# ---- seq_demux_4b_1to8_buf_flat ----
Figure 1. Sizing map (seq_demux_4b_1to8_buf_flat).
Bar = 20 microns.
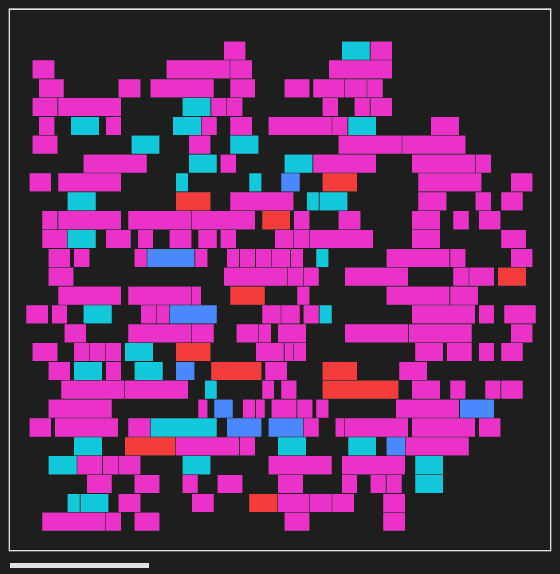
Figure 2. Metal 1 (seq_demux_4b_1to8_buf_flat).
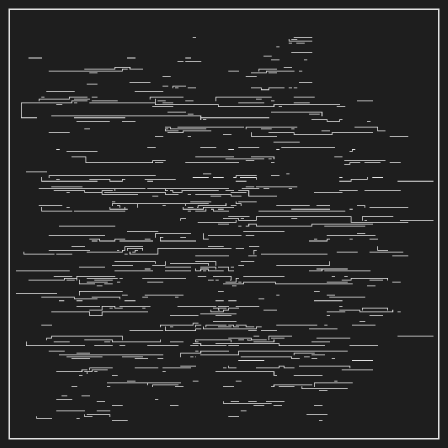
Figure 3. Clock routing (seq_demux_4b_1to8_buf_flat).
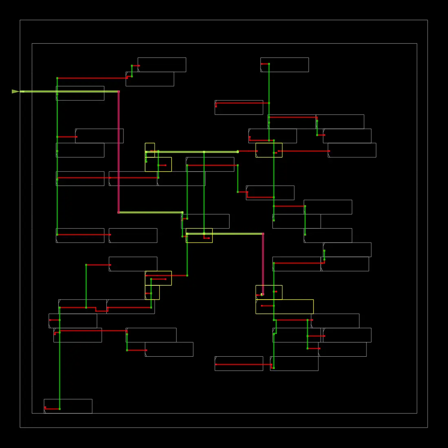
File: config.mk
export PLATFORM = sky130hd
export DESIGN_NAME = seq_demux_4b_1to8_buf_flat
export DESIGN_NICKNAME = d
export VERILOG_FILES = /design/src/rtl/seq_demux_4b_1to8_buf_if.sv /design/src/rtl/seq_demux_4b_1to8_buf.sv /design/src/flat_wrapper.sv
export SDC_FILE = /design/constraint.sdc
export NUM_CORES = 1
export LEC_CHECK = 0
export CAP_MARGIN = 30
export CORE_MARGIN = 2
export CORE_UTILIZATION = 35
export DETAILED_ROUTE_END_ITERATION = 6
export GPL_TIMING_DRIVEN = 0
export HOLD_SLACK_MARGIN = 0.03
export PLACE_DENSITY_LB_ADDON = 0.08
export SLEW_MARGIN = 5
export SYNTH_ARGS = -nofsm -noshare
export SYNTH_HDL_FRONTEND = slang
export SYNTH_SLANG_ARGS = --single-unit
File: constraint.sdc
create_clock -name clk -period 1.9 [get_ports clk]
set_clock_uncertainty 0.1 [all_clocks]
set_input_delay 0.38 -clock clk [delete_from_list [all_inputs] [get_ports clk]]
set_output_delay 0.38 -clock clk [all_outputs]
set_load 0.02 [all_outputs]
File: src/rtl/seq_demux_4b_1to8_buf_if.sv
// rtl/seq_demux_4b_1to8_buf_if.sv - val/rdy bundle for the 4-bit 1-to-8 buffered demux router
interface seq_demux_4b_1to8_buf_if;
    logic       in_val;
    logic       in_rdy;
    logic [3:0] in_;
    logic [2:0] sel;
    logic [7:0] out_val;
    logic [7:0] out_rdy;
    logic [3:0] out0;
    logic [3:0] out1;
    logic [3:0] out2;
    logic [3:0] out3;
    logic [3:0] out4;
    logic [3:0] out5;
    logic [3:0] out6;
    logic [3:0] out7;

    // Producer and lane consumers: drives the message, select and lane readies
    modport master (
        output in_val, in_, sel, out_rdy,
        input  in_rdy, out_val, out0, out1, out2, out3, out4, out5, out6, out7
    );

    // Router side
    modport slave (
        input  in_val, in_, sel, out_rdy,
        output in_rdy, out_val, out0, out1, out2, out3, out4, out5, out6, out7
    );
endinterface

File: src/rtl/seq_demux_4b_1to8_buf.sv
// rtl/seq_demux_4b_1to8_buf.sv - registered 4-bit 1-to-8 demux with one-entry lane buffers; optional DEMUX_STATS_EN
module seq_demux_4b_1to8_buf (
    input  logic                   clk,
    input  logic                   reset,
    seq_demux_4b_1to8_buf_if.slave bus
`ifdef DEMUX_STATS_EN
    ,
    output logic [7:0]             xfer_count
`endif
);

    logic [7:0] full;
    logic [3:0] lane_buf [8];
    logic       in_xfer;
    logic [7:0] in_hit;
    logic [7:0] out_xfer;

    // Ready looks only at the selected lane; a full lane frees up when its consumer drains this edge
    always_comb begin
        bus.in_rdy = reset & (~full[bus.sel] | bus.out_rdy[bus.sel]);
        in_xfer    = bus.in_val & bus.in_rdy;
        in_hit     = in_xfer ? (8'b1 << bus.sel) : 8'h00;
        out_xfer   = full & bus.out_rdy;
    end

    // Per-lane buffer: a write wins over a drain so pass-through keeps the lane full
    always_ff @(posedge clk or negedge reset) begin
        if (!reset) begin
            full <= 8'h00;
            for (int k = 0; k < 8; k++) begin
                lane_buf[k] <= 4'h0;
            end
        end else begin
            for (int k = 0; k < 8; k++) begin
                if (in_hit[k]) begin
                    full[k]     <= 1'b1;
                    lane_buf[k] <= bus.in_;
                end else if (out_xfer[k]) begin
                    full[k]     <= 1'b0;
                end
            end
        end
    end

    // Lane outputs are masked to zero whenever the lane is empty
    always_comb begin
        bus.out_val = full;
        bus.out0    = full[0] ? lane_buf[0] : 4'h0;
        bus.out1    = full[1] ? lane_buf[1] : 4'h0;
        bus.out2    = full[2] ? lane_buf[2] : 4'h0;
        bus.out3    = full[3] ? lane_buf[3] : 4'h0;
        bus.out4    = full[4] ? lane_buf[4] : 4'h0;
        bus.out5    = full[5] ? lane_buf[5] : 4'h0;
        bus.out6    = full[6] ? lane_buf[6] : 4'h0;
        bus.out7    = full[7] ? lane_buf[7] : 4'h0;
    end

`ifdef DEMUX_STATS_EN
    // Accepted-message counter, wraps modulo 256
    always_ff @(posedge clk or negedge reset) begin
        if (!reset) begin
            xfer_count <= 8'h00;
        end else if (in_xfer) begin
            xfer_count <= xfer_count + 8'd1;
        end
    end
`endif

endmodule

File: src/flat_wrapper.sv
// flat-port wrapper written by rule: the top's interface ports become plain ports
module seq_demux_4b_1to8_buf_flat 
  (clk, reset, bus_in_val, bus_in_, bus_sel, bus_out_rdy, bus_in_rdy, bus_out_val, bus_out0, bus_out1, bus_out2, bus_out3, bus_out4, bus_out5, bus_out6, bus_out7);
  seq_demux_4b_1to8_buf_if bus_i ();
  input  logic clk;
  input  logic reset;
  input wire logic [$bits(bus_i.in_val)-1:0] bus_in_val;
  input wire logic [$bits(bus_i.in_)-1:0] bus_in_;
  input wire logic [$bits(bus_i.sel)-1:0] bus_sel;
  input wire logic [$bits(bus_i.out_rdy)-1:0] bus_out_rdy;
  output wire logic [$bits(bus_i.in_rdy)-1:0] bus_in_rdy;
  output wire logic [$bits(bus_i.out_val)-1:0] bus_out_val;
  output wire logic [$bits(bus_i.out0)-1:0] bus_out0;
  output wire logic [$bits(bus_i.out1)-1:0] bus_out1;
  output wire logic [$bits(bus_i.out2)-1:0] bus_out2;
  output wire logic [$bits(bus_i.out3)-1:0] bus_out3;
  output wire logic [$bits(bus_i.out4)-1:0] bus_out4;
  output wire logic [$bits(bus_i.out5)-1:0] bus_out5;
  output wire logic [$bits(bus_i.out6)-1:0] bus_out6;
  output wire logic [$bits(bus_i.out7)-1:0] bus_out7;
  assign bus_i.in_val = bus_in_val;
  assign bus_i.in_ = bus_in_;
  assign bus_i.sel = bus_sel;
  assign bus_i.out_rdy = bus_out_rdy;
  assign bus_in_rdy = bus_i.in_rdy;
  assign bus_out_val = bus_i.out_val;
  assign bus_out0 = bus_i.out0;
  assign bus_out1 = bus_i.out1;
  assign bus_out2 = bus_i.out2;
  assign bus_out3 = bus_i.out3;
  assign bus_out4 = bus_i.out4;
  assign bus_out5 = bus_i.out5;
  assign bus_out6 = bus_i.out6;
  assign bus_out7 = bus_i.out7;
  seq_demux_4b_1to8_buf u_core (.clk(clk), .reset(reset), .bus(bus_i));
endmodule
==> Slide: Implementation Results <==
Implementation Results

Job
  • Total of max-cap violations: 0

Synth
  • Unique cell types: 23
  • Syn Nets: approximately 170
  • Post-synth top flop: dfrtp_1
  • Cell taking the most area after synthesis: dfrtp_1
  • Sequential area share after synthesis: 0.523
  • Async SR Flop Fraction: 1.00
  • Most frequent cells after synthesis: dfrtp_1 (40), and2_1 (32), mux2_2 (24)
  • XORs/XNORs by Area: 0
  • Yosys stat cell total: 155
  • Simple share: 0.233

Run status
  • Failing checks: setup timing
  • Outcome: complete, but fails checks

Detailed routing
  • DRC: 0
  • Met2 Wirelength: 2.37 mm
  • Routed wire per std cell: between 15 and 20 microns
  • ANT nets after route: 0
  • Vias: ~1,400
  • Drt first pass iters: 4

Floorplan
  • Die span in y: between 70 and 80 microns
  • FP Rows: 26

Finish
  • Layout non-clock buf frac: 0.235
  • Biggest Area Class: sequential cells
  • Multi-input logic area: approximately 900 sq um
  • Comb area share: 0.325
  • Util after Layout: 0.527
  • Fin nets: around 240

Timing
  • Max Transition Viols Final: 0
  • Hold_ws: between 50 and 60 ps
  • Peak Freq: roughly 490 MHz
  • Min Tclk post-route: 2050 ps
  • Fin worst setup slack: -154 ps
  • Finish-stage setup viols: 1
  • Slew HR: 0.692

Clock network
  • Postcts setup bufs: 3
  • H-tree lvl count: 2

Power and ir drop
  • Sw Pwr: ~0.53 mW
  • Int Pwr: around 1.6 mW

Global route
  • Busiest metal layer after global routing: met2
  • Met3 usage: 0.0302
  • Antenna violations before repair: 0

Place
  • Dpl hpwl: about 3.4 mm

Critical path
  • Cell class contributing the biggest share of worst-path delay: simple AND/OR/NAND/NOR gates
  • RR Startpoint: u_core.bus.out_val[2]
  • Instance count on the critical path: 4
Notes on Figure 1 above:
blue -> _3 and _4 cells  # cells 9
magenta -> _0 and _1 cells  # cells 175
red -> _6 and larger  # cells 11
cyan -> _2 cells  # cells 32

Notes on Figure 2 above:
share of all routed wire = 43%
main direction = horizontal
wire length on this layer = 1,980 microns

Notes on Figure 3 above:
Clock Power: 0.686 mW
CLK BUF: 5
Skew-Pair Late Insertion Delay: 290 ps
Sink Count: 40


# ---- pc_gen_mw ----
Figure 4. Wiring by layer (pc_gen_mw).
Only two layers are drawn.
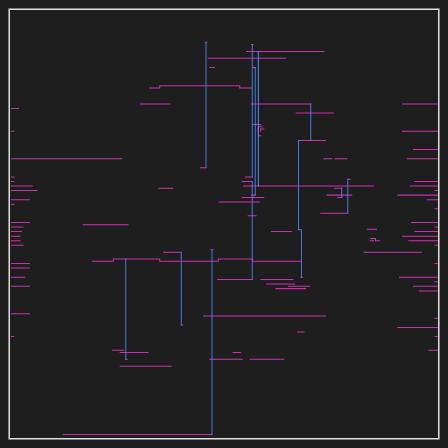
Figure 5. Sizing map (pc_gen_mw).
Bar = 50 microns.
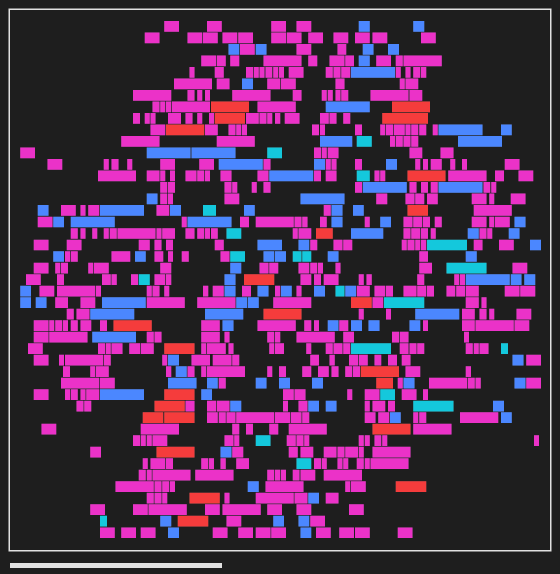
Figure 6. Clock routing (pc_gen_mw).
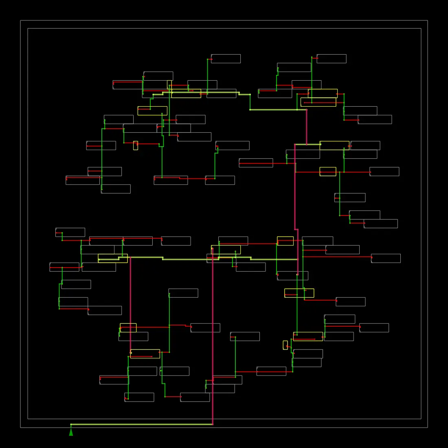
File: config.mk
export PLATFORM = sky130hd
export DESIGN_NAME = pc_gen_mw
export DESIGN_NICKNAME = d
export VERILOG_FILES = /design/src/rtl/pc_gen_mw.sv
export SDC_FILE = /design/constraint.sdc
export NUM_CORES = 1
export LEC_CHECK = 0
export CAP_MARGIN = 10
export CELL_PAD_IN_SITES_DETAIL_PLACEMENT = 0
export CELL_PAD_IN_SITES_GLOBAL_PLACEMENT = 1
export CORE_MARGIN = 2
export CORE_UTILIZATION = 28
export DETAILED_ROUTE_END_ITERATION = 16
export PLACE_DENSITY = 0.68
export SYNTH_ARGS = -nofsm -noshare
export SYNTH_HDL_FRONTEND = slang
export SYNTH_SLANG_ARGS = --single-unit
File: constraint.sdc
create_clock -name clk -period 2 [get_ports clk]
set_input_delay 0.3 -clock clk [delete_from_list [all_inputs] [get_ports clk]]
set_output_delay 0.3 -clock clk [all_outputs]
set_load 0.1 [all_outputs]
File: src/rtl/pc_gen_mw.sv
// pc_gen_mw: instruction fetch address generator.
// It has three states (IDLE, RUN, HELD). It redirects on a flush or a branch,
// and it remembers the target of a branch that arrived while fetch was stalled.
// Optional feature: define PC_ALIGN_CHECK_EN to force redirect targets onto a
// FETCH_BYTES boundary and to pulse misalign_o when a target needed fixing.
module pc_gen_mw #(
    parameter int          ADDR_W       = 32,
    parameter logic [ADDR_W-1:0] RESET_VECTOR = '0,
    parameter int          FETCH_BYTES  = 4
) (
    input  logic              clk,
    input  logic              rst,
    input  logic [5:0]        stall,
    input  logic              flush,
    input  logic [ADDR_W-1:0] new_pc,
    input  logic              branch_flag_i,
    input  logic [ADDR_W-1:0] branch_target_address_i,
    output logic [ADDR_W-1:0] pc,
    output logic              ce,
    output logic              redirect_pending_o,
    output logic              misalign_o
);

    typedef enum logic [1:0] {
        IDLE = 2'd0,
        RUN  = 2'd1,
        HELD = 2'd2
    } state_t;

    state_t            state, state_next;
    logic [ADDR_W-1:0] pc_next;
    logic [ADDR_W-1:0] pending_q, pending_next;
    logic              ce_next;
    logic              misalign_next;

    // Only the fetch-stage stall bit matters here; the later stages are deliberately ignored.
    logic unused_stall;
    assign unused_stall = ^stall[5:1];

`ifdef PC_ALIGN_CHECK_EN
    localparam logic [ADDR_W-1:0] LOW_MASK = ADDR_W'(FETCH_BYTES - 1);

    function automatic logic [ADDR_W-1:0] fix_target(input logic [ADDR_W-1:0] t);
        return t & ~LOW_MASK;
    endfunction

    function automatic logic is_misaligned(input logic [ADDR_W-1:0] t);
        return |(t & LOW_MASK);
    endfunction
`else
    function automatic logic [ADDR_W-1:0] fix_target(input logic [ADDR_W-1:0] t);
        return t;
    endfunction

    function automatic logic is_misaligned(input logic [ADDR_W-1:0] t);
        return (t != t);
    endfunction
`endif

    // Next state and next fetch address. Priority: flush, then stall, then live branch, then pending target, then sequential.
    always_comb begin
        state_next    = state;
        pc_next       = pc;
        pending_next  = pending_q;
        misalign_next = 1'b0;
        case (state)
            IDLE: begin
                state_next = RUN;
            end
            RUN, HELD: begin
                if (flush) begin
                    pc_next       = fix_target(new_pc);
                    misalign_next = is_misaligned(new_pc);
                    pending_next  = '0;
                    state_next    = RUN;
                end else if (stall[0]) begin
                    if (branch_flag_i) begin
                        pending_next = branch_target_address_i;
                        state_next   = HELD;
                    end
                end else if (branch_flag_i) begin
                    pc_next       = fix_target(branch_target_address_i);
                    misalign_next = is_misaligned(branch_target_address_i);
                    pending_next  = '0;
                    state_next    = RUN;
                end else if (state == HELD) begin
                    pc_next       = fix_target(pending_q);
                    misalign_next = is_misaligned(pending_q);
                    pending_next  = '0;
                    state_next    = RUN;
                end else begin
                    pc_next = pc + ADDR_W'(FETCH_BYTES);
                end
            end
            default: begin
                state_next   = IDLE;
                pending_next = '0;
            end
        endcase
    end

    // Fetch is enabled in every state except IDLE. It is registered so that ce changes in step with pc.
    assign ce_next = (state_next != IDLE);

    // State registers. Reset discards any pending redirect at once, without waiting for a clock.
    always_ff @(posedge clk or negedge rst) begin
        if (!rst) begin
            state      <= IDLE;
            pc         <= RESET_VECTOR;
            pending_q  <= '0;
            ce         <= 1'b0;
            misalign_o <= 1'b0;
        end else begin
            state      <= state_next;
            pc         <= pc_next;
            pending_q  <= pending_next;
            ce         <= ce_next;
            misalign_o <= misalign_next;
        end
    end

    assign redirect_pending_o = (state == HELD);

endmodule

==> Slide: Implementation Results <==
Implementation Results

Critical path
  • R2R setup slack: ~35 ps
  • Instance count on the critical path: 7
  • Slowest cell on crit path: dfrtp_1
  • CP startpoint kind: register

Min path
  • Worst Hold Path EP: pc[2]

Timing
  • Hold_ws: between 300 and 400 ps

Run status
  • Outcome: completed

Clock network
  • H-tree lvl count: 3
  • Clock Tree Buf Depth: 2
  • Sink Count: ~67
  • CTS tree: built

Global route
  • Met3 usage: 0.0360
  • Met2 usage: 0.321
  • Antenna violations before repair: 0

Synth
  • Number of synthesized flops with an enable pin: 0
  • Synth warn: 0

Floorplan
  • FP Util: 0.284
  • TAP cells: approximately 190

Finish
  • Non-clock buffer count: approximately 150
  • Clock buffers and inverters, area share: 0.0498
  • Register Area: approximately 1800 sq um
  • Multi-input logic area: between 2000 and 2500 sq um
  • Finished Cell Area: 6180 sq um

Power and ir drop
  • Sw Ratio: 0.534
  • Final total power: between 10 and 15 mW

Place
  • Dpl hpwl: between 10 and 15 mm
Notes on Figure 4 above:
blue -> metal 4  # wire length 357 microns
magenta -> metal 3  # wire length 766 microns

Notes on Figure 5 above:
blue -> _3 and _4 cells  # cells 99
cyan -> _2 cells  # cells 20
red -> _6 and larger  # cells 24
magenta -> _0 and _1 cells  # cells 508

Notes on Figure 6 above:
Skew-Pair Late Insertion Delay: 340 ps
TritonCTS buffer count: 9


# ---- dmem_io_param_flat ----
$ cat src/rtl/dmem_io_param_pkg.sv
`default_nettype none
// ============================================================================
//  Module   : dmem_io_param_pkg
//  Purpose  : Shared constants for the data-memory / I/O block: offsets of
//             the I/O registers inside the 16-word window and the hex glyph
//             table used by the seven-segment decoders.
//  Ports    : none (package)
//  Revision : 1.0 - initial release
// ============================================================================
package dmem_io_param_pkg;

   // Register offsets relative to IO_BASE
   localparam logic [3:0] OFF_DISP     = 4'd0;
   localparam logic [3:0] OFF_SW_LEVEL = 4'd8;
   localparam logic [3:0] OFF_SW_EDGE  = 4'd9;
   localparam logic [3:0] OFF_TIMER    = 4'd10;

   // Hex glyphs, segment order {g,f,e,d,c,b,a}, active-high
   localparam logic [6:0] GLYPH_TABLE [16] = '{
      7'h3F, 7'h06, 7'h5B, 7'h4F, 7'h66, 7'h6D, 7'h7D, 7'h07,
      7'h7F, 7'h6F, 7'h77, 7'h7C, 7'h39, 7'h5E, 7'h79, 7'h71
   };

endpackage
`default_nettype wire

$ cat src/rtl/dmem_io_param_if.sv
`default_nettype none
// ============================================================================
//  Module   : dmem_io_param_if
//  Purpose  : CPU data-port bus between the core and the data memory / I/O
//             block.
//  Signals  : addr  - word address (ALU result)
//             wdata - write data
//             write - write strobe
//             read  - read strobe
//             rdata - combinational read data (0 when read is low)
//  Modports : master (CPU side), slave (memory side)
//  Revision : 1.0 - initial release
// ============================================================================
interface dmem_io_param_if #(
   parameter int ADDR_W = 16,
   parameter int DATA_W = 16
) ();
   logic [ADDR_W-1:0] addr;
   logic [DATA_W-1:0] wdata;
   logic              write;
   logic              read;
   logic [DATA_W-1:0] rdata;

   modport master (output addr, output wdata, output write, output read, input  rdata);
   modport slave  (input  addr, input  wdata, input  write, input  read, output rdata);
endinterface
`default_nettype wire

$ cat src/rtl/dmem_io_param_seven_seg_decode.sv
`default_nettype none
// ============================================================================
//  Module   : seven_seg_decode
//  Purpose  : Hex nibble to seven-segment glyph lookup.
//  Ports    : nibble in  4 - value to display
//             seg    out 7 - segments {g,f,e,d,c,b,a}, active-high
//  Revision : 1.0 - initial release
// ============================================================================
module seven_seg_decode (
   input  logic [3:0] nibble,
   output logic [6:0] seg
);
   import dmem_io_param_pkg::*;

   assign seg = GLYPH_TABLE[nibble];
endmodule
`default_nettype wire

$ cat src/rtl/dmem_io_param.sv
`default_nettype none
// ============================================================================
//  Module   : dmem_io_param
//  Purpose  : Word-addressed data RAM plus a 16-word memory-mapped I/O window
//             with debounced switches (level + sticky rising-edge flags),
//             hex seven-segment display registers and a loadable cycle timer.
//  Ports    : clock      in  1           - system clock, rising edge
//             reset      in  1           - synchronous, active-high
//             bus        slave           - addr/wdata/write/read/rdata
//             io_sw      in  NUM_SW      - raw asynchronous switches
//             io_display out 7*NUM_DISP  - segments per digit, digit 0 in LSBs
//  Revision : 1.0 - initial release
// ============================================================================
module dmem_io_param #(
   parameter int                DATA_W          = 16,
   parameter int                ADDR_W          = 16,
   parameter int                DEPTH           = 128,
   parameter int                NUM_SW          = 2,
   parameter int                NUM_DISP        = 1,
   parameter logic [ADDR_W-1:0] IO_BASE         = 16'hFFF0,
   parameter int                DEBOUNCE_CYCLES = 4
) (
   input  logic                  clock,
   input  logic                  reset,
   dmem_io_param_if.slave        bus,
   input  logic [NUM_SW-1:0]     io_sw,
   output logic [7*NUM_DISP-1:0] io_display
);
   import dmem_io_param_pkg::*;

   localparam int                RAM_AW  = (DEPTH > 1) ? $clog2(DEPTH) : 1;
   localparam logic [ADDR_W-1:0] RAM_TOP = ADDR_W'(DEPTH - 1);
   localparam int                CNT_W   = $clog2(DEBOUNCE_CYCLES + 1);
   localparam logic [CNT_W-1:0]  CNT_MAX = CNT_W'(DEBOUNCE_CYCLES - 1);

   // ---------------- address decode ----------------
   logic [ADDR_W-1:0] io_off;
   logic [3:0]        off;
   logic              ram_hit;
   logic              io_hit;
   logic [RAM_AW-1:0] ram_idx;

   assign ram_hit = (bus.addr <= RAM_TOP);
   assign ram_idx = bus.addr[RAM_AW-1:0];
   // Wrapping subtraction keeps the window test correct when IO_BASE+16
   // overflows the address width.
   assign io_off  = bus.addr - IO_BASE;
   assign io_hit  = (bus.addr >= IO_BASE) && (io_off[ADDR_W-1:4] == '0);
   assign off     = io_off[3:0];

   logic edge_clr;
   logic timer_wr;
   assign edge_clr = bus.write && io_hit && (off == OFF_SW_EDGE);
   assign timer_wr = bus.write && io_hit && (off == OFF_TIMER);

   // ---------------- RAM (not reset) ----------------
   logic [DATA_W-1:0] mem [DEPTH];

   always_ff @(posedge clock) begin
      if (!reset && bus.write && ram_hit)
         mem[ram_idx] <= bus.wdata;
   end

   // ---------------- display registers ----------------
   logic [3:0] disp [NUM_DISP];

   always_ff @(posedge clock) begin
      for (int i = 0; i < NUM_DISP; i++) begin
         if (reset)
            disp[i] <= 4'd0;
         else if (bus.write && io_hit && (off == OFF_DISP + 4'(i)))
            disp[i] <= bus.wdata[3:0];
      end
   end

   for (genvar i = 0; i < NUM_DISP; i++) begin : g_disp
      seven_seg_decode u_dec (
         .nibble (disp[i]),
         .seg    (io_display[7*i +: 7])
      );
   end

   // ---------------- timer ----------------
   logic [DATA_W-1:0] timer;

   always_ff @(posedge clock) begin
      if (reset)
         timer <= '0;
      else if (timer_wr)
         timer <= bus.wdata;
      else
         timer <= timer + 1'b1;
   end

   // ---------------- switch synchronise / debounce / edge ----------------
   logic [NUM_SW-1:0] sw_level;
   logic [NUM_SW-1:0] sw_edge;

   for (genvar i = 0; i < NUM_SW; i++) begin : g_sw
      logic             sync1;
      logic             sync2;
      logic             deb;
      logic             flag;
      logic             rise;
      logic [CNT_W-1:0] cnt;

      // deb goes 0->1 at this edge; the flag set takes priority over a clear
      assign rise = sync2 && !deb && (cnt == CNT_MAX);

      always_ff @(posedge clock) begin
         if (reset) begin
            sync1 <= 1'b0;
            sync2 <= 1'b0;
            deb   <= 1'b0;
            cnt   <= '0;
            flag  <= 1'b0;
         end else begin
            sync1 <= io_sw[i];
            sync2 <= sync1;
            if (sync2 != deb) begin
               if (cnt == CNT_MAX) begin
                  deb <= sync2;
                  cnt <= '0;
               end else begin
                  cnt <= cnt + 1'b1;
               end
            end else begin
               cnt <= '0;
            end
            flag <= rise || (flag && !(edge_clr && bus.wdata[i]));
         end
      end

      assign sw_level[i] = deb;
      assign sw_edge[i]  = flag;
   end

   // ---------------- combinational read mux ----------------
   always_comb begin
      bus.rdata = '0;
      if (bus.read) begin
         if (ram_hit) begin
            bus.rdata = mem[ram_idx];
         end else if (io_hit) begin
            for (int i = 0; i < NUM_DISP; i++) begin
               if (off == OFF_DISP + 4'(i))
                  bus.rdata = DATA_W'(disp[i]);
            end
            case (off)
               OFF_SW_LEVEL: bus.rdata = DATA_W'(sw_level);
               OFF_SW_EDGE:  bus.rdata = DATA_W'(sw_edge);
               OFF_TIMER:    bus.rdata = timer;
               default:      ;
            endcase
         end
      end
   end

endmodule
`default_nettype wire
$ cat src/flat_wrapper.sv
// flat-port wrapper written by rule: the top's interface ports become plain ports
module dmem_io_param_flat import dmem_io_param_pkg::*;
#(
   parameter int                DATA_W          = 16,
   parameter int                ADDR_W          = 16,
   parameter int                DEPTH           = 128,
   parameter int                NUM_SW          = 2,
   parameter int                NUM_DISP        = 1,
   parameter logic [ADDR_W-1:0] IO_BASE         = 16'hFFF0,
   parameter int                DEBOUNCE_CYCLES = 4
)
  (clock, reset, io_sw, io_display, bus_addr, bus_wdata, bus_write, bus_read, bus_rdata);
  dmem_io_param_if #(.ADDR_W(ADDR_W), .DATA_W(DATA_W)) bus_i ();
  input  logic clock;
  input  logic reset;
  input  logic [NUM_SW-1:0] io_sw;
  output logic [7*NUM_DISP-1:0] io_display;
  input wire logic [$bits(bus_i.addr)-1:0] bus_addr;
  input wire logic [$bits(bus_i.wdata)-1:0] bus_wdata;
  input wire logic [$bits(bus_i.write)-1:0] bus_write;
  input wire logic [$bits(bus_i.read)-1:0] bus_read;
  output wire logic [$bits(bus_i.rdata)-1:0] bus_rdata;
  assign bus_i.addr = bus_addr;
  assign bus_i.wdata = bus_wdata;
  assign bus_i.write = bus_write;
  assign bus_i.read = bus_read;
  assign bus_rdata = bus_i.rdata;
  dmem_io_param #(.DATA_W(DATA_W), .ADDR_W(ADDR_W), .DEPTH(DEPTH), .NUM_SW(NUM_SW), .NUM_DISP(NUM_DISP), .IO_BASE(IO_BASE), .DEBOUNCE_CYCLES(DEBOUNCE_CYCLES)) u_core (.clock(clock), .reset(reset), .bus(bus_i), .io_sw(io_sw), .io_display(io_display));
endmodule
$ cat config.mk
export PLATFORM = sky130hd
export DESIGN_NAME = dmem_io_param_flat
export DESIGN_NICKNAME = d
export VERILOG_FILES = /design/src/rtl/dmem_io_param_pkg.sv /design/src/rtl/dmem_io_param_if.sv /design/src/rtl/dmem_io_param_seven_seg_decode.sv /design/src/rtl/dmem_io_param.sv /design/src/flat_wrapper.sv
export SDC_FILE = /design/constraint.sdc
export NUM_CORES = 2
export LEC_CHECK = 0
export CAP_MARGIN = 5
export CORE_ASPECT_RATIO = 1.75
export CORE_UTILIZATION = 55
export DETAILED_ROUTE_END_ITERATION = 8
export PLACE_DENSITY = 0.73
export SLEW_MARGIN = 20
export SYNTH_ARGS = -nofsm -noshare
export SYNTH_HDL_FRONTEND = slang
export SYNTH_SLANG_ARGS = --single-unit
$ cat constraint.sdc
create_clock -name clock -period 6.6 [get_ports clock]
set_clock_uncertainty 0.15 [all_clocks]
set_input_delay 1.32 -clock clock [delete_from_list [all_inputs] [get_ports clock]]
set_output_delay 1.32 -clock clock [all_outputs]
set_load 0.05 [all_outputs]
==> Slide: Implementation Results <==
Implementation Results

Global route
  • Vias in the first global route: approximately 40,000
  • Met2 usage: 0.504
  • Pin count of the biggest net entering global routing: 83
  • Busiest metal layer after global routing: met2
  • Antenna violations before repair: 7
  • Total GRT Usage: 0.294
  • Grt ovf: 0

Timing
  • Tcrit/Tclk final: 0.937
  • Max Transition Viols Final: 0
  • Slew HR: 0.282
  • Fin worst setup slack: roughly 420 ps

Detailed routing
  • Highest Signal Layer: met5
  • ANT nets after route: 0
  • Drt first pass iters: 7
  • Met3 WL: about 21 mm
  • Vias: ~40,000
  • DRC: 2
  • Wl on met1: roughly 73 mm
  • Routed wire per std cell: roughly 36 microns
  • Via-per-instance ratio: 6.79
  • Met2 Wirelength: ~110 mm

Critical path
  • Crit-path max cell delay: 560 ps
  • RR Startpoint: u_core.timer[0]
  • Crit Reg-Reg Endpoint: u_core.timer[12]
  • Worst-path maximum fanout: 36
  • Critical path class: in -> out
  • Cell class contributing the biggest share of worst-path delay: multiplexers
  • Instance count on the critical path: 9
  • Worst Path Arrival: roughly 4700 ps

Power and ir drop
  • Final total power: 26.0 mW
  • Sequential Power Share: 0.558
  • Combinational fraction of design power: 0.053
  • Biggest consumer: sequential cells
  • Sw Pwr: approximately 5.5 mW
  • P per Cell Area: about 290 nW/um^2
  • Clk pwr share: 0.388

Synth
  • Most frequent cells after synthesis: edfxtp_1 (2,052), mux4_2 (538), nor2_1 (185)
  • XORs/XNORs by Area: 0.00151
  • Sequential area share after synthesis: 0.768
  • Synth warn: 0
  • Yosys stat area: 81,000 sq um
  • Synth top cell by count: edfxtp_1
  • Syn Nets: 3,737
  • Cell taking the most area after synthesis: edfxtp_1
  • Number of synthesized flops with an enable pin: 2,052

Run status
  • Outcome: complete, but fails checks
  • Failing checks: DRC

Floorplan
  • FP Util: 0.553
  • # IOs: approximately 60
  • Die width: ~300 microns
  • TAP cells: around 1,900

Finish
  • Invs w/o clock: 19
  • Comb area share: 0.192
  • Synth-to-Final Area Change: 12.4%
  • Multi-input logic area: around 17,000 sq um
  • Fin nets: between 4,000 and 5,000
  • Biggest Area Class: sequential cells
  • Non-clock buffer count: a little under 400

Clock network
  • H-tree lvl count: 4
  • Postcts setup bufs: 0
  • CTS tree: built
  • Clk pin slew, worst setup/hold paths: roughly 60 ps

Job
  • Log Warnings: 33
  • Total of max-cap violations: 0

Min path
  • Worst hold stages: 1
  • Worst min-delay path class: reg -> reg

Place
  • Placement Setup Slack: 388 ps
  • Dpl hpwl: around 140 mm
Figure 7. Clock routing (dmem_io_param_flat).
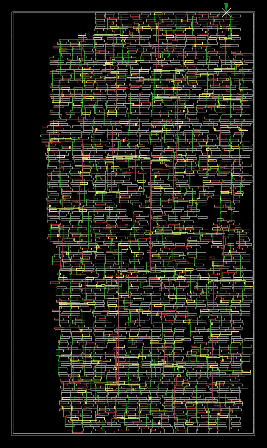
CLK BUF: 210
Skew-Pair Late Insertion Delay: 790 ps
Sink Count: 2,082
Clock Power: 10.1 mW
sequential cells: 2,082

Figure 8. Sizing map (dmem_io_param_flat).
Bar = 100 microns.
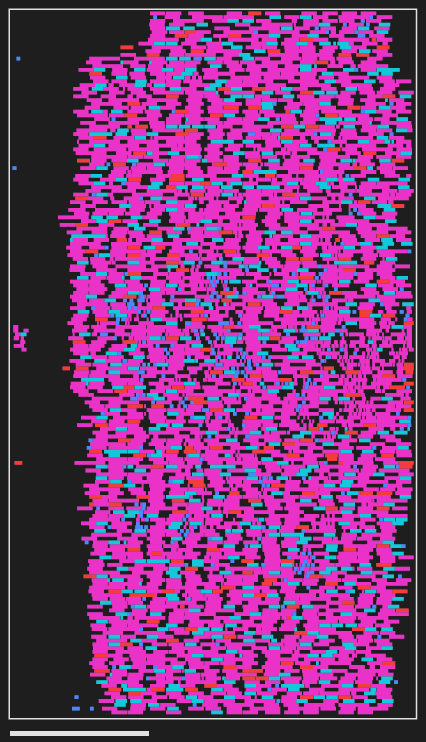
magenta -> _0 and _1 cells  # cells 2,986
cyan -> _2 cells  # cells 608
red -> _6 and larger  # cells 238
blue -> _3 and _4 cells  # cells 343

Figure 9. Metal 4 (dmem_io_param_flat).
Bar = 100 microns. Cells faint in the background.
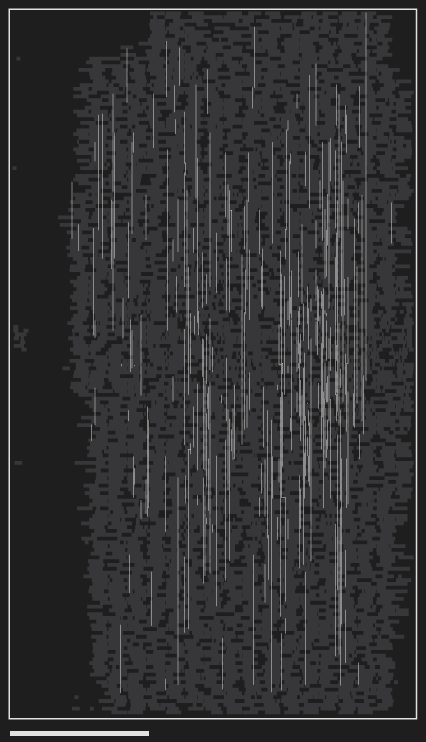
nets with wire on the layer = 179
share of all routed wire = 5.7%
wire length on this layer = 12,400 microns
longest straight run = 265 microns


# ---- serial_digit_adder_flat ----
==> src/rtl/serial_digit_adder_pkg.sv <==
// serial_digit_adder_pkg: shared encodings and sizing helpers for the digit-serial adder
package serial_adder_pkg;
   localparam logic OP_ADD = 1'b0;
   localparam logic OP_SUB = 1'b1;
   typedef enum logic {IDLE = 1'b0, RUN = 1'b1} state_t;
   function automatic int ndig(input int width, input int digit);
      return width / digit;
   endfunction
   function automatic int cnt_w(input int width, input int digit);
      return (width / digit > 1) ? $clog2(width / digit) : 1;
   endfunction
endpackage

==> src/rtl/serial_digit_adder_if.sv <==
// serial_digit_adder_if: start/busy/done handshake plus operands and results
interface serial_digit_adder_if #(
   parameter int WIDTH = 16,
   parameter int DIGIT = 4
);
   logic             start;
   logic             sub;
   logic [WIDTH-1:0] a;
   logic [WIDTH-1:0] b;
   logic             c_in;
   logic             busy;
   logic             done;
   logic [WIDTH-1:0] sum;
   logic             c_out;
   logic             ovf;
   modport master (output start, sub, a, b, c_in, input busy, done, sum, c_out, ovf);
   modport slave (input start, sub, a, b, c_in, output busy, done, sum, c_out, ovf);
endinterface

==> src/rtl/serial_digit_adder_slice.sv <==
// digit_slice_adder: combinational DIGIT-bit ripple-carry slice exposing the carry into its MSB
module digit_slice_adder #(
   parameter int DIGIT = 4
) (
   input  logic [DIGIT-1:0] a,
   input  logic [DIGIT-1:0] b,
   input  logic             ci,
   output logic [DIGIT-1:0] s,
   output logic             co,
   output logic             c_msb
);
   logic [DIGIT:0] c;
   assign c[0] = ci;
   for (genvar i = 0; i < DIGIT; i++) begin : g_fa
      assign s[i]   = a[i] ^ b[i] ^ c[i];
      assign c[i+1] = (a[i] & b[i]) | (c[i] & (a[i] ^ b[i]));
   end
   assign co    = c[DIGIT];
   assign c_msb = c[DIGIT-1];
endmodule

==> src/rtl/serial_digit_adder.sv <==
// serial_digit_adder: WIDTH-bit add/subtract computed DIGIT bits per clock through one ripple slice
module serial_digit_adder
   import serial_adder_pkg::*;
#(
   parameter int WIDTH = 16,
   parameter int DIGIT = 4
) (
   input logic                clk,
   input logic                rst,
   serial_digit_adder_if.slave bus
);
   localparam int NDIG = ndig(WIDTH, DIGIT);
   localparam int CW   = cnt_w(WIDTH, DIGIT);

   state_t           state, state_n;
   logic [CW-1:0]    cnt;
   logic [WIDTH-1:0] opa, opb, sum_r;
   logic             carry, c_out_r, ovf_r, done_r;
   logic [DIGIT-1:0] s;
   logic             cy, c_msb, last;

   assign last = cnt == CW'(NDIG - 1);

   digit_slice_adder #(.DIGIT(DIGIT)) u_slice (
      .a     (opa[int'(cnt)*DIGIT +: DIGIT]),
      .b     (opb[int'(cnt)*DIGIT +: DIGIT]),
      .ci    (carry),
      .s     (s),
      .co    (cy),
      .c_msb (c_msb)
   );

   // next state: IDLE waits for start, RUN leaves after the last digit
   always_comb begin
      state_n = state;
      state_n = (state == IDLE) ? (bus.start ? RUN : IDLE) : (last ? IDLE : RUN);
   end

   // state register
   always_ff @(posedge clk) begin
      if (rst) state <= IDLE;
      else     state <= state_n;
   end

   // datapath: capture operands on start, then one digit per cycle into the result
   always_ff @(posedge clk) begin
      if (rst) begin
         cnt     <= '0;
         opa     <= '0;
         opb     <= '0;
         carry   <= 1'b0;
         sum_r   <= '0;
         c_out_r <= 1'b0;
         ovf_r   <= 1'b0;
         done_r  <= 1'b0;
      end else begin
         done_r <= 1'b0;
         if (state == IDLE && bus.start) begin
            opa   <= bus.a;
            opb   <= (bus.sub == OP_SUB) ? ~bus.b : bus.b;
            carry <= (bus.sub == OP_SUB) ? 1'b1 : bus.c_in;
            cnt   <= '0;
            sum_r <= '0;
         end else if (state == RUN) begin
            sum_r[int'(cnt)*DIGIT +: DIGIT] <= s;
            carry <= cy;
            cnt   <= last ? '0 : cnt + CW'(1);
            if (last) begin
               c_out_r <= cy;
               ovf_r   <= c_msb ^ cy;
               done_r  <= 1'b1;
            end
         end
      end
   end

   assign bus.busy  = state == RUN;
   assign bus.done  = done_r;
   assign bus.sum   = sum_r;
   assign bus.c_out = c_out_r;
   assign bus.ovf   = ovf_r;
endmodule

==> src/flat_wrapper.sv <==
// flat-port wrapper written by rule: the top's interface ports become plain ports
module serial_digit_adder_flat import serial_adder_pkg::*;
#(
   parameter int WIDTH = 16,
   parameter int DIGIT = 4
)
  (clk, rst, bus_start, bus_sub, bus_a, bus_b, bus_c_in, bus_busy, bus_done, bus_sum, bus_c_out, bus_ovf);
  serial_digit_adder_if #(.WIDTH(WIDTH), .DIGIT(DIGIT)) bus_i ();
  input logic clk;
  input logic rst;
  input wire logic [$bits(bus_i.start)-1:0] bus_start;
  input wire logic [$bits(bus_i.sub)-1:0] bus_sub;
  input wire logic [$bits(bus_i.a)-1:0] bus_a;
  input wire logic [$bits(bus_i.b)-1:0] bus_b;
  input wire logic [$bits(bus_i.c_in)-1:0] bus_c_in;
  output wire logic [$bits(bus_i.busy)-1:0] bus_busy;
  output wire logic [$bits(bus_i.done)-1:0] bus_done;
  output wire logic [$bits(bus_i.sum)-1:0] bus_sum;
  output wire logic [$bits(bus_i.c_out)-1:0] bus_c_out;
  output wire logic [$bits(bus_i.ovf)-1:0] bus_ovf;
  assign bus_i.start = bus_start;
  assign bus_i.sub = bus_sub;
  assign bus_i.a = bus_a;
  assign bus_i.b = bus_b;
  assign bus_i.c_in = bus_c_in;
  assign bus_busy = bus_i.busy;
  assign bus_done = bus_i.done;
  assign bus_sum = bus_i.sum;
  assign bus_c_out = bus_i.c_out;
  assign bus_ovf = bus_i.ovf;
  serial_digit_adder #(.WIDTH(WIDTH), .DIGIT(DIGIT)) u_core (.clk(clk), .rst(rst), .bus(bus_i));
endmodule
==> config.mk <==
export PLATFORM = sky130hd
export DESIGN_NAME = serial_digit_adder_flat
export DESIGN_NICKNAME = d
export VERILOG_FILES = /design/src/rtl/serial_digit_adder_pkg.sv /design/src/rtl/serial_digit_adder_if.sv /design/src/rtl/serial_digit_adder_slice.sv /design/src/rtl/serial_digit_adder.sv /design/src/flat_wrapper.sv
export SDC_FILE = /design/constraint.sdc
export NUM_CORES = 1
export LEC_CHECK = 0
export CAP_MARGIN = 30
export CORE_AREA = 2 2 90 92
export CTS_CLUSTER_SIZE = 8
export DETAILED_ROUTE_END_ITERATION = 6
export DIE_AREA = 0 0 92 94
export REMOVE_ABC_BUFFERS = 1
export SLEW_MARGIN = 20
export SYNTH_ARGS = -nofsm -noshare
export SYNTH_HDL_FRONTEND = slang
export SYNTH_SLANG_ARGS = --single-unit
==> constraint.sdc <==
create_clock -name clk -period 7.4 [get_ports clk]
set_clock_uncertainty 0.2 [all_clocks]
set_input_delay 1.11 -clock clk [delete_from_list [all_inputs] [get_ports clk]]
set_output_delay 1.11 -clock clk [all_outputs]
set_load 0.02 [all_outputs]
==> Slide: Implementation Results <==
Implementation Results

Run status
  • Outcome: completed

Timing
  • Setup TNS: 0 ps
  • Fin worst setup slack: 3770 ps
  • Finish-stage setup viols: 0
  • Peak Freq: 276 MHz

Synth
  • Synth flops: around 55
  • Syn Inst Count: roughly 270
  • Mux cell area share after synthesis: 0.0793
  • Post-synth top flop: dfxtp_1
  • Most frequent cells after synthesis: dfxtp_1 (55), nand2_1 (48), a21oi_1 (26), nor2_1 (26), xnor2_1 (17)

Detailed routing
  • Met3 WL: slightly below 300 microns
  • Drt initial violations: just under 80
  • Highest Signal Layer: met4

Finish
  • Invs w/o clock: 10
  • Sequential cells: 55
  • Fillers: 771
  • Synth-to-Final Area Change: 28.9%
  • Finished Cell Area: approximately 3300 sq um
  • Non-clock buffer count: roughly 58
  • Clock buffers and inverters, area share: 0.0359
  • Share of layout cells above drive strength 1: 0.0755
  • N_diodes: 0

Place
  • Placer Congestion: between 0.7 and 0.8
  • DP Cell Count: a little over 400

Power and ir drop
  • Combinational fraction of design power: 0.167
  • Biggest consumer: sequential cells
  • Clk pwr share: 0.323
  • Sw Ratio: 0.251
  • P per Cell Area: approximately 190 nW/um^2
  • Int Pwr: approximately 0.48 mW

Min path
  • Min-delay src: u_core.opa[2]
  • Worst hold stages: 2

Critical path
  • Worst-path maximum fanout: 16
  • Crit-path max cell delay: 870 ps
  • FF-to-FF path depth: 9
  • Critical Path RT: 7400 ps
  • CP startpoint kind: register
  • Critical Path, Cell by Cell: mux4_2 > fa_1 > inv_1 > fa_1 > fa_1 > inv_1 > fa_1 > nor3b_1 > a32o_1

Global route
  • First-pass GRT wire length: 8.74 mm

Job
  • Total of max-cap violations: 0

Floorplan
  • Die span in y: 94 microns
Figure 10. Signal wires on met2 (serial_digit_adder_flat).
Cells faint in the background.
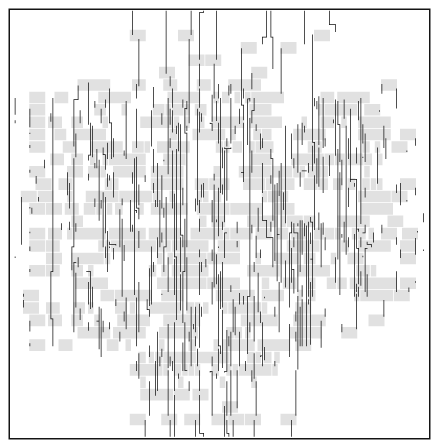
wire length on this layer = 2,560 microns
main direction = vertical

Figure 11. Clock routing (serial_digit_adder_flat).
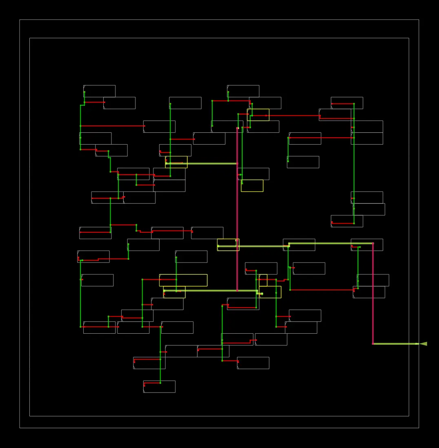
Sink Count: 55
CLK BUF: 6
Clock Power: 0.205 mW
TritonCTS buffer count: 5
Skew-Pair Late Insertion Delay: 310 ps

Figure 12. Sizing map (serial_digit_adder_flat).
Bar = 20 microns.
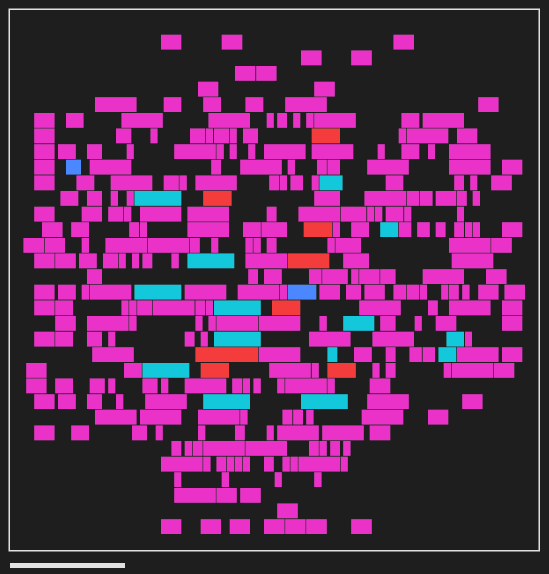
red -> _6 and larger  # cells 8
blue -> _3 and _4 cells  # cells 2
cyan -> _2 cells  # cells 14
magenta -> _0 and _1 cells  # cells 294


# ---- seq_addsub_flat ----
### src/rtl/seq_addsub_pkg.sv
// seq_addsub_pkg: shared FSM states, opcodes and counter sizing for seq_addsub
package seq_addsub_pkg;
  typedef enum logic [1:0] {ST_IDLE, ST_BUSY, ST_DONE} state_t;
  localparam logic OP_ADD = 1'b0;
  localparam logic OP_SUB = 1'b1;
  function automatic int clog2(input int n);
    int r = 0;
    for (int i = 0; i < 31; i++) if ((1 << i) < n) r = i + 1;
    return r;
  endfunction
endpackage

### src/rtl/seq_addsub_if.sv
// seq_addsub_if: request/response bus of seq_addsub
//   request : in_valid, in_ready, a, b, opcode (0 add, 1 sub)
//   response: out_valid, out_ready, res, cout, ovf
//   modports: master = operand source / result consumer, slave = seq_addsub
interface seq_addsub_if #(parameter int WIDTH = 8);
  logic             in_valid;
  logic             in_ready;
  logic [WIDTH-1:0] a;
  logic [WIDTH-1:0] b;
  logic             opcode;
  logic             out_valid;
  logic             out_ready;
  logic [WIDTH-1:0] res;
  logic             cout;
  logic             ovf;
  modport master (output in_valid, a, b, opcode, out_ready, input in_ready, out_valid, res, cout, ovf);
  modport slave  (input in_valid, a, b, opcode, out_ready, output in_ready, out_valid, res, cout, ovf);
endinterface

### src/rtl/seq_addsub_chunk.sv
// addsub_chunk: combinational CHUNK-bit ripple-carry slice
//   a, b, cin -> s, cout (carry out of slice), c_msb_in (carry into slice MSB)
module addsub_chunk #(
  parameter int CHUNK = 2
) (
  input  logic [CHUNK-1:0] a,
  input  logic [CHUNK-1:0] b,
  input  logic             cin,
  output logic [CHUNK-1:0] s,
  output logic             cout,
  output logic             c_msb_in
);
  logic [CHUNK:0] c;
  assign c[0] = cin;
  for (genvar i = 0; i < CHUNK; i++) begin : g_bit
    assign s[i]   = a[i] ^ b[i] ^ c[i];
    assign c[i+1] = (a[i] & b[i]) | (c[i] & (a[i] ^ b[i]));
  end
  assign cout     = c[CHUNK];
  assign c_msb_in = c[CHUNK-1];
endmodule

### src/rtl/seq_addsub.sv
// seq_addsub: multi-cycle two's-complement add/sub, CHUNK bits per clock, LSB first
//   clk, rst_n (async active-low), bus (seq_addsub_if.slave)
//   optional SEQ_ADDSUB_SAT_EN: saturate res on signed overflow
module seq_addsub
  import seq_addsub_pkg::*;
#(
  parameter int WIDTH = 8,
  parameter int CHUNK = 2
) (
  input logic         clk,
  input logic         rst_n,
  seq_addsub_if.slave bus
);
  localparam int NCHUNK = WIDTH / CHUNK;
  localparam int CW = NCHUNK > 1 ? clog2(NCHUNK) : 1;
  state_t           state, state_n;
  logic [WIDTH-1:0] a_q, b_q, r_q;
  logic [CW-1:0]    cnt;
  logic             carry, cout_q, ovf_q, last;
  logic [CHUNK-1:0] s;
  logic             c_out, c_msb;
  addsub_chunk #(.CHUNK(CHUNK)) u_chunk (
    .a       (a_q[cnt*CHUNK +: CHUNK]),
    .b       (b_q[cnt*CHUNK +: CHUNK]),
    .cin     (carry),
    .s       (s),
    .cout    (c_out),
    .c_msb_in(c_msb)
  );
  assign last = cnt == CW'(NCHUNK - 1);
  always_comb begin
    state_n       = state;
    bus.in_ready  = state == ST_IDLE;
    bus.out_valid = state == ST_DONE;
    state_n = state == ST_IDLE ? (bus.in_valid ? ST_BUSY : ST_IDLE)
            : state == ST_BUSY ? (last ? ST_DONE : ST_BUSY)
            : state == ST_DONE ? (bus.out_ready ? ST_IDLE : ST_DONE)
            : ST_IDLE;
  end
  always_ff @(posedge clk or negedge rst_n) begin
    if (!rst_n) begin
      state  <= ST_IDLE;
      a_q    <= '0;
      b_q    <= '0;
      r_q    <= '0;
      cnt    <= '0;
      carry  <= 1'b0;
      cout_q <= 1'b0;
      ovf_q  <= 1'b0;
    end else begin
      state <= state_n;
      if (state == ST_IDLE && bus.in_valid) begin
        a_q   <= bus.a;
        b_q   <= bus.b ^ {WIDTH{bus.opcode == OP_SUB}};
        carry <= bus.opcode == OP_SUB;
        cnt   <= '0;
      end
      if (state == ST_BUSY) begin
        r_q[cnt*CHUNK +: CHUNK] <= s;
        carry <= c_out;
        cnt   <= cnt + 1'b1;
        if (last) begin
          cout_q <= c_out;
          ovf_q  <= c_out ^ c_msb;
        end
      end
    end
  end
  assign bus.cout = cout_q;
  assign bus.ovf  = ovf_q;
`ifdef SEQ_ADDSUB_SAT_EN
  // a_q still holds operand A, so its MSB is the latched sign that picks the rail
  assign bus.res = ovf_q ? {a_q[WIDTH-1], {(WIDTH-1){~a_q[WIDTH-1]}}} : r_q;
`else
  assign bus.res = r_q;
`endif
endmodule

### src/flat_wrapper.sv
// flat-port wrapper written by rule: the top's interface ports become plain ports
module seq_addsub_flat import seq_addsub_pkg::*;
#(
  parameter int WIDTH = 8,
  parameter int CHUNK = 2
)
  (clk, rst_n, bus_in_valid, bus_a, bus_b, bus_opcode, bus_out_ready, bus_in_ready, bus_out_valid, bus_res, bus_cout, bus_ovf);
  seq_addsub_if #(.WIDTH(WIDTH)) bus_i ();
  input logic clk;
  input logic rst_n;
  input wire logic [$bits(bus_i.in_valid)-1:0] bus_in_valid;
  input wire logic [$bits(bus_i.a)-1:0] bus_a;
  input wire logic [$bits(bus_i.b)-1:0] bus_b;
  input wire logic [$bits(bus_i.opcode)-1:0] bus_opcode;
  input wire logic [$bits(bus_i.out_ready)-1:0] bus_out_ready;
  output wire logic [$bits(bus_i.in_ready)-1:0] bus_in_ready;
  output wire logic [$bits(bus_i.out_valid)-1:0] bus_out_valid;
  output wire logic [$bits(bus_i.res)-1:0] bus_res;
  output wire logic [$bits(bus_i.cout)-1:0] bus_cout;
  output wire logic [$bits(bus_i.ovf)-1:0] bus_ovf;
  assign bus_i.in_valid = bus_in_valid;
  assign bus_i.a = bus_a;
  assign bus_i.b = bus_b;
  assign bus_i.opcode = bus_opcode;
  assign bus_i.out_ready = bus_out_ready;
  assign bus_in_ready = bus_i.in_ready;
  assign bus_out_valid = bus_i.out_valid;
  assign bus_res = bus_i.res;
  assign bus_cout = bus_i.cout;
  assign bus_ovf = bus_i.ovf;
  seq_addsub #(.WIDTH(WIDTH), .CHUNK(CHUNK)) u_core (.clk(clk), .rst_n(rst_n), .bus(bus_i));
endmodule
### config.mk
export PLATFORM = sky130hd
export DESIGN_NAME = seq_addsub_flat
export DESIGN_NICKNAME = d
export VERILOG_FILES = /design/src/rtl/seq_addsub_pkg.sv /design/src/rtl/seq_addsub_if.sv /design/src/rtl/seq_addsub_chunk.sv /design/src/rtl/seq_addsub.sv /design/src/flat_wrapper.sv
export SDC_FILE = /design/constraint.sdc
export NUM_CORES = 1
export LEC_CHECK = 0
export CAP_MARGIN = 20
export CORE_MARGIN = 2
export CORE_UTILIZATION = 45
export DETAILED_ROUTE_END_ITERATION = 10
export GPL_TIMING_DRIVEN = 0
export PLACE_DENSITY_LB_ADDON = 0.2
export SETUP_SLACK_MARGIN = 0.3
export SLEW_MARGIN = 5
export SYNTH_ARGS = -nofsm -noshare
export SYNTH_HDL_FRONTEND = slang
export SYNTH_SLANG_ARGS = --single-unit
### constraint.sdc
create_clock -name clk -period 3.1 [get_ports clk]
set_input_delay 0.465 -clock clk [delete_from_list [all_inputs] [get_ports clk]]
set_output_delay 0.465 -clock clk [all_outputs]
set_load 0.05 [all_outputs]
Figure 13. Signal wires on met2 (seq_addsub_flat).
Cells faint in the background.
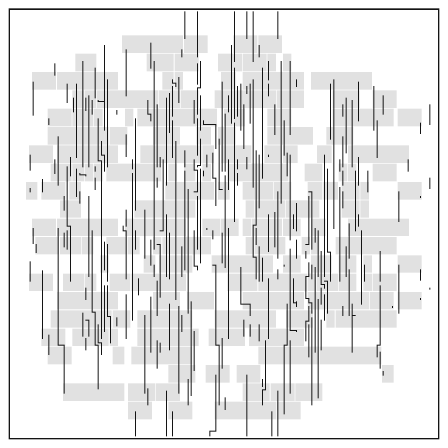
share of all routed wire = 52%
longest straight run = 27.9 microns
main direction = vertical

Figure 14. Metal 1 (seq_addsub_flat).
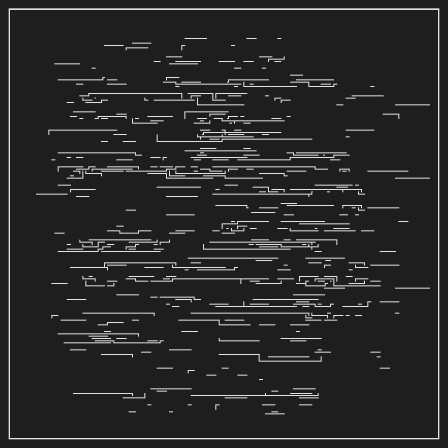
share of all routed wire = 42%
wire length on this layer = 1,240 microns
nets with wire on the layer = 165
main direction = horizontal

Figure 15. Wiring by layer (seq_addsub_flat).
Only two layers are drawn.
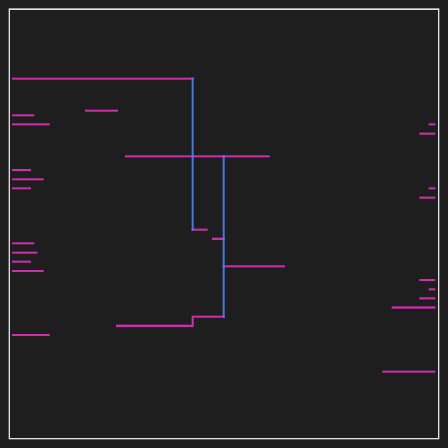
magenta -> metal 3  # wire length 143 microns
blue -> metal 4  # wire length 46.2 microns

==> Slide: Implementation Results <==
Implementation Results

Clock network
  • Sink Count: 31

Synth
  • Cell taking the most area after synthesis: dfrtp_1
  • Sequential area share after synthesis: 0.486
  • XORs/XNORs by Area: 0.0494
  • Main logic family: multiplexers

Critical path
  • R2R setup slack: around 420 ps
  • CP startpoint kind: register
  • Critical path class: reg -> reg
  • Critical Path, Cell by Cell: buf_4 > mux4_2 > fa_1 > fa_1 > nand2b_1 > nor2_1 > mux2_2
  • Critical Path Source: u_core.cnt[0]

Global route
  • Total GRT Usage: 0.169

Finish
  • Share of layout cells above drive strength 1: 0.189

Detailed routing
  • Routed WL: approximately 3.0 mm
  • Wl on met1: 1.24 mm
  • Vias: ~1,100

Floorplan
  • Core footprint: around 3400 sq um

Timing
  • Max Transition Viols Final: 0

Place
  • Placer Congestion: 0.759

Min path
  • Worst min-delay path class: in -> async

Run status
  • Outcome: completed

# ---- clk_div_sequencer ----
--- src/rtl/clk_div_sequencer_pkg.sv ---
// Shared types and helpers for the divided-clock sequencer.
package clk_div_sequencer_pkg;

  // Run/stop controller states.
  typedef enum logic [1:0] {
    IDLE  = 2'd0,
    RUN   = 2'd1,
    DRAIN = 2'd2
  } state_e;

  // Widest half-period value the clamp helper accepts.
  localparam int unsigned HALF_PERIOD_MAX_WIDTH = 32;

  // A half-period of zero has no meaning; treat it as the shortest legal value.
  function automatic logic [HALF_PERIOD_MAX_WIDTH-1:0] clamp_nonzero(
    input logic [HALF_PERIOD_MAX_WIDTH-1:0] value
  );
    return (value == '0) ? HALF_PERIOD_MAX_WIDTH'(1) : value;
  endfunction

endpackage

--- src/rtl/clk_div_core.sv ---
// Half-period counter, clk_out toggle and tick generator.
// run=1 counts; run=0 holds counter and clk_out cleared.
module clk_div_core #(
  parameter int BIT_LENGTH_OF_HALF_PERIOD = 8
) (
  input  logic                                 clk_in,
  input  logic                                 rst_n,
  input  logic                                 run,
  input  logic [BIT_LENGTH_OF_HALF_PERIOD-1:0] half_period,
  output logic                                 clk_out,
  output logic                                 tick,
  output logic                                 at_fall
);

  logic [BIT_LENGTH_OF_HALF_PERIOD-1:0] counter;
  logic                                 terminal;

  // half_period is always >= 1, so the subtraction cannot wrap.
  assign terminal = (counter == half_period - BIT_LENGTH_OF_HALF_PERIOD'(1));
  // Next counting edge is a 1->0 toggle (only meaningful while run=1).
  assign at_fall  = terminal && clk_out;

  // Count the half-period and toggle clk_out at its last cycle.
  always_ff @(posedge clk_in or negedge rst_n) begin
    // NOTE: registers take non-blocking assignments so every flop samples pre-edge values.
    if (!rst_n) begin
      counter <= '0;
      clk_out <= 1'b0;
      tick    <= 1'b0;
    end else if (!run) begin
      counter <= '0;
      clk_out <= 1'b0;
      tick    <= 1'b0;
    end else if (terminal) begin
      counter <= '0;
      clk_out <= ~clk_out;
      tick    <= 1'b1;
    end else begin
      counter <= counter + BIT_LENGTH_OF_HALF_PERIOD'(1);
      tick    <= 1'b0;
    end
  end

endmodule

--- src/rtl/clk_div_sequencer.sv ---
// Run/stop FSM plus one-deep half-period reconfiguration for the divided clock.
// New values are applied only in IDLE or at a 1->0 toggle, so no runt pulses.
module clk_div_sequencer
  import clk_div_sequencer_pkg::*;
#(
  parameter int BIT_LENGTH_OF_HALF_PERIOD = 8,
  parameter int HALF_PERIOD               = 7
) (
  input  logic                                 clk_in,
  input  logic                                 rst_n,
  input  logic                                 enable,
  input  logic                                 cfg_valid,
  input  logic [BIT_LENGTH_OF_HALF_PERIOD-1:0] cfg_half_period,
  output logic                                 cfg_ready,
  output logic                                 clk_out,
  output logic                                 tick,
  output logic [BIT_LENGTH_OF_HALF_PERIOD-1:0] active_half_period,
  output logic                                 busy
);

  localparam int W = BIT_LENGTH_OF_HALF_PERIOD;

  state_e         state, state_next;
  logic           pending;
  logic [W-1:0]   pending_value;
  logic           core_run;
  logic           core_at_fall;
  logic           fall_now;
  logic           capture;
  logic           apply;

  // Stopping with clk_out low is immediate; otherwise the high phase drains.
  assign core_run  = (state == RUN || state == DRAIN) &&
                     !(state == RUN && !enable && !clk_out);
  assign fall_now  = core_run && core_at_fall;

  assign cfg_ready = !pending;
  assign capture   = cfg_valid && !pending;
  // capture needs pending=0 and apply needs pending=1, so they never coincide.
  assign apply     = pending && (state == IDLE || fall_now);
  assign busy      = (state != IDLE) || pending;

  clk_div_core #(
    .BIT_LENGTH_OF_HALF_PERIOD(W)
  ) u_core (
    .clk_in      (clk_in),
    .rst_n       (rst_n),
    .run         (core_run),
    .half_period (active_half_period),
    .clk_out     (clk_out),
    .tick        (tick),
    .at_fall     (core_at_fall)
  );

  // State register.
  always_ff @(posedge clk_in or negedge rst_n) begin
    if (!rst_n) state <= IDLE;
    else        state <= state_next;
  end

  // Next-state logic for run, drain and stop.
  always_comb begin
    // NOTE: default first so every path assigns state_next and no latch is inferred.
    state_next = state;
    case (state)
      IDLE:    if (enable) state_next = RUN;
      RUN:     if (!enable) begin
                 if (!clk_out || fall_now) state_next = IDLE;
                 else                      state_next = DRAIN;
               end
      DRAIN:   if (fall_now) state_next = IDLE;
      default: state_next = IDLE;
    endcase
  end

  // One-entry config holding register and the active half-period.
  always_ff @(posedge clk_in or negedge rst_n) begin
    if (!rst_n) begin
      pending            <= 1'b0;
      pending_value      <= W'(HALF_PERIOD);
      active_half_period <= W'(HALF_PERIOD);
    end else if (capture) begin
      pending       <= 1'b1;
      pending_value <= W'(clamp_nonzero(HALF_PERIOD_MAX_WIDTH'(cfg_half_period)));
    end else if (apply) begin
      pending            <= 1'b0;
      active_half_period <= pending_value;
    end
  end

endmodule
--- config.mk ---
export PLATFORM = sky130hd
export DESIGN_NAME = clk_div_sequencer
export DESIGN_NICKNAME = d
export VERILOG_FILES = /design/src/rtl/clk_div_sequencer_pkg.sv /design/src/rtl/clk_div_core.sv /design/src/rtl/clk_div_sequencer.sv
export SDC_FILE = /design/constraint.sdc
export NUM_CORES = 1
export LEC_CHECK = 0
export CAP_MARGIN = 20
export CORE_UTILIZATION = 55
export DETAILED_ROUTE_END_ITERATION = 16
export PLACE_DENSITY = 0.82
export SKIP_CTS_REPAIR_TIMING = 1
export SYNTH_ARGS = -nofsm -noshare
export SYNTH_HDL_FRONTEND = slang
export SYNTH_SLANG_ARGS = --single-unit
--- constraint.sdc ---
create_clock -name clk_in -period 5.85 [get_ports clk_in]
set_input_delay 0.8775 -clock clk_in [delete_from_list [all_inputs] [get_ports clk_in]]
set_output_delay 0.8775 -clock clk_in [all_outputs]
set_load 0.01 [all_outputs]
Figure 16. Wiring by layer (clk_div_sequencer).
Only two layers are drawn.
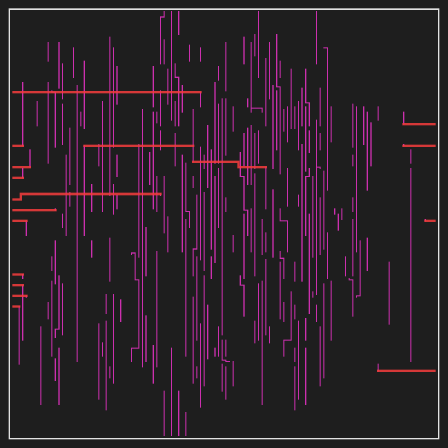
red -> metal 3  # wire length 98.7 microns
magenta -> metal 2  # wire length 1,400 microns

Figure 17. Metal 1 (clk_div_sequencer).
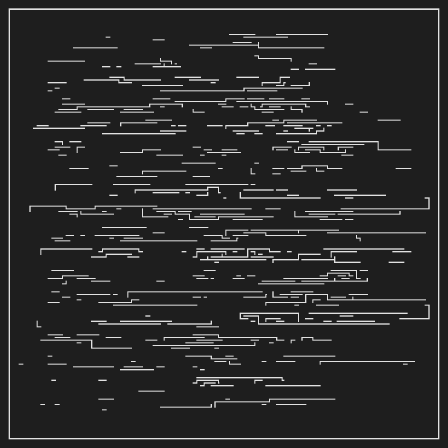
main direction = horizontal
longest straight run = 17.0 microns
share of all routed wire = 44%
nets with wire on the layer = 145

Figure 18. Sizing map (clk_div_sequencer).
Bar = 20 microns.
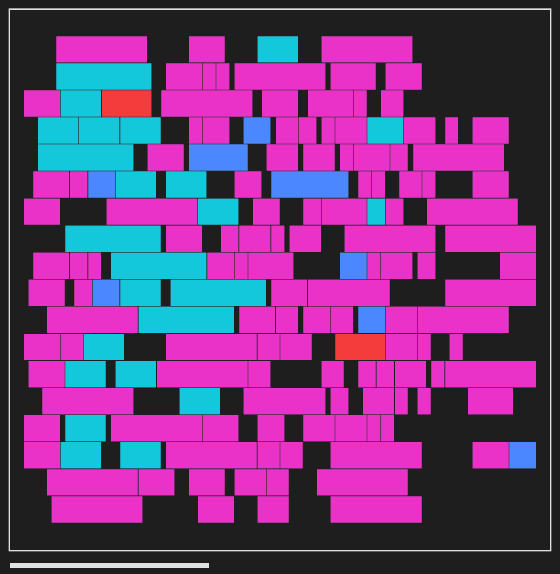
magenta -> _0 and _1 cells  # cells 123
cyan -> _2 cells  # cells 24
red -> _6 and larger  # cells 2
blue -> _3 and _4 cells  # cells 8

==> Slide: Implementation Results <==
Implementation Results

Synth
  • Fa+ha+maj area frac: 0.0416
  • Main logic family: simple AND/OR/NAND/NOR gates
  • Unique cell types: 33
  • Syn Inst Count: about 130
  • Async SR Flop Fraction: 1.00
  • Area fraction in compound gates: 0.0649
  • Syn Nets: ~140
  • Simple share: 0.147
  • Mux cell area share after synthesis: 0.127
  • Yosys stat area: 1500 sq um

Finish
  • Sequential cells: 29
  • Comb area share: 0.401
  • Util after Layout: 0.731
  • Sequential share of cell area: 0.398

Run status
  • Outcome: completed

Place
  • DP Cell Count: around 180
  • Dpl hpwl: 2.09 mm

Clock network
  • Clock Tree Buf Depth: 2
  • Sink Count: 29

Critical path
  • FF-to-FF path depth: 8
  • Worst-path maximum fanout: 6
  • Critical Path RT: 4970 ps
  • Crit Reg-Reg Endpoint: active_half_period[5]
  • R2R setup slack: ~3300 ps
  • RR Startpoint: active_half_period[0]
  • Critical path class: reg -> out
  • Buf/Inv on CP: 2
  • Crit-path max cell delay: 490 ps

Global route
  • Met2 usage: 0.390
  • Total GRT Usage: 0.224
  • Busiest metal layer after global routing: met2
  • Vias in the first global route: approximately 1,100

Timing
  • RSZ-0062 raised after global routing: false
  • Hold_ws: ~480 ps
  • Peak Freq: around 400 MHz
  • Min Tclk post-route: 2570 ps
  • Tcrit/Tclk final: 0.439

Detailed routing
  • DRC: 0
  • Via-per-instance ratio: 5.50
  • Met3 WL: 98 microns

Power and ir drop
  • Comb pwr: 0.391 mW
  • Sw Ratio: 0.348

Min path
  • Worst Hold Path EP: pending_value[0]

Floorplan
  • Die area: 2950 sq um

# ---- lloyd_quantizer ----
File: config.mk
export PLATFORM = sky130hd
export DESIGN_NAME = lloyd_quantizer
export DESIGN_NICKNAME = d
export VERILOG_FILES = /design/src/rtl/lloyd_quantizer.sv
export SDC_FILE = /design/constraint.sdc
export NUM_CORES = 2
export LEC_CHECK = 0
export CAP_MARGIN = 20
export CORE_UTILIZATION = 47
export DETAILED_ROUTE_END_ITERATION = 10
export PLACE_DENSITY_LB_ADDON = 0.08
export SYNTH_ARGS = -nofsm -noshare
export SYNTH_HDL_FRONTEND = slang
export SYNTH_SLANG_ARGS = --single-unit
File: constraint.sdc
create_clock -name clk -period 8.9 [get_ports clk]
set_input_delay 1.78 -clock clk [delete_from_list [all_inputs] [get_ports clk]]
set_output_delay 1.78 -clock clk [all_outputs]
set_load 0.05 [all_outputs]
File: src/rtl/lloyd_quantizer.sv
// Scalar Lloyd-Max quantiser: a sample is mapped to a bin with a fixed-length
// binary search over a programmable boundary table. The result is the bin index
// and the reconstruction level for that bin. Both tables hold signed Q8.8 values.
module lloyd_quantizer #(
  parameter int NUM_BITS_DATA = 8,
  parameter int NUM_BINS      = 20
) (
  input  logic                     clk,
  input  logic                     rst_n,
  input  logic                     cb_wr_en,
  input  logic                     cb_sel,
  input  logic [4:0]               cb_addr,
  input  logic [15:0]              cb_wdata,
  input  logic                     in_valid,
  output logic                     in_ready,
  input  logic [NUM_BITS_DATA-1:0] in_data,
  output logic                     out_valid,
  input  logic                     out_ready,
  output logic [4:0]               out_index,
  output logic [15:0]              out_level,
  output logic [31:0]              sample_count
);

  // The search always runs this many steps, so latency is the same for every sample.
  localparam int         STEPS     = $clog2(NUM_BINS);
  localparam logic [2:0] LAST_STEP = 3'(STEPS - 1);
  localparam logic [4:0] TOP_BIN   = 5'(NUM_BINS - 1);

  typedef enum logic [1:0] {IDLE, SEARCH, DONE} state_t;

  state_t state_q, state_d;

  // boundary[0] is minus infinity. Its slot is never written and is never
  // used to make a decision.
  logic signed [15:0] bnd_q [NUM_BINS];
  logic signed [15:0] lvl_q [NUM_BINS];

  logic signed [15:0] x_q;
  logic signed [15:0] x_ext;
  logic signed [15:0] x_in;
  logic [4:0]         lo_q, hi_q;
  logic [4:0]         lo_nxt, hi_nxt;
  logic [4:0]         mid;
  logic [2:0]         step_q;

  logic accept;
  logic last_step;
  logic handshake;
  logic cb_bnd_wr;
  logic cb_lvl_wr;

  // A codebook write takes the cycle, so no sample is accepted while one is present.
  assign in_ready  = rst_n && (state_q == IDLE) && !cb_wr_en;
  assign accept    = in_valid && in_ready;
  assign last_step = (state_q == SEARCH) && (step_q == LAST_STEP);
  assign handshake = (state_q == DONE) && out_ready;

  assign cb_bnd_wr = cb_wr_en && (state_q == IDLE) && !cb_sel &&
                     (cb_addr != 5'd0) && (cb_addr <= TOP_BIN);
  assign cb_lvl_wr = cb_wr_en && (state_q == IDLE) && cb_sel && (cb_addr <= TOP_BIN);

  // Integer sample to Q8.8: sign-extend the sample, then shift by the 8 fraction bits.
  assign x_ext = 16'($signed(in_data));
  assign x_in  = x_ext << 8;

  // Upper midpoint, so the bin found is the highest one whose boundary is <= x.
  assign mid = 5'((6'(lo_q) + 6'(hi_q) + 6'd1) >> 1);

  // One binary-search step. When the range has collapsed, the step leaves it unchanged.
  always_comb begin
    // NOTE: give every combinational output a default first so that no path can infer a latch.
    lo_nxt = lo_q;
    hi_nxt = hi_q;
    if (lo_q != hi_q) begin
      if (x_q >= bnd_q[mid]) begin
        lo_nxt = mid;
      end else begin
        hi_nxt = mid - 5'd1;
      end
    end
  end

  // Next-state logic for the controller.
  always_comb begin
    state_d = state_q;
    unique case (state_q)
      IDLE:    if (accept)    state_d = SEARCH;
      SEARCH:  if (last_step) state_d = DONE;
      DONE:    if (out_ready) state_d = IDLE;
      default: state_d = IDLE;
    endcase
  end

  // State register.
  always_ff @(posedge clk) begin
    // NOTE: sequential state uses non-blocking assignments, so every register updates from pre-edge values.
    if (!rst_n) begin
      state_q <= IDLE;
    end else begin
      state_q <= state_d;
    end
  end

  // Search registers, result registers and the consumed-sample counter.
  always_ff @(posedge clk) begin
    if (!rst_n) begin
      x_q          <= '0;
      lo_q         <= '0;
      hi_q         <= '0;
      step_q       <= '0;
      out_valid    <= 1'b0;
      out_index    <= '0;
      out_level    <= '0;
      sample_count <= '0;
    end else begin
      if (accept) begin
        x_q    <= x_in;
        lo_q   <= '0;
        hi_q   <= TOP_BIN;
        step_q <= '0;
      end else if (state_q == SEARCH) begin
        lo_q   <= lo_nxt;
        hi_q   <= hi_nxt;
        step_q <= step_q + 3'd1;
      end

      // The result registers are loaded only here. They hold their values after the handshake.
      if (last_step) begin
        out_valid <= 1'b1;
        out_index <= lo_nxt;
        out_level <= lvl_q[lo_nxt];
      end else if (handshake) begin
        out_valid    <= 1'b0;
        sample_count <= sample_count + 32'd1;
      end
    end
  end

  // Codebook storage. Reset loads a uniform quantiser across the full Q8.8 range.
  always_ff @(posedge clk) begin
    // NOTE: these tables have a defined reset value, so they are built from registers
    // rather than a RAM macro that cannot be reset.
    if (!rst_n) begin
      for (int i = 0; i < NUM_BINS; i++) begin
        bnd_q[i] <= 16'(i * 2560 - 32768);
        lvl_q[i] <= 16'(((i == 0) ? -32768 : (i * 2560 - 32768)) + 1280);
      end
    end else begin
      if (cb_bnd_wr) bnd_q[cb_addr] <= cb_wdata;
      if (cb_lvl_wr) lvl_q[cb_addr] <= cb_wdata;
    end
  end

endmodule

Figure 19. Signal wires on met2 (lloyd_quantizer).
Cells faint in the background.
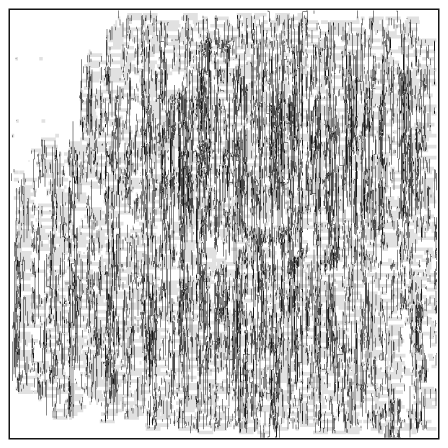
nets with wire on the layer = 3,068
longest straight run = 97.1 microns
share of all routed wire = 47%
main direction = vertical
wire length on this layer = 58.0 mm

==> Slide: Implementation Results <==
Implementation Results

Run status
  • Outcome: completed

Clock network
  • CTS Hold Bufs: 0
  • CTS tree: built
  • Postcts setup bufs: 0
  • Root Buffer: clkbuf_16
  • TritonCTS buffer count: about 120

Critical path
  • CP endpoint kind: register
  • Critical Path, Cell by Cell: ha_1 > and3b_1 > o21ai_2 > and2_4 > buf_4 > mux4_2 > mux4_2 > mux2i_1 > ha_1 > nand4_1 > nor2_1 > nand2_1 > a211o_1 > o31ai_4 > o211ai_2 > nand2_8 > buf_4 > mux2i_1 > o22ai_1 > nor4_1 > o221ai_1
  • Slowest cell on crit path: nor4_1
  • Critical Path Source: lo_q[2]
  • Cell class contributing the biggest share of worst-path delay: simple AND/OR/NAND/NOR gates

Timing
  • Setup TNS: 0 ps
  • Peak Freq: about 120 MHz
  • Hold_ws: about 460 ps
  • RSZ-0062 raised after global routing: false
  • Hold Vio Cnt, Final: 0

Synth
  • Largest cells by area: edfxtp_1 (66%), and2_1 (6.3%), mux2i_1 (5.2%)
  • Syn_area_per_cell: between 10 and 15 sq um
  • Main logic family: simple AND/OR/NAND/NOR gates
  • Synth top cell by count: edfxtp_1
  • Mux cell area share after synthesis: 0.0961
  • Yosys stat area: about 47,000 sq um
  • Yosys stat cell total: roughly 3,200

Global route
  • Grt ovf: 0
  • First-pass GRT wire length: about 180 mm
  • GR Util met1: 0.341
  • Met2 usage: 0.393

Finish
  • Multi-input logic area: 14,900 sq um
  • Non-clock buffer count: 197
  • Fillers: 8,033
  • Finished Layout Cells: between 5,000 and 6,000
  • Util after Layout: 0.550
  • Top cell excl fill/tap: edfxtp_1
  • Top Layout Cells: edfxtp_1 (1,024), and2_1 (470), conb_1 (400)
  • Comb area share: 0.275
  • Biggest Area Class: sequential cells
  • CLK BUF: about 150
  • Sequential share of cell area: 0.596
  • Top Registers: bnd_q x512, lvl_q x512, sample_count x32

Power and ir drop
  • Seq power: around 6 mW
  • Combinational fraction of design power: 0.121
  • Biggest consumer: sequential cells
  • Clk pwr share: 0.383
  • Maximum VDD drop: about 0.16 mV

Place
  • Port Buffers: just under 90

Detailed routing
  • ANT nets after route: 0
  • Via-per-instance ratio: 5.56
  • Routed wire per std cell: about 25 microns
  • DRC: 0

Floorplan
  • TAP cells: 1,287
  • Die area: slightly above 100,000 sq um
Figure 20. Sizing map (lloyd_quantizer).
Bar = 100 microns.
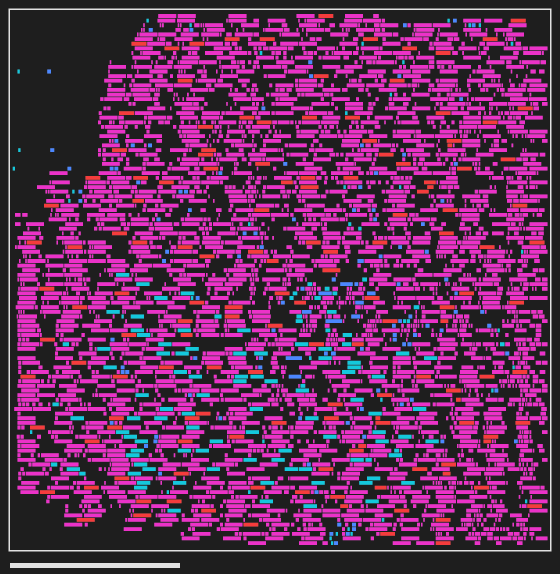
cyan -> _2 cells  # cells 150
blue -> _3 and _4 cells  # cells 115
red -> _6 and larger  # cells 143
magenta -> _0 and _1 cells  # cells 3,332


# ---- irq_ctrl ----
File: src/rtl/irq_ctrl.sv
// -----------------------------------------------------------------------------
// irq_ctrl: 8-line prioritised interrupt controller with a CPU request and
// acknowledge handshake and a small register file.
//
// Ports
//   clk        : single clock, rising edge
//   reset      : asynchronous, active-low; clears all state
//   irq_in     : [7:0] external interrupt lines, asynchronous to clk
//                (bit 0 is highest priority)
//   Ireq       : registered interrupt request to the CPU
//   Iack       : one-cycle acknowledge from the CPU
//   eret       : one-cycle pulse when ERET executes; ends service
//   IntCause   : [2:0] registered ID of the last acknowledged line
//   cfg_we     : register write strobe
//   cfg_addr   : [1:0] register address (0 MASK, 1 PENDING, 2 STATUS, 3 none)
//   cfg_wdata  : [31:0] register write data
//   cfg_rdata  : [31:0] combinational register read data
//
// Build option
//   IRQ_LEVEL_EN : when defined, pending follows the synchronised lines
//                  directly (level sensing); PENDING clears by W1C or by Iack
//                  have no effect. When undefined, rising edges are latched.
// -----------------------------------------------------------------------------
module irq_ctrl (
  input  logic        clk,
  input  logic        reset,
  input  logic [7:0]  irq_in,
  output logic        Ireq,
  input  logic        Iack,
  input  logic        eret,
  output logic [2:0]  IntCause,
  input  logic        cfg_we,
  input  logic [1:0]  cfg_addr,
  input  logic [31:0] cfg_wdata,
  output logic [31:0] cfg_rdata
);

  typedef enum logic [1:0] {
    ST_IDLE    = 2'd0,
    ST_REQ     = 2'd1,
    ST_SERVICE = 2'd2
  } state_t;

  // Index of the lowest set bit (highest priority line); 0 when none set.
  function automatic logic [2:0] lowest_idx(input logic [7:0] v);
    logic [2:0] idx;
    idx = 3'd0;
    for (int i = 7; i >= 0; i--) begin
      if (v[i]) begin
        idx = 3'(i);
      end else begin
        idx = idx;
      end
    end
    return idx;
  endfunction

  state_t      state_q, state_d;
  logic [7:0]  sync1_q, sync1_d;
  logic [7:0]  sync2_q, sync2_d;
  logic [7:0]  mask_q, mask_d;
  logic        gie_q, gie_d;
  logic        spur_q, spur_d;
  logic        ireq_q, ireq_d;
  logic [2:0]  cause_q, cause_d;
  logic [7:0]  pending_s;
  logic [7:0]  active_s;
  logic        qual_s;
  logic        wr_mask_s, wr_pend_s, wr_stat_s;
  logic        unused_s;

`ifndef IRQ_LEVEL_EN
  logic [7:0]  hist_q, hist_d;
  logic [7:0]  pend_q, pend_d;
  logic [7:0]  rise_s;
  logic [7:0]  ack_clr_s;
`endif

  assign unused_s = ^{cfg_wdata[30:10], cfg_wdata[8]};

  // Write strobe decode for the register file.
  always_comb begin
    wr_mask_s = cfg_we && (cfg_addr == 2'd0);
    wr_pend_s = cfg_we && (cfg_addr == 2'd1);
    wr_stat_s = cfg_we && (cfg_addr == 2'd2);
  end

  // Synchroniser chain; the history flop remembers the previous sync2 value.
  always_comb begin
    sync1_d = irq_in;
    sync2_d = sync1_q;
`ifndef IRQ_LEVEL_EN
    hist_d  = sync2_q;
`endif
  end

`ifndef IRQ_LEVEL_EN
  // Edge latching: a fresh rise always beats a W1C or acknowledge clear.
  always_comb begin
    rise_s = sync2_q & ~hist_q;
    if (wr_pend_s) begin
      pend_d = (pend_q & ~cfg_wdata[7:0] & ~ack_clr_s) | rise_s;
    end else begin
      pend_d = (pend_q & ~ack_clr_s) | rise_s;
    end
  end
  assign pending_s = pend_q;
`else
  assign pending_s = sync2_q;
`endif

  assign active_s = pending_s & mask_q;
  assign qual_s   = gie_q & (|active_s);

  // Request FSM next state; Ireq and IntCause are registered from here.
  always_comb begin
    state_d   = state_q;
    ireq_d    = ireq_q;
    cause_d   = cause_q;
`ifndef IRQ_LEVEL_EN
    ack_clr_s = 8'd0;
`endif
    case (state_q)
      ST_IDLE: begin
        if (qual_s) begin
          state_d = ST_REQ;
          ireq_d  = 1'b1;
        end else begin
          ireq_d  = 1'b0;
        end
      end
      ST_REQ: begin
        if (!qual_s) begin
          // Request withdrawn before the CPU took it.
          state_d = ST_IDLE;
          ireq_d  = 1'b0;
        end else if (Iack) begin
          state_d   = ST_SERVICE;
          ireq_d    = 1'b0;
          cause_d   = lowest_idx(active_s);
`ifndef IRQ_LEVEL_EN
          ack_clr_s = 8'd1 << lowest_idx(active_s);
`endif
        end else begin
          ireq_d  = 1'b1;
        end
      end
      ST_SERVICE: begin
        ireq_d = 1'b0;
        if (eret) begin
          state_d = ST_IDLE;
        end else begin
          state_d = ST_SERVICE;
        end
      end
      default: begin
        state_d = ST_IDLE;
        ireq_d  = 1'b0;
      end
    endcase
  end

  // Configuration registers and the sticky spurious-acknowledge flag.
  always_comb begin
    if (wr_mask_s) begin
      mask_d = cfg_wdata[7:0];
      gie_d  = cfg_wdata[31];
    end else begin
      mask_d = mask_q;
      gie_d  = gie_q;
    end
    if (Iack && (state_q != ST_REQ)) begin
      spur_d = 1'b1;
    end else if (wr_stat_s && cfg_wdata[9]) begin
      spur_d = 1'b0;
    end else begin
      spur_d = spur_q;
    end
  end

  // All state flops.
  always_ff @(posedge clk or negedge reset) begin
    if (!reset) begin
      state_q <= ST_IDLE;
      sync1_q <= 8'd0;
      sync2_q <= 8'd0;
      mask_q  <= 8'd0;
      gie_q   <= 1'b0;
      spur_q  <= 1'b0;
      ireq_q  <= 1'b0;
      cause_q <= 3'd0;
`ifndef IRQ_LEVEL_EN
      hist_q  <= 8'd0;
      pend_q  <= 8'd0;
`endif
    end else begin
      state_q <= state_d;
      sync1_q <= sync1_d;
      sync2_q <= sync2_d;
      mask_q  <= mask_d;
      gie_q   <= gie_d;
      spur_q  <= spur_d;
      ireq_q  <= ireq_d;
      cause_q <= cause_d;
`ifndef IRQ_LEVEL_EN
      hist_q  <= hist_d;
      pend_q  <= pend_d;
`endif
    end
  end

  assign Ireq     = ireq_q;
  assign IntCause = cause_q;

  // Register read mux; unmapped bits read 0.
  always_comb begin
    case (cfg_addr)
      2'd0:    cfg_rdata = {gie_q, 23'd0, mask_q};
      2'd1:    cfg_rdata = {24'd0, pending_s};
      2'd2:    cfg_rdata = {22'd0, spur_q, (state_q == ST_SERVICE), 5'd0, cause_q};
      default: cfg_rdata = 32'd0;
    endcase
  end

endmodule

File: config.mk
export PLATFORM = sky130hd
export DESIGN_NAME = irq_ctrl
export DESIGN_NICKNAME = d
export VERILOG_FILES = /design/src/rtl/irq_ctrl.sv
export SDC_FILE = /design/constraint.sdc
export NUM_CORES = 1
export LEC_CHECK = 0
export ABC_CLOCK_PERIOD_IN_PS = 1800
export CAP_MARGIN = 20
export CORE_UTILIZATION = 35
export DETAILED_ROUTE_END_ITERATION = 7
export PLACE_DENSITY_LB_ADDON = 0.05
export RECOVER_POWER = 100
export SETUP_SLACK_MARGIN = 0.1
export SKIP_LAST_GASP = 1
export SLEW_MARGIN = 5
export SYNTH_ARGS = -nofsm -noshare
export SYNTH_HDL_FRONTEND = slang
export SYNTH_SLANG_ARGS = --single-unit
File: constraint.sdc
create_clock -name clk -period 1.8 [get_ports clk]
set_input_delay 0.18 -clock clk [delete_from_list [all_inputs] [get_ports clk]]
set_output_delay 0.18 -clock clk [all_outputs]
set_load 0.005 [all_outputs]
Figure 21. Sizing map (irq_ctrl).
Bar = 20 microns.
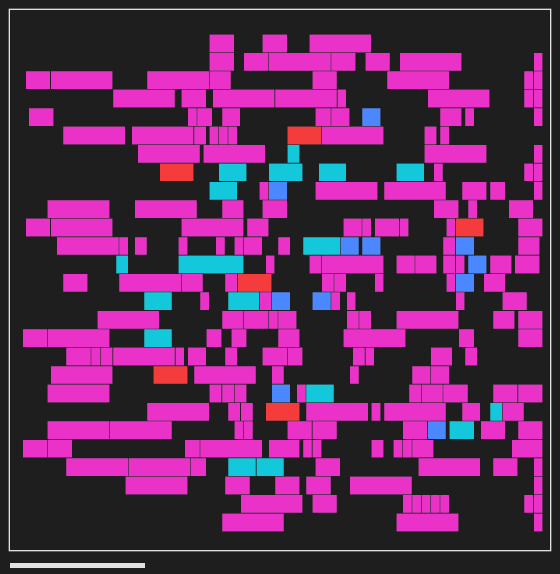
cyan -> _2 cells  # cells 17
blue -> _3 and _4 cells  # cells 11
red -> _6 and larger  # cells 6
magenta -> _0 and _1 cells  # cells 209

==> Slide: Implementation Results <==
Implementation Results

Place
  • Dpl hpwl: 3.37 mm
  • Placement Setup Slack: -53.6 ps
  • DP Cell Count: just over 300
  • Placer Congestion: about 0.78

Finish
  • Synth-to-Final Area Change: 26.9%
  • Clock buffers and inverters, area share: 0.0303
  • Top Layout Cells: dfrtp_1 (47), conb_1 (21), nand2_1 (19)
  • Sequential cells: between 40 and 50
  • Biggest Area Class: sequential cells
  • Fin nets: approximately 290
  • Share of layout cells above drive strength 1: 0.140
  • Invs w/o clock: 7
  • Register Area: between 1000 and 1500 sq um
  • CLK BUF: 5

Detailed routing
  • DRC: 0
  • Wl on met1: 2.04 mm

Power and ir drop
  • Combinational fraction of design power: 0.237
  • Final total power: between 2 and 3 mW
  • Sw Pwr: 0.737 mW
  • Clock Power: just under 0.6 mW
  • Int Pwr: 1.80 mW
  • Clk pwr share: 0.235
  • Maximum VDD drop: 0.389 mV

Critical path
  • Worst-path maximum fanout: 12
  • RR Startpoint: pend_q[2]
  • CP startpoint kind: input pin
  • Critical Path RT: roughly 1600 ps
  • R2R setup slack: 190 ps
  • Cell class contributing the biggest share of worst-path delay: buffers and inverters

Global route
  • Met2 usage: 0.248
  • Grt ovf: 0
  • Vias in the first global route: approximately 1,500

Synth
  • Fa+ha+maj area frac: 0
  • Async SR Flop Fraction: 1.00
  • Sequential area share after synthesis: 0.568
  • XORs/XNORs by Area: 0
  • Yosys stat cell total: ~190

Timing
  • Slew HR: 0.592

Run status
  • Outcome: completed

Clock network
  • Post-CTS Resized: 11
  • Root Buffer: clkbuf_8
  • CTS Hold Bufs: 1

Min path
  • Worst hold stages: 0
Figure 22. Signal wires on met2 (irq_ctrl).
Cells faint in the background.
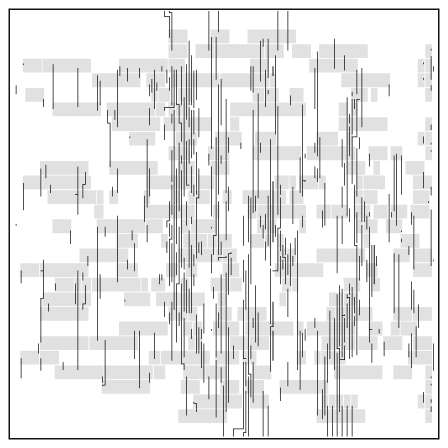
nets with wire on the layer = 233
main direction = vertical
wire length on this layer = 2,160 microns
share of all routed wire = 48%


# ---- regfile_multi ----
Figure 23. Sizing map (regfile_multi).
Bar = 50 microns.
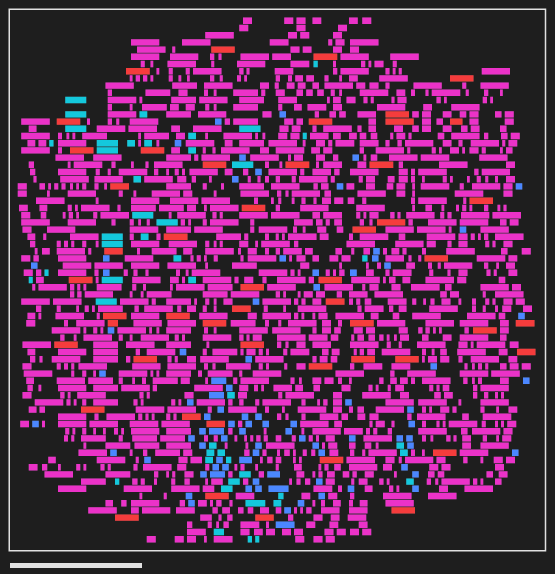
Figure 24. Signal wires on met2 (regfile_multi).
Cells faint in the background.
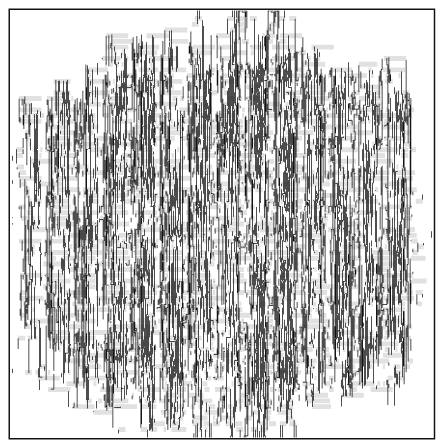
$ cat config.mk
export PLATFORM = sky130hd
export DESIGN_NAME = regfile_multi
export DESIGN_NICKNAME = d
export VERILOG_FILES = /design/src/rtl/regfile_multi.sv
export SDC_FILE = /design/constraint.sdc
export NUM_CORES = 1
export LEC_CHECK = 0
export CELL_PAD_IN_SITES_DETAIL_PLACEMENT = 1
export CELL_PAD_IN_SITES_GLOBAL_PLACEMENT = 2
export CORE_AREA = 2 2 200 202
export DETAILED_ROUTE_END_ITERATION = 7
export DIE_AREA = 0 0 202 204
export PLACE_DENSITY = 0.84
export SLEW_MARGIN = 20
export SYNTH_ARGS = -nofsm -noshare
export SYNTH_HDL_FRONTEND = slang
export SYNTH_SLANG_ARGS = --single-unit
$ cat constraint.sdc
create_clock -name clk -period 3 [get_ports clk]
set_input_delay 0.6 -clock clk [delete_from_list [all_inputs] [get_ports clk]]
set_output_delay 0.6 -clock clk [all_outputs]
set_load 0.03 [all_outputs]
$ cat src/rtl/regfile_multi.sv
// Multi-read-port register file with a hardware clear sequence after reset and registered reads.
// Optional same-cycle write-to-read forwarding is enabled by defining REGFILE_BYPASS_EN.
module regfile_multi #(
  parameter int unsigned DATA_W   = 16,
  parameter int unsigned ADDR_W   = 4,
  parameter int unsigned RD_PORTS = 2
) (
  input  logic                         clk,
  input  logic                         rst_n,
  input  logic [RD_PORTS*ADDR_W-1:0]   read_reg,
  output logic [RD_PORTS*DATA_W-1:0]   read_data,
  input  logic [ADDR_W-1:0]            write_reg,
  input  logic [DATA_W-1:0]            write_data,
  input  logic                         reg_write,
  input  logic                         hold,
  output logic                         ready
);

  localparam int unsigned NUM_REGS = 1 << ADDR_W;
  localparam logic [ADDR_W-1:0] LAST_REG = ADDR_W'(NUM_REGS - 1);

  typedef enum logic {
    ST_CLEAR = 1'b0,
    ST_RUN   = 1'b1
  } state_e;

  state_e                      state_q, state_d;
  logic [ADDR_W-1:0]           cnt_q, cnt_d;
  logic                        ready_q, ready_d;
  logic [RD_PORTS*DATA_W-1:0]  rdata_q, rdata_d;
  logic [DATA_W-1:0]           regs_q [NUM_REGS];
  logic [DATA_W-1:0]           regs_d [NUM_REGS];

  logic                        wr_en_c;
  logic [ADDR_W-1:0]           rd_addr;
  logic [DATA_W-1:0]           rd_val;

  // Architectural write: only in RUN, and register 0 is hard-wired to zero.
  always_comb begin
    wr_en_c = (state_q == ST_RUN) && reg_write && (write_reg != '0);
  end

  // Clear sequencer and write path.
  always_comb begin
    state_d = state_q;
    cnt_d   = cnt_q;
    ready_d = ready_q;
    regs_d  = regs_q;
    case (state_q)
      ST_CLEAR: begin
        regs_d[cnt_q] = '0;
        cnt_d         = cnt_q + ADDR_W'(1);
        if (cnt_q == LAST_REG) begin
          state_d = ST_RUN;
          ready_d = 1'b1;
          cnt_d   = '0;
        end
      end
      ST_RUN: begin
        if (wr_en_c) begin
          regs_d[write_reg] = write_data;
        end
      end
      default: begin
        state_d = ST_CLEAR;
        cnt_d   = '0;
        ready_d = 1'b0;
      end
    endcase
  end

  // Read ports: zero while clearing, frozen under hold (hold wins over forwarding).
  always_comb begin
    rdata_d = rdata_q;
    rd_addr = '0;
    rd_val  = '0;
    if (state_q != ST_RUN) begin
      rdata_d = '0;
    end else if (!hold) begin
      for (int p = 0; p < int'(RD_PORTS); p++) begin
        rd_addr = read_reg[p*ADDR_W +: ADDR_W];
        rd_val  = (rd_addr == '0) ? '0 : regs_q[rd_addr];
`ifdef REGFILE_BYPASS_EN
        if (wr_en_c && (rd_addr == write_reg)) begin
          rd_val = write_data;
        end
`endif
        rdata_d[p*DATA_W +: DATA_W] = rd_val;
      end
    end
  end

  always_ff @(posedge clk) begin
    if (!rst_n) begin
      state_q <= ST_CLEAR;
      cnt_q   <= '0;
      ready_q <= 1'b0;
      rdata_q <= '0;
    end else begin
      state_q <= state_d;
      cnt_q   <= cnt_d;
      ready_q <= ready_d;
      rdata_q <= rdata_d;
    end
  end

  // Storage is not reset; the clear sequence zeroes it once reset is released.
  always_ff @(posedge clk) begin
    if (rst_n) begin
      regs_q <= regs_d;
    end
  end

  assign read_data = rdata_q;
  assign ready     = ready_q;

endmodule

==> Slide: Implementation Results <==
Implementation Results

Run status
  • Outcome: completed

Finish
  • N_diodes: 0
  • Multi-input logic area: approximately 7300 sq um
  • Layout non-clock buf frac: 0.0719
  • Share of layout cells above drive strength 1: 0.122
  • Synth-to-Final Area Change: 14.4%
  • Fillers: 4,108
  • Sequential cells: roughly 290

Global route
  • Grt ovf: 0
  • Vias in the first global route: 12,916
  • Total GRT Usage: 0.264
  • GR Util met1: 0.356
  • Busiest metal layer after global routing: met2
  • Met2 usage: 0.454

Critical path
  • FF-to-FF path depth: 5
  • Cell class contributing the biggest share of worst-path delay: buffers and inverters
  • R2R setup slack: around 780 ps
  • CP endpoint kind: output pin
  • Critical Path End: read_data[20]
  • Buf/Inv on CP: 1

Detailed routing
  • Drt initial violations: a little under 1,000
  • Met3 WL: around 3.3 mm

Synth
  • Unique cell types: 47
  • Syn_area_per_cell: about 12 sq um
  • Area fraction in compound gates: 0.155
  • Syn Nets: between 1,000 and 1,500
  • Yosys stat area: approximately 17,000 sq um
  • Post-Syn Area: roughly 17,000 sq um
  • Simple share: 0.0847
  • Synth warn: 0

Timing
  • Max Transition Viols Final: 0

Clock network
  • Sink Count: between 200 and 300
  • Postcts setup bufs: 0
  • Clock Tree Buf Depth: 3
  • Post-CTS Resized: 0

Min path
  • Worst Hold Path EP: read_data[18]

Floorplan
  • FP Rows: 73

Power and ir drop
  • Combinational fraction of design power: 0.121
  • Sequential Power Share: 0.477
  • Maximum VDD drop: 0.369 mV
  • Seq power: just under 5 mW
About Figure 23:
magenta -> _0 and _1 cells  # cells 1,309
red -> _6 and larger  # cells 50
blue -> _3 and _4 cells  # cells 85
cyan -> _2 cells  # cells 47

About Figure 24:
longest straight run = 109 microns
share of all routed wire = 49%
nets with wire on the layer = 1,289


# ---- mul_div_unit ----
Figure 25. Metal 4 (mul_div_unit).
Bar = 50 microns. Cells faint in the background.
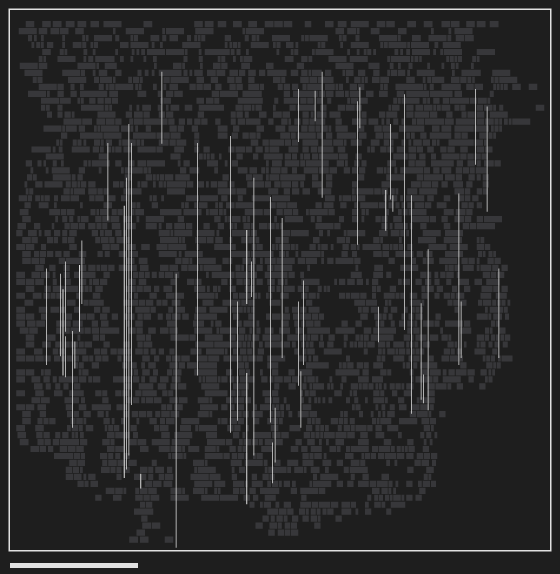
Figure 26. Sizing map (mul_div_unit).
Bar = 50 microns.
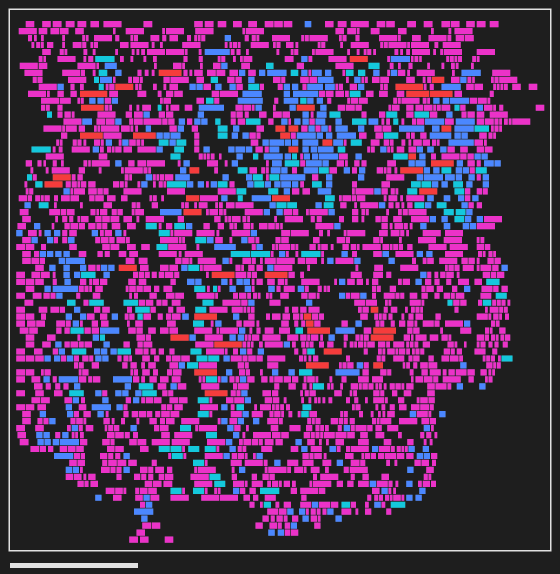
<file path="src/rtl/muldiv_pkg.sv">
// Shared constants and state encoding for the RV32M iterative multiply/divide unit.
package muldiv_pkg;

  localparam int XLEN = 32;

  localparam logic [2:0] F3_MUL    = 3'b000;
  localparam logic [2:0] F3_MULH   = 3'b001;
  localparam logic [2:0] F3_MULHSU = 3'b010;
  localparam logic [2:0] F3_MULHU  = 3'b011;
  localparam logic [2:0] F3_DIV    = 3'b100;
  localparam logic [2:0] F3_DIVU   = 3'b101;
  localparam logic [2:0] F3_REM    = 3'b110;
  localparam logic [2:0] F3_REMU   = 3'b111;

  localparam logic [31:0] INT_MIN  = 32'h8000_0000;
  localparam logic [31:0] ALL_ONES = 32'hFFFF_FFFF;

  typedef enum logic [1:0] {
    ST_IDLE   = 2'd0,
    ST_CALC   = 2'd1,
    ST_FINISH = 2'd2
  } state_t;

endpackage

</file>
<file path="src/rtl/muldiv_sign_fix.sv">
// Combinational conditional two's-complement negate; with neg tied to the MSB it
// yields the absolute value.
module muldiv_sign_fix #(
  parameter int W = 32
) (
  input  logic [W-1:0] value,
  input  logic         neg,
  output logic [W-1:0] fixed
);

  // Negate when requested, otherwise pass through.
  always_comb begin
    if (neg) begin
      fixed = ~value + W'(1);
    end else begin
      fixed = value;
    end
  end

endmodule

</file>
<file path="src/rtl/mul_div_unit.sv">
// Iterative RV32M multiply/divide unit (start/busy/done, 32 iterations per op).
// Optional macro MULDIV_FAST_ZERO_EN: multiplies with a zero operand finish early.
import muldiv_pkg::*;

module mul_div_unit #(
  parameter int XLEN = 32,
  parameter int ITER = 32
) (
  input  logic            clk,
  input  logic            reset,
  input  logic            start,
  input  logic [2:0]      funct3,
  input  logic [XLEN-1:0] opA,
  input  logic [XLEN-1:0] opB,
  input  logic [4:0]      rdIn,
  output logic            busy,
  output logic            done,
  output logic [XLEN-1:0] result,
  output logic [4:0]      rdOut,
  output logic            rWriteOut
);

  localparam int            CW   = $clog2(ITER);
  localparam logic [CW-1:0] LAST = CW'(ITER - 1);

  state_t              state_r, state_nx_s;
  logic [2:0]          op_r;
  logic [4:0]          rd_r;
  logic [XLEN-1:0]     opnd_r, result_r;
  logic [2*XLEN-1:0]   acc_r;
  logic [CW-1:0]       cnt_r;
  logic                neg_r, spec_r, busy_r, done_r, rwrite_r;

  logic                a_sgn_s, b_sgn_s, a_neg_s, b_neg_s, neg_s;
  logic                div0_s, ovf_s, zero_s, special_s;
  logic [XLEN-1:0]     a_abs_s, b_abs_s, spec_val_s;
  logic [XLEN:0]       sum_s, trial_s;
  logic [XLEN-1:0]     diff_s, rem_nx_s, fin_s;
  logic                ge_s;
  logic [2*XLEN-1:0]   step_s, fix_in_s, fix_out_s;

  muldiv_sign_fix #(.W(XLEN))   u_abs_a (.value(opA),      .neg(a_neg_s), .fixed(a_abs_s));
  muldiv_sign_fix #(.W(XLEN))   u_abs_b (.value(opB),      .neg(b_neg_s), .fixed(b_abs_s));
  muldiv_sign_fix #(.W(2*XLEN)) u_fix_r (.value(fix_in_s), .neg(neg_r),   .fixed(fix_out_s));

  // Operand signedness, result-sign flag and early-exit detection at accept.
  always_comb begin
    a_sgn_s = (funct3 == F3_MULH) | (funct3 == F3_MULHSU) | (funct3 == F3_DIV) | (funct3 == F3_REM);
    b_sgn_s = (funct3 == F3_MULH) | (funct3 == F3_DIV) | (funct3 == F3_REM);
    a_neg_s = a_sgn_s & opA[XLEN-1];
    b_neg_s = b_sgn_s & opB[XLEN-1];
    if (funct3 == F3_REM) begin
      neg_s = a_neg_s;
    end else begin
      neg_s = a_neg_s ^ b_neg_s;
    end
    div0_s = funct3[2] & (opB == {XLEN{1'b0}});
    ovf_s  = ((funct3 == F3_DIV) | (funct3 == F3_REM)) & (opA == INT_MIN) & (opB == ALL_ONES);
`ifdef MULDIV_FAST_ZERO_EN
    zero_s = ~funct3[2] & ((opA == {XLEN{1'b0}}) | (opB == {XLEN{1'b0}}));
`else
    zero_s = 1'b0;
`endif
    special_s = div0_s | ovf_s | zero_s;
    if (div0_s) begin
      spec_val_s = funct3[1] ? opA : ALL_ONES;
    end else if (ovf_s) begin
      spec_val_s = funct3[1] ? {XLEN{1'b0}} : INT_MIN;
    end else begin
      spec_val_s = {XLEN{1'b0}};
    end
  end

  // One shift-add or restoring shift-subtract step, plus final sign correction and select.
  always_comb begin
    sum_s    = {1'b0, acc_r[2*XLEN-1:XLEN]} + (acc_r[0] ? {1'b0, opnd_r} : {(XLEN+1){1'b0}});
    trial_s  = acc_r[2*XLEN-1:XLEN-1];
    ge_s     = (trial_s >= {1'b0, opnd_r});
    diff_s   = trial_s[XLEN-1:0] - opnd_r;
    if (ge_s) begin
      rem_nx_s = diff_s;
    end else begin
      rem_nx_s = trial_s[XLEN-1:0];
    end
    if (op_r[2]) begin
      step_s = {rem_nx_s, acc_r[XLEN-2:0], ge_s};
    end else begin
      step_s = {sum_s, acc_r[XLEN-1:1]};
    end
    // Divide keeps remainder in the upper half and quotient in the lower half.
    if (!op_r[2]) begin
      fix_in_s = acc_r;
    end else if (op_r[1]) begin
      fix_in_s = {{XLEN{1'b0}}, acc_r[2*XLEN-1:XLEN]};
    end else begin
      fix_in_s = {{XLEN{1'b0}}, acc_r[XLEN-1:0]};
    end
    if (spec_r) begin
      fin_s = acc_r[XLEN-1:0];
    end else if (op_r == F3_MUL) begin
      fin_s = fix_out_s[XLEN-1:0];
    end else if (!op_r[2]) begin
      fin_s = fix_out_s[2*XLEN-1:XLEN];
    end else begin
      fin_s = fix_out_s[XLEN-1:0];
    end
  end

  // Next-state logic.
  always_comb begin
    state_nx_s = state_r;
    case (state_r)
      ST_IDLE: begin
        if (start) begin
          state_nx_s = special_s ? ST_FINISH : ST_CALC;
        end else begin
          state_nx_s = ST_IDLE;
        end
      end
      ST_CALC: begin
        if (cnt_r == LAST) begin
          state_nx_s = ST_FINISH;
        end else begin
          state_nx_s = ST_CALC;
        end
      end
      ST_FINISH: state_nx_s = ST_IDLE;
      default:   state_nx_s = ST_IDLE;
    endcase
  end

  // State register.
  always_ff @(posedge clk) begin
    if (reset) begin
      state_r <= ST_IDLE;
    end else begin
      state_r <= state_nx_s;
    end
  end

  // Datapath and registered outputs.
  always_ff @(posedge clk) begin
    if (reset) begin
      op_r     <= 3'd0;
      rd_r     <= 5'd0;
      opnd_r   <= {XLEN{1'b0}};
      acc_r    <= {(2*XLEN){1'b0}};
      cnt_r    <= {CW{1'b0}};
      neg_r    <= 1'b0;
      spec_r   <= 1'b0;
      busy_r   <= 1'b0;
      done_r   <= 1'b0;
      rwrite_r <= 1'b0;
      result_r <= {XLEN{1'b0}};
    end else begin
      case (state_r)
        ST_IDLE: begin
          done_r   <= 1'b0;
          rwrite_r <= 1'b0;
          if (start) begin
            op_r   <= funct3;
            rd_r   <= rdIn;
            cnt_r  <= {CW{1'b0}};
            neg_r  <= neg_s;
            spec_r <= special_s;
            busy_r <= 1'b1;
            if (special_s) begin
              acc_r <= {{XLEN{1'b0}}, spec_val_s};
            end else if (funct3[2]) begin
              opnd_r <= b_abs_s;
              acc_r  <= {{XLEN{1'b0}}, a_abs_s};
            end else begin
              opnd_r <= a_abs_s;
              acc_r  <= {{XLEN{1'b0}}, b_abs_s};
            end
          end
        end
        ST_CALC: begin
          acc_r <= step_s;
          cnt_r <= cnt_r + CW'(1);
        end
        ST_FINISH: begin
          result_r <= fin_s;
          done_r   <= 1'b1;
          rwrite_r <= (rd_r != 5'd0);
          busy_r   <= 1'b0;
        end
        default: begin
          busy_r <= 1'b0;
          done_r <= 1'b0;
        end
      endcase
    end
  end

  assign busy      = busy_r;
  assign done      = done_r;
  assign result    = result_r;
  assign rdOut     = rd_r;
  assign rWriteOut = rwrite_r;

endmodule

</file>
<file path="config.mk">
export PLATFORM = sky130hd
export DESIGN_NAME = mul_div_unit
export DESIGN_NICKNAME = d
export VERILOG_FILES = /design/src/rtl/muldiv_pkg.sv /design/src/rtl/muldiv_sign_fix.sv /design/src/rtl/mul_div_unit.sv
export SDC_FILE = /design/constraint.sdc
export NUM_CORES = 1
export LEC_CHECK = 0
export CAP_MARGIN = 20
export CORE_MARGIN = 2
export CORE_UTILIZATION = 37
export CTS_CLUSTER_SIZE = 14
export DETAILED_ROUTE_END_ITERATION = 6
export PLACE_DENSITY = 0.55
export SLEW_MARGIN = 20
export SYNTH_ARGS = -nofsm -noshare
export SYNTH_HDL_FRONTEND = slang
export SYNTH_HIERARCHICAL = 1
export SYNTH_SLANG_ARGS = --single-unit
</file>
<file path="constraint.sdc">
create_clock -name clk -period 3.4 [get_ports clk]
set_clock_uncertainty 0.1 [all_clocks]
set_input_delay 0.34 -clock clk [delete_from_list [all_inputs] [get_ports clk]]
set_output_delay 0.34 -clock clk [all_outputs]
set_load 0.005 [all_outputs]
</file>
==> Slide: Implementation Results <==
Implementation Results

Detailed routing
  • Met3 WL: between 3 and 4 mm
  • Drt first pass iters: 5
  • Highest Signal Layer: met4
  • Routed wire per std cell: 21.0 microns
  • Wl on met1: 27.6 mm

Synth
  • Cell taking the most area after synthesis: dfxtp_1
  • Area leader share: 0.187
  • Simple share: 0.237
  • XORs/XNORs by Area: 0.0962
  • Synth flops: between 100 and 150
  • Syn Inst Count: between 2,000 and 2,500
  • Main logic family: AND-OR/OR-AND gates
  • Largest cells by area: dfxtp_1 (19%), mux2i_1 (9.4%), xnor2_1 (8.5%)
  • Synth top cell by count: nor2_1
  • Synth warn: 6
  • Unique cell types: 90
  • Post-Syn Area: approximately 16,000 sq um

Finish
  • Util after Layout: 0.498
  • Register Area: 2980 sq um
  • Layout non-clock buf frac: 0.183
  • CLK BUF: 19
  • Top Layout Cells: buf_4 (325), nor2_1 (191), nand2_1 (180)
  • Biggest Area Class: logic gates
  • Sequential cells: roughly 150
  • Max FFs per register: approximately 64
  • Invs w/o clock: roughly 62
  • Finished Layout Cells: just under 3,000
  • Multi-input logic area: ~13,000 sq um
  • Clock buffers and inverters, area share: 0.0291
  • Finished Cell Area: 21,000 sq um
  • Comb area share: 0.603

Floorplan
  • Die width: 211 microns
  • FP Util: 0.376
  • FP Rows: 75
  • Core footprint: 42,100 sq um
  • Die area: 44,500 sq um

Clock network
  • Sink Count: 148
  • Clock Tree Buf Depth: 2
  • Post-CTS Resized: ~42
  • TritonCTS buffer count: 17

Timing
  • Slew HR: 0.311
  • Fin worst setup slack: -81.2 ps
  • Finish-stage setup viols: 11
  • Max Transition Viols Final: 0
  • Min Tclk post-route: 3480 ps
  • Slew @ Worst Pin: slightly above 1000 ps

Power and ir drop
  • Combinational fraction of design power: 0.425
  • Clk pwr share: 0.295
  • Comb pwr: ~2.9 mW
  • P per Cell Area: approximately 330 nW/um^2
  • Maximum VDD drop: 0.341 mV
  • Sw Pwr: 2.63 mW
  • Leak: approximately 8.5 nW
  • Seq power: 1.94 mW

Place
  • Placer Congestion: roughly 0.95
  • Port Buffers: 114

Global route
  • Total GRT Usage: 0.274
  • First-pass GRT wire length: approximately 95 mm
  • Pin count of the biggest net entering global routing: about 70
  • GR Util met1: 0.365

Critical path
  • CP endpoint kind: register
  • Buf/Inv on CP: 1
  • Crit-path max cell delay: approximately 500 ps
  • FF-to-FF path depth: 14
  • Worst-path maximum fanout: 11

Min path
  • Min-delay src: reset
  • Worst hold stages: 2

Job
  • Log Warnings: 29

Run status
  • Outcome: complete, but fails checks
  • Failing checks: setup timing
About Figure 25:
nets with wire on the layer = 44
wire length on this layer = 2,280 microns

About Figure 26:
cyan -> _2 cells  # cells 131
magenta -> _0 and _1 cells  # cells 1,847
red -> _6 and larger  # cells 45
blue -> _3 and _4 cells  # cells 394


# ---- sys_bus_bridge ----
Figure 27. Sizing map (sys_bus_bridge).
Bar = 50 microns.
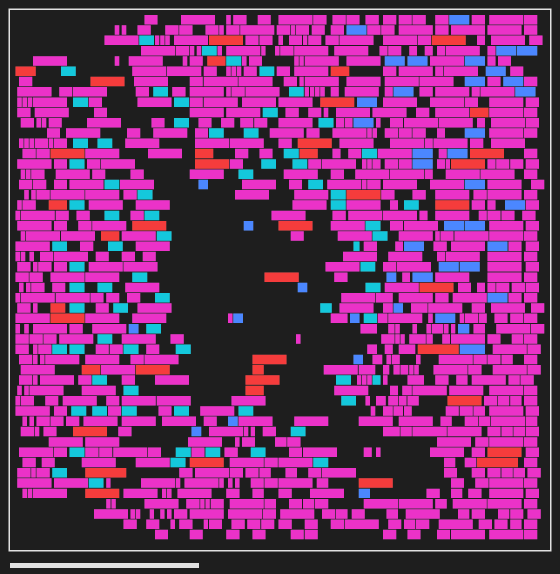
### src/rtl/sys_bus_bridge.sv
// Bridges system-space read/write requests onto a req/ack peripheral bus.
// Serialises a same-cycle write+read pair and bounds each transaction with a timeout.
module sys_bus_bridge #(
  parameter int                ADDR_W     = 32,
  parameter int                DATA_W     = 32,
  parameter int                TIMEOUT    = 16,
  parameter logic [DATA_W-1:0] FAULT_DATA = 32'hDEAD_BEEF
) (
  input  logic              clk,
  input  logic              rst,
  input  logic              sys_r,
  input  logic [ADDR_W-1:0] sys_r_addr,
  input  logic              sys_w,
  input  logic [ADDR_W-1:0] sys_w_addr,
  input  logic [DATA_W-1:0] sys_w_line,
  output logic [DATA_W-1:0] sys_r_line,
  output logic              stall,
  output logic              fault,
  output logic [ADDR_W-1:0] fault_addr,
  output logic              bus_req,
  output logic              bus_we,
  output logic [ADDR_W-1:0] bus_addr,
  output logic [DATA_W-1:0] bus_wdata,
  input  logic              bus_ack,
  input  logic [DATA_W-1:0] bus_rdata
);

  localparam int               CNT_W    = $clog2(TIMEOUT + 1);
  localparam logic [CNT_W-1:0] CNT_LAST = CNT_W'(TIMEOUT - 1);

  typedef enum logic [1:0] {
    S_IDLE = 2'd0,
    S_WR   = 2'd1,
    S_RD   = 2'd2
  } state_e;

  state_e            state_q, state_d;
  logic [ADDR_W-1:0] waddr_q, waddr_d;
  logic [DATA_W-1:0] wdata_q, wdata_d;
  logic [ADDR_W-1:0] raddr_q, raddr_d;
  logic              rd_pend_q, rd_pend_d;
  logic              done_q, done_d;
  logic [CNT_W-1:0]  cnt_q, cnt_d;
  logic [DATA_W-1:0] sys_r_line_q, sys_r_line_d;
  logic              fault_q, fault_d;
  logic [ADDR_W-1:0] fault_addr_q, fault_addr_d;
  logic              bus_req_q, bus_req_d;
  logic              bus_we_q, bus_we_d;
  logic [ADDR_W-1:0] bus_addr_q, bus_addr_d;
  logic [DATA_W-1:0] bus_wdata_q, bus_wdata_d;
  logic              timeout_s;

  // Ack in the last allowed cycle beats the timeout.
  assign timeout_s = (cnt_q == CNT_LAST) && !bus_ack;

  // done_q masks the request that was just served while the pipeline advances.
  assign stall = (state_q != S_IDLE) || ((sys_r || sys_w) && !done_q);

  // Next-state, latched request fields, timeout counter and completion results.
  always_comb begin
    state_d      = state_q;
    waddr_d      = waddr_q;
    wdata_d      = wdata_q;
    raddr_d      = raddr_q;
    rd_pend_d    = rd_pend_q;
    done_d       = 1'b0;
    cnt_d        = cnt_q;
    sys_r_line_d = sys_r_line_q;
    fault_d      = 1'b0;
    fault_addr_d = fault_addr_q;
    case (state_q)
      S_IDLE: begin
        if (!done_q && (sys_w || sys_r)) begin
          waddr_d   = sys_w_addr;
          wdata_d   = sys_w_line;
          raddr_d   = sys_r_addr;
          cnt_d     = {CNT_W{1'b0}};
          rd_pend_d = sys_w && sys_r;
          state_d   = sys_w ? S_WR : S_RD;
        end else begin
          state_d = S_IDLE;
        end
      end
      S_WR: begin
        if (bus_ack || timeout_s) begin
          if (timeout_s) begin
            fault_d      = 1'b1;
            fault_addr_d = bus_addr_q;
          end else begin
            fault_d = 1'b0;
          end
          // An aborted write is dropped; a pending read still runs.
          if (rd_pend_q) begin
            state_d   = S_RD;
            rd_pend_d = 1'b0;
            cnt_d     = {CNT_W{1'b0}};
          end else begin
            state_d = S_IDLE;
            done_d  = 1'b1;
          end
        end else begin
          cnt_d = cnt_q + CNT_W'(1);
        end
      end
      S_RD: begin
        if (bus_ack || timeout_s) begin
          if (timeout_s) begin
            fault_d      = 1'b1;
            fault_addr_d = bus_addr_q;
            sys_r_line_d = FAULT_DATA;
          end else begin
            sys_r_line_d = bus_rdata;
          end
          state_d = S_IDLE;
          done_d  = 1'b1;
        end else begin
          cnt_d = cnt_q + CNT_W'(1);
        end
      end
      default: begin
        state_d   = S_IDLE;
        rd_pend_d = 1'b0;
      end
    endcase
  end

  // Bus outputs are registered from the next state so they change with it.
  always_comb begin
    bus_req_d   = 1'b0;
    bus_we_d    = 1'b0;
    bus_addr_d  = {ADDR_W{1'b0}};
    bus_wdata_d = {DATA_W{1'b0}};
    case (state_d)
      S_WR: begin
        bus_req_d   = 1'b1;
        bus_we_d    = 1'b1;
        bus_addr_d  = waddr_d;
        bus_wdata_d = wdata_d;
      end
      S_RD: begin
        bus_req_d  = 1'b1;
        bus_addr_d = raddr_d;
      end
      default: begin
        bus_req_d = 1'b0;
      end
    endcase
  end

  // State and output registers; reset abandons any in-flight transaction.
  always_ff @(posedge clk or negedge rst) begin
    if (!rst) begin
      state_q      <= S_IDLE;
      waddr_q      <= {ADDR_W{1'b0}};
      wdata_q      <= {DATA_W{1'b0}};
      raddr_q      <= {ADDR_W{1'b0}};
      rd_pend_q    <= 1'b0;
      done_q       <= 1'b0;
      cnt_q        <= {CNT_W{1'b0}};
      sys_r_line_q <= {DATA_W{1'b0}};
      fault_q      <= 1'b0;
      fault_addr_q <= {ADDR_W{1'b0}};
      bus_req_q    <= 1'b0;
      bus_we_q     <= 1'b0;
      bus_addr_q   <= {ADDR_W{1'b0}};
      bus_wdata_q  <= {DATA_W{1'b0}};
    end else begin
      state_q      <= state_d;
      waddr_q      <= waddr_d;
      wdata_q      <= wdata_d;
      raddr_q      <= raddr_d;
      rd_pend_q    <= rd_pend_d;
      done_q       <= done_d;
      cnt_q        <= cnt_d;
      sys_r_line_q <= sys_r_line_d;
      fault_q      <= fault_d;
      fault_addr_q <= fault_addr_d;
      bus_req_q    <= bus_req_d;
      bus_we_q     <= bus_we_d;
      bus_addr_q   <= bus_addr_d;
      bus_wdata_q  <= bus_wdata_d;
    end
  end

  assign sys_r_line = sys_r_line_q;
  assign fault      = fault_q;
  assign fault_addr = fault_addr_q;
  assign bus_req    = bus_req_q;
  assign bus_we     = bus_we_q;
  assign bus_addr   = bus_addr_q;
  assign bus_wdata  = bus_wdata_q;

endmodule

### config.mk
export PLATFORM = sky130hd
export DESIGN_NAME = sys_bus_bridge
export DESIGN_NICKNAME = d
export VERILOG_FILES = /design/src/rtl/sys_bus_bridge.sv
export SDC_FILE = /design/constraint.sdc
export NUM_CORES = 1
export LEC_CHECK = 0
export CORE_UTILIZATION = 45
export DETAILED_ROUTE_END_ITERATION = 7
export GPL_ROUTABILITY_DRIVEN = 0
export MAX_ROUTING_LAYER = met4
export PLACE_DENSITY = 0.82
export SYNTH_ARGS = -nofsm -noshare
export SYNTH_HDL_FRONTEND = slang
export SYNTH_SLANG_ARGS = --single-unit
### constraint.sdc
create_clock -name clk -period 7.8 [get_ports clk]
set_input_delay 2.34 -clock clk [delete_from_list [all_inputs] [get_ports clk]]
set_output_delay 2.34 -clock clk [all_outputs]
set_load 0.03 [all_outputs]
==> Slide: Implementation Results <==
Implementation Results

Critical path
  • Critical Path End: stall
  • Cell class contributing the biggest share of worst-path delay: buffers and inverters
  • Instance count on the critical path: 4
  • FF-to-FF path depth: 12
  • Worst Path Arrival: approximately 3800 ps

Finish
  • Top cell excl fill/tap: clkdlybuf4s50_1
  • CLK BUF: 36
  • Biggest Area Class: sequential cells
  • Share of layout cells above drive strength 1: 0.172

Timing
  • Finish-stage setup viols: 0
  • Slew @ Worst Pin: approximately 1100 ps
  • Tcrit/Tclk final: 0.781
  • Hold Vio Cnt, Final: 0
  • Slew HR: 0.290

Clock network
  • CTS Hold Bufs: 0
  • CTS tree: built

Synth
  • Yosys stat cell total: 623
  • Sequential area share after synthesis: 0.663
  • Unique cell types: 32
  • Number of synthesized flops with an enable pin: 0

Place
  • Placed inst area: ~12,000 sq um

Detailed routing
  • Via-per-instance ratio: roughly 5.0
  • Met2 Wirelength: about 10 mm
  • Drt initial violations: roughly 250

Floorplan
  • # IOs: about 270

Power and ir drop
  • Final total power: around 5.4 mW
  • Sequential Power Share: 0.352

Global route
  • Met3 usage: 0.0513

Run status
  • Outcome: completed
Notes on Figure 27 above:
magenta -> _0 and _1 cells  # cells 750
red -> _6 and larger  # cells 40
cyan -> _2 cells  # cells 73
blue -> _3 and _4 cells  # cells 43



==> notes/layouts.md <==
Pictures saved along the way, in no particular order.

Wiring by layer.
Only two layers are drawn.
Plate I
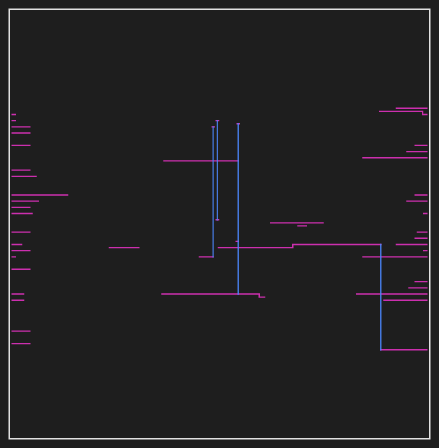
Plate II
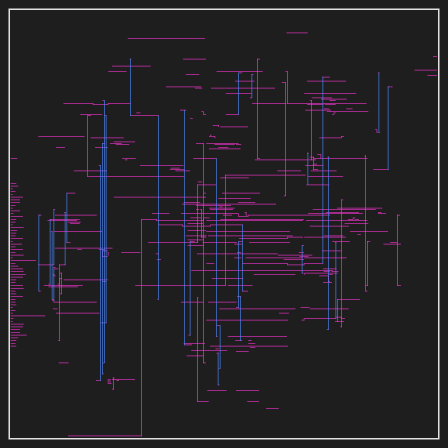
Plate III
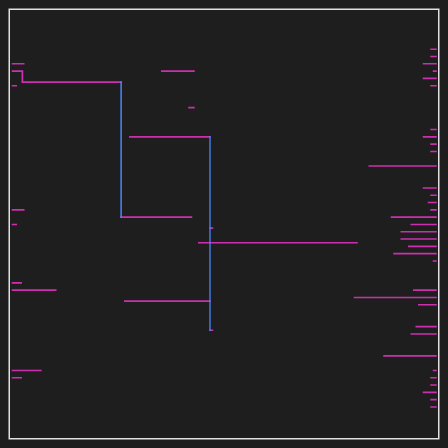
Plate IV
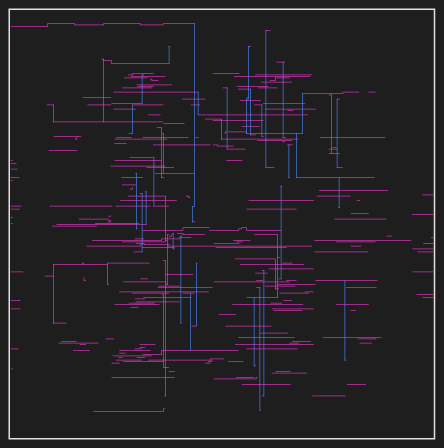
Plate V
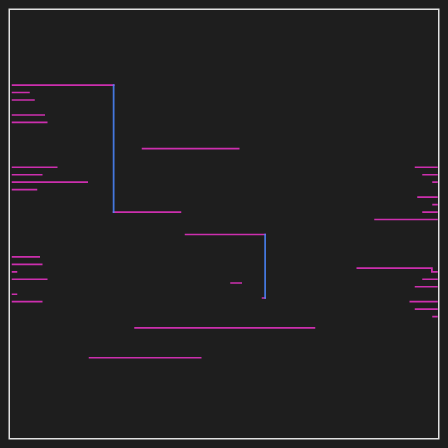
Plate VI
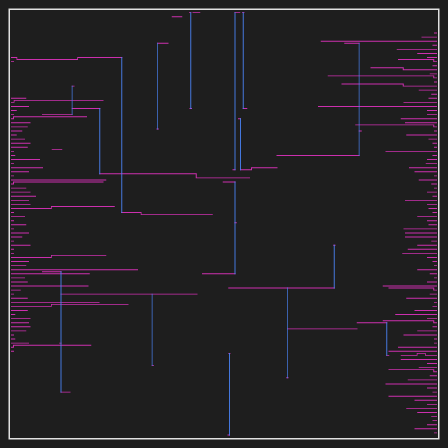
| picture | from |
|---|---|
| Plate III | irq_ctrl |
| Plate II | mul_div_unit |
| Plate VI | sys_bus_bridge |
| Plate IV | regfile_multi |
| Plate I | serial_digit_adder_flat |
| Plate V | seq_demux_4b_1to8_buf_flat |


==> notes/layouts.md <==
Pictures saved along the way, in no particular order.

Clock routing.
panel A
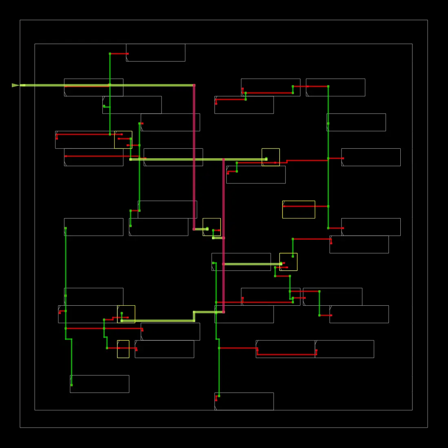
panel B
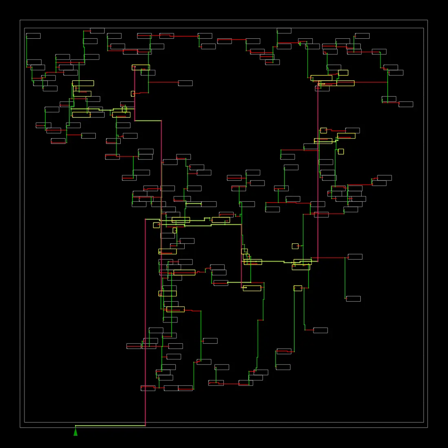
panel C
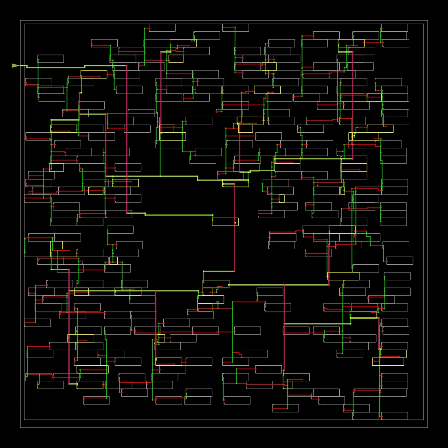
panel D
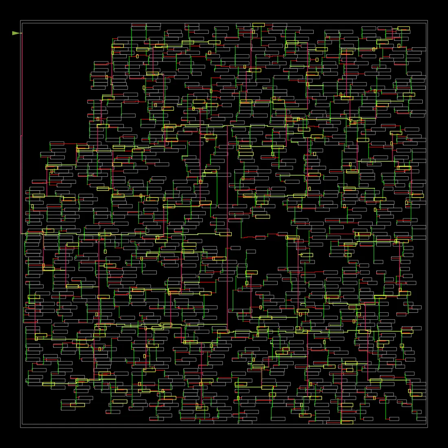
panel E
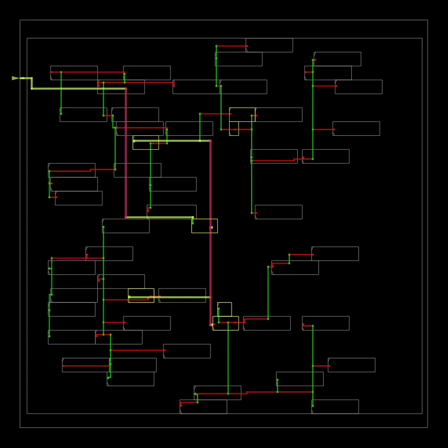
panel F
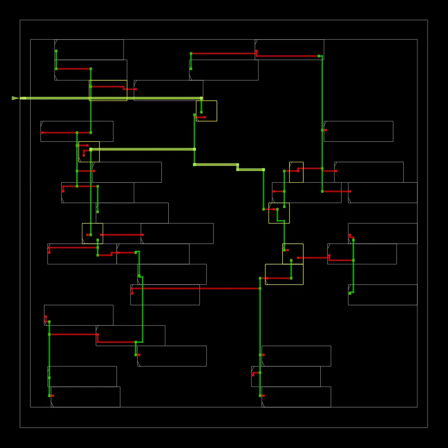
Of these, most sequential cells: panel D
Of these, most clock buffers: panel D
| picture | from |
|---|---|
| panel A | seq_addsub_flat |
| panel F | clk_div_sequencer |
| panel D | lloyd_quantizer |
| panel B | mul_div_unit |
| panel C | sys_bus_bridge |
| panel E | irq_ctrl |

Power figures rest on the tool's default switching activity, not on a simulated workload.
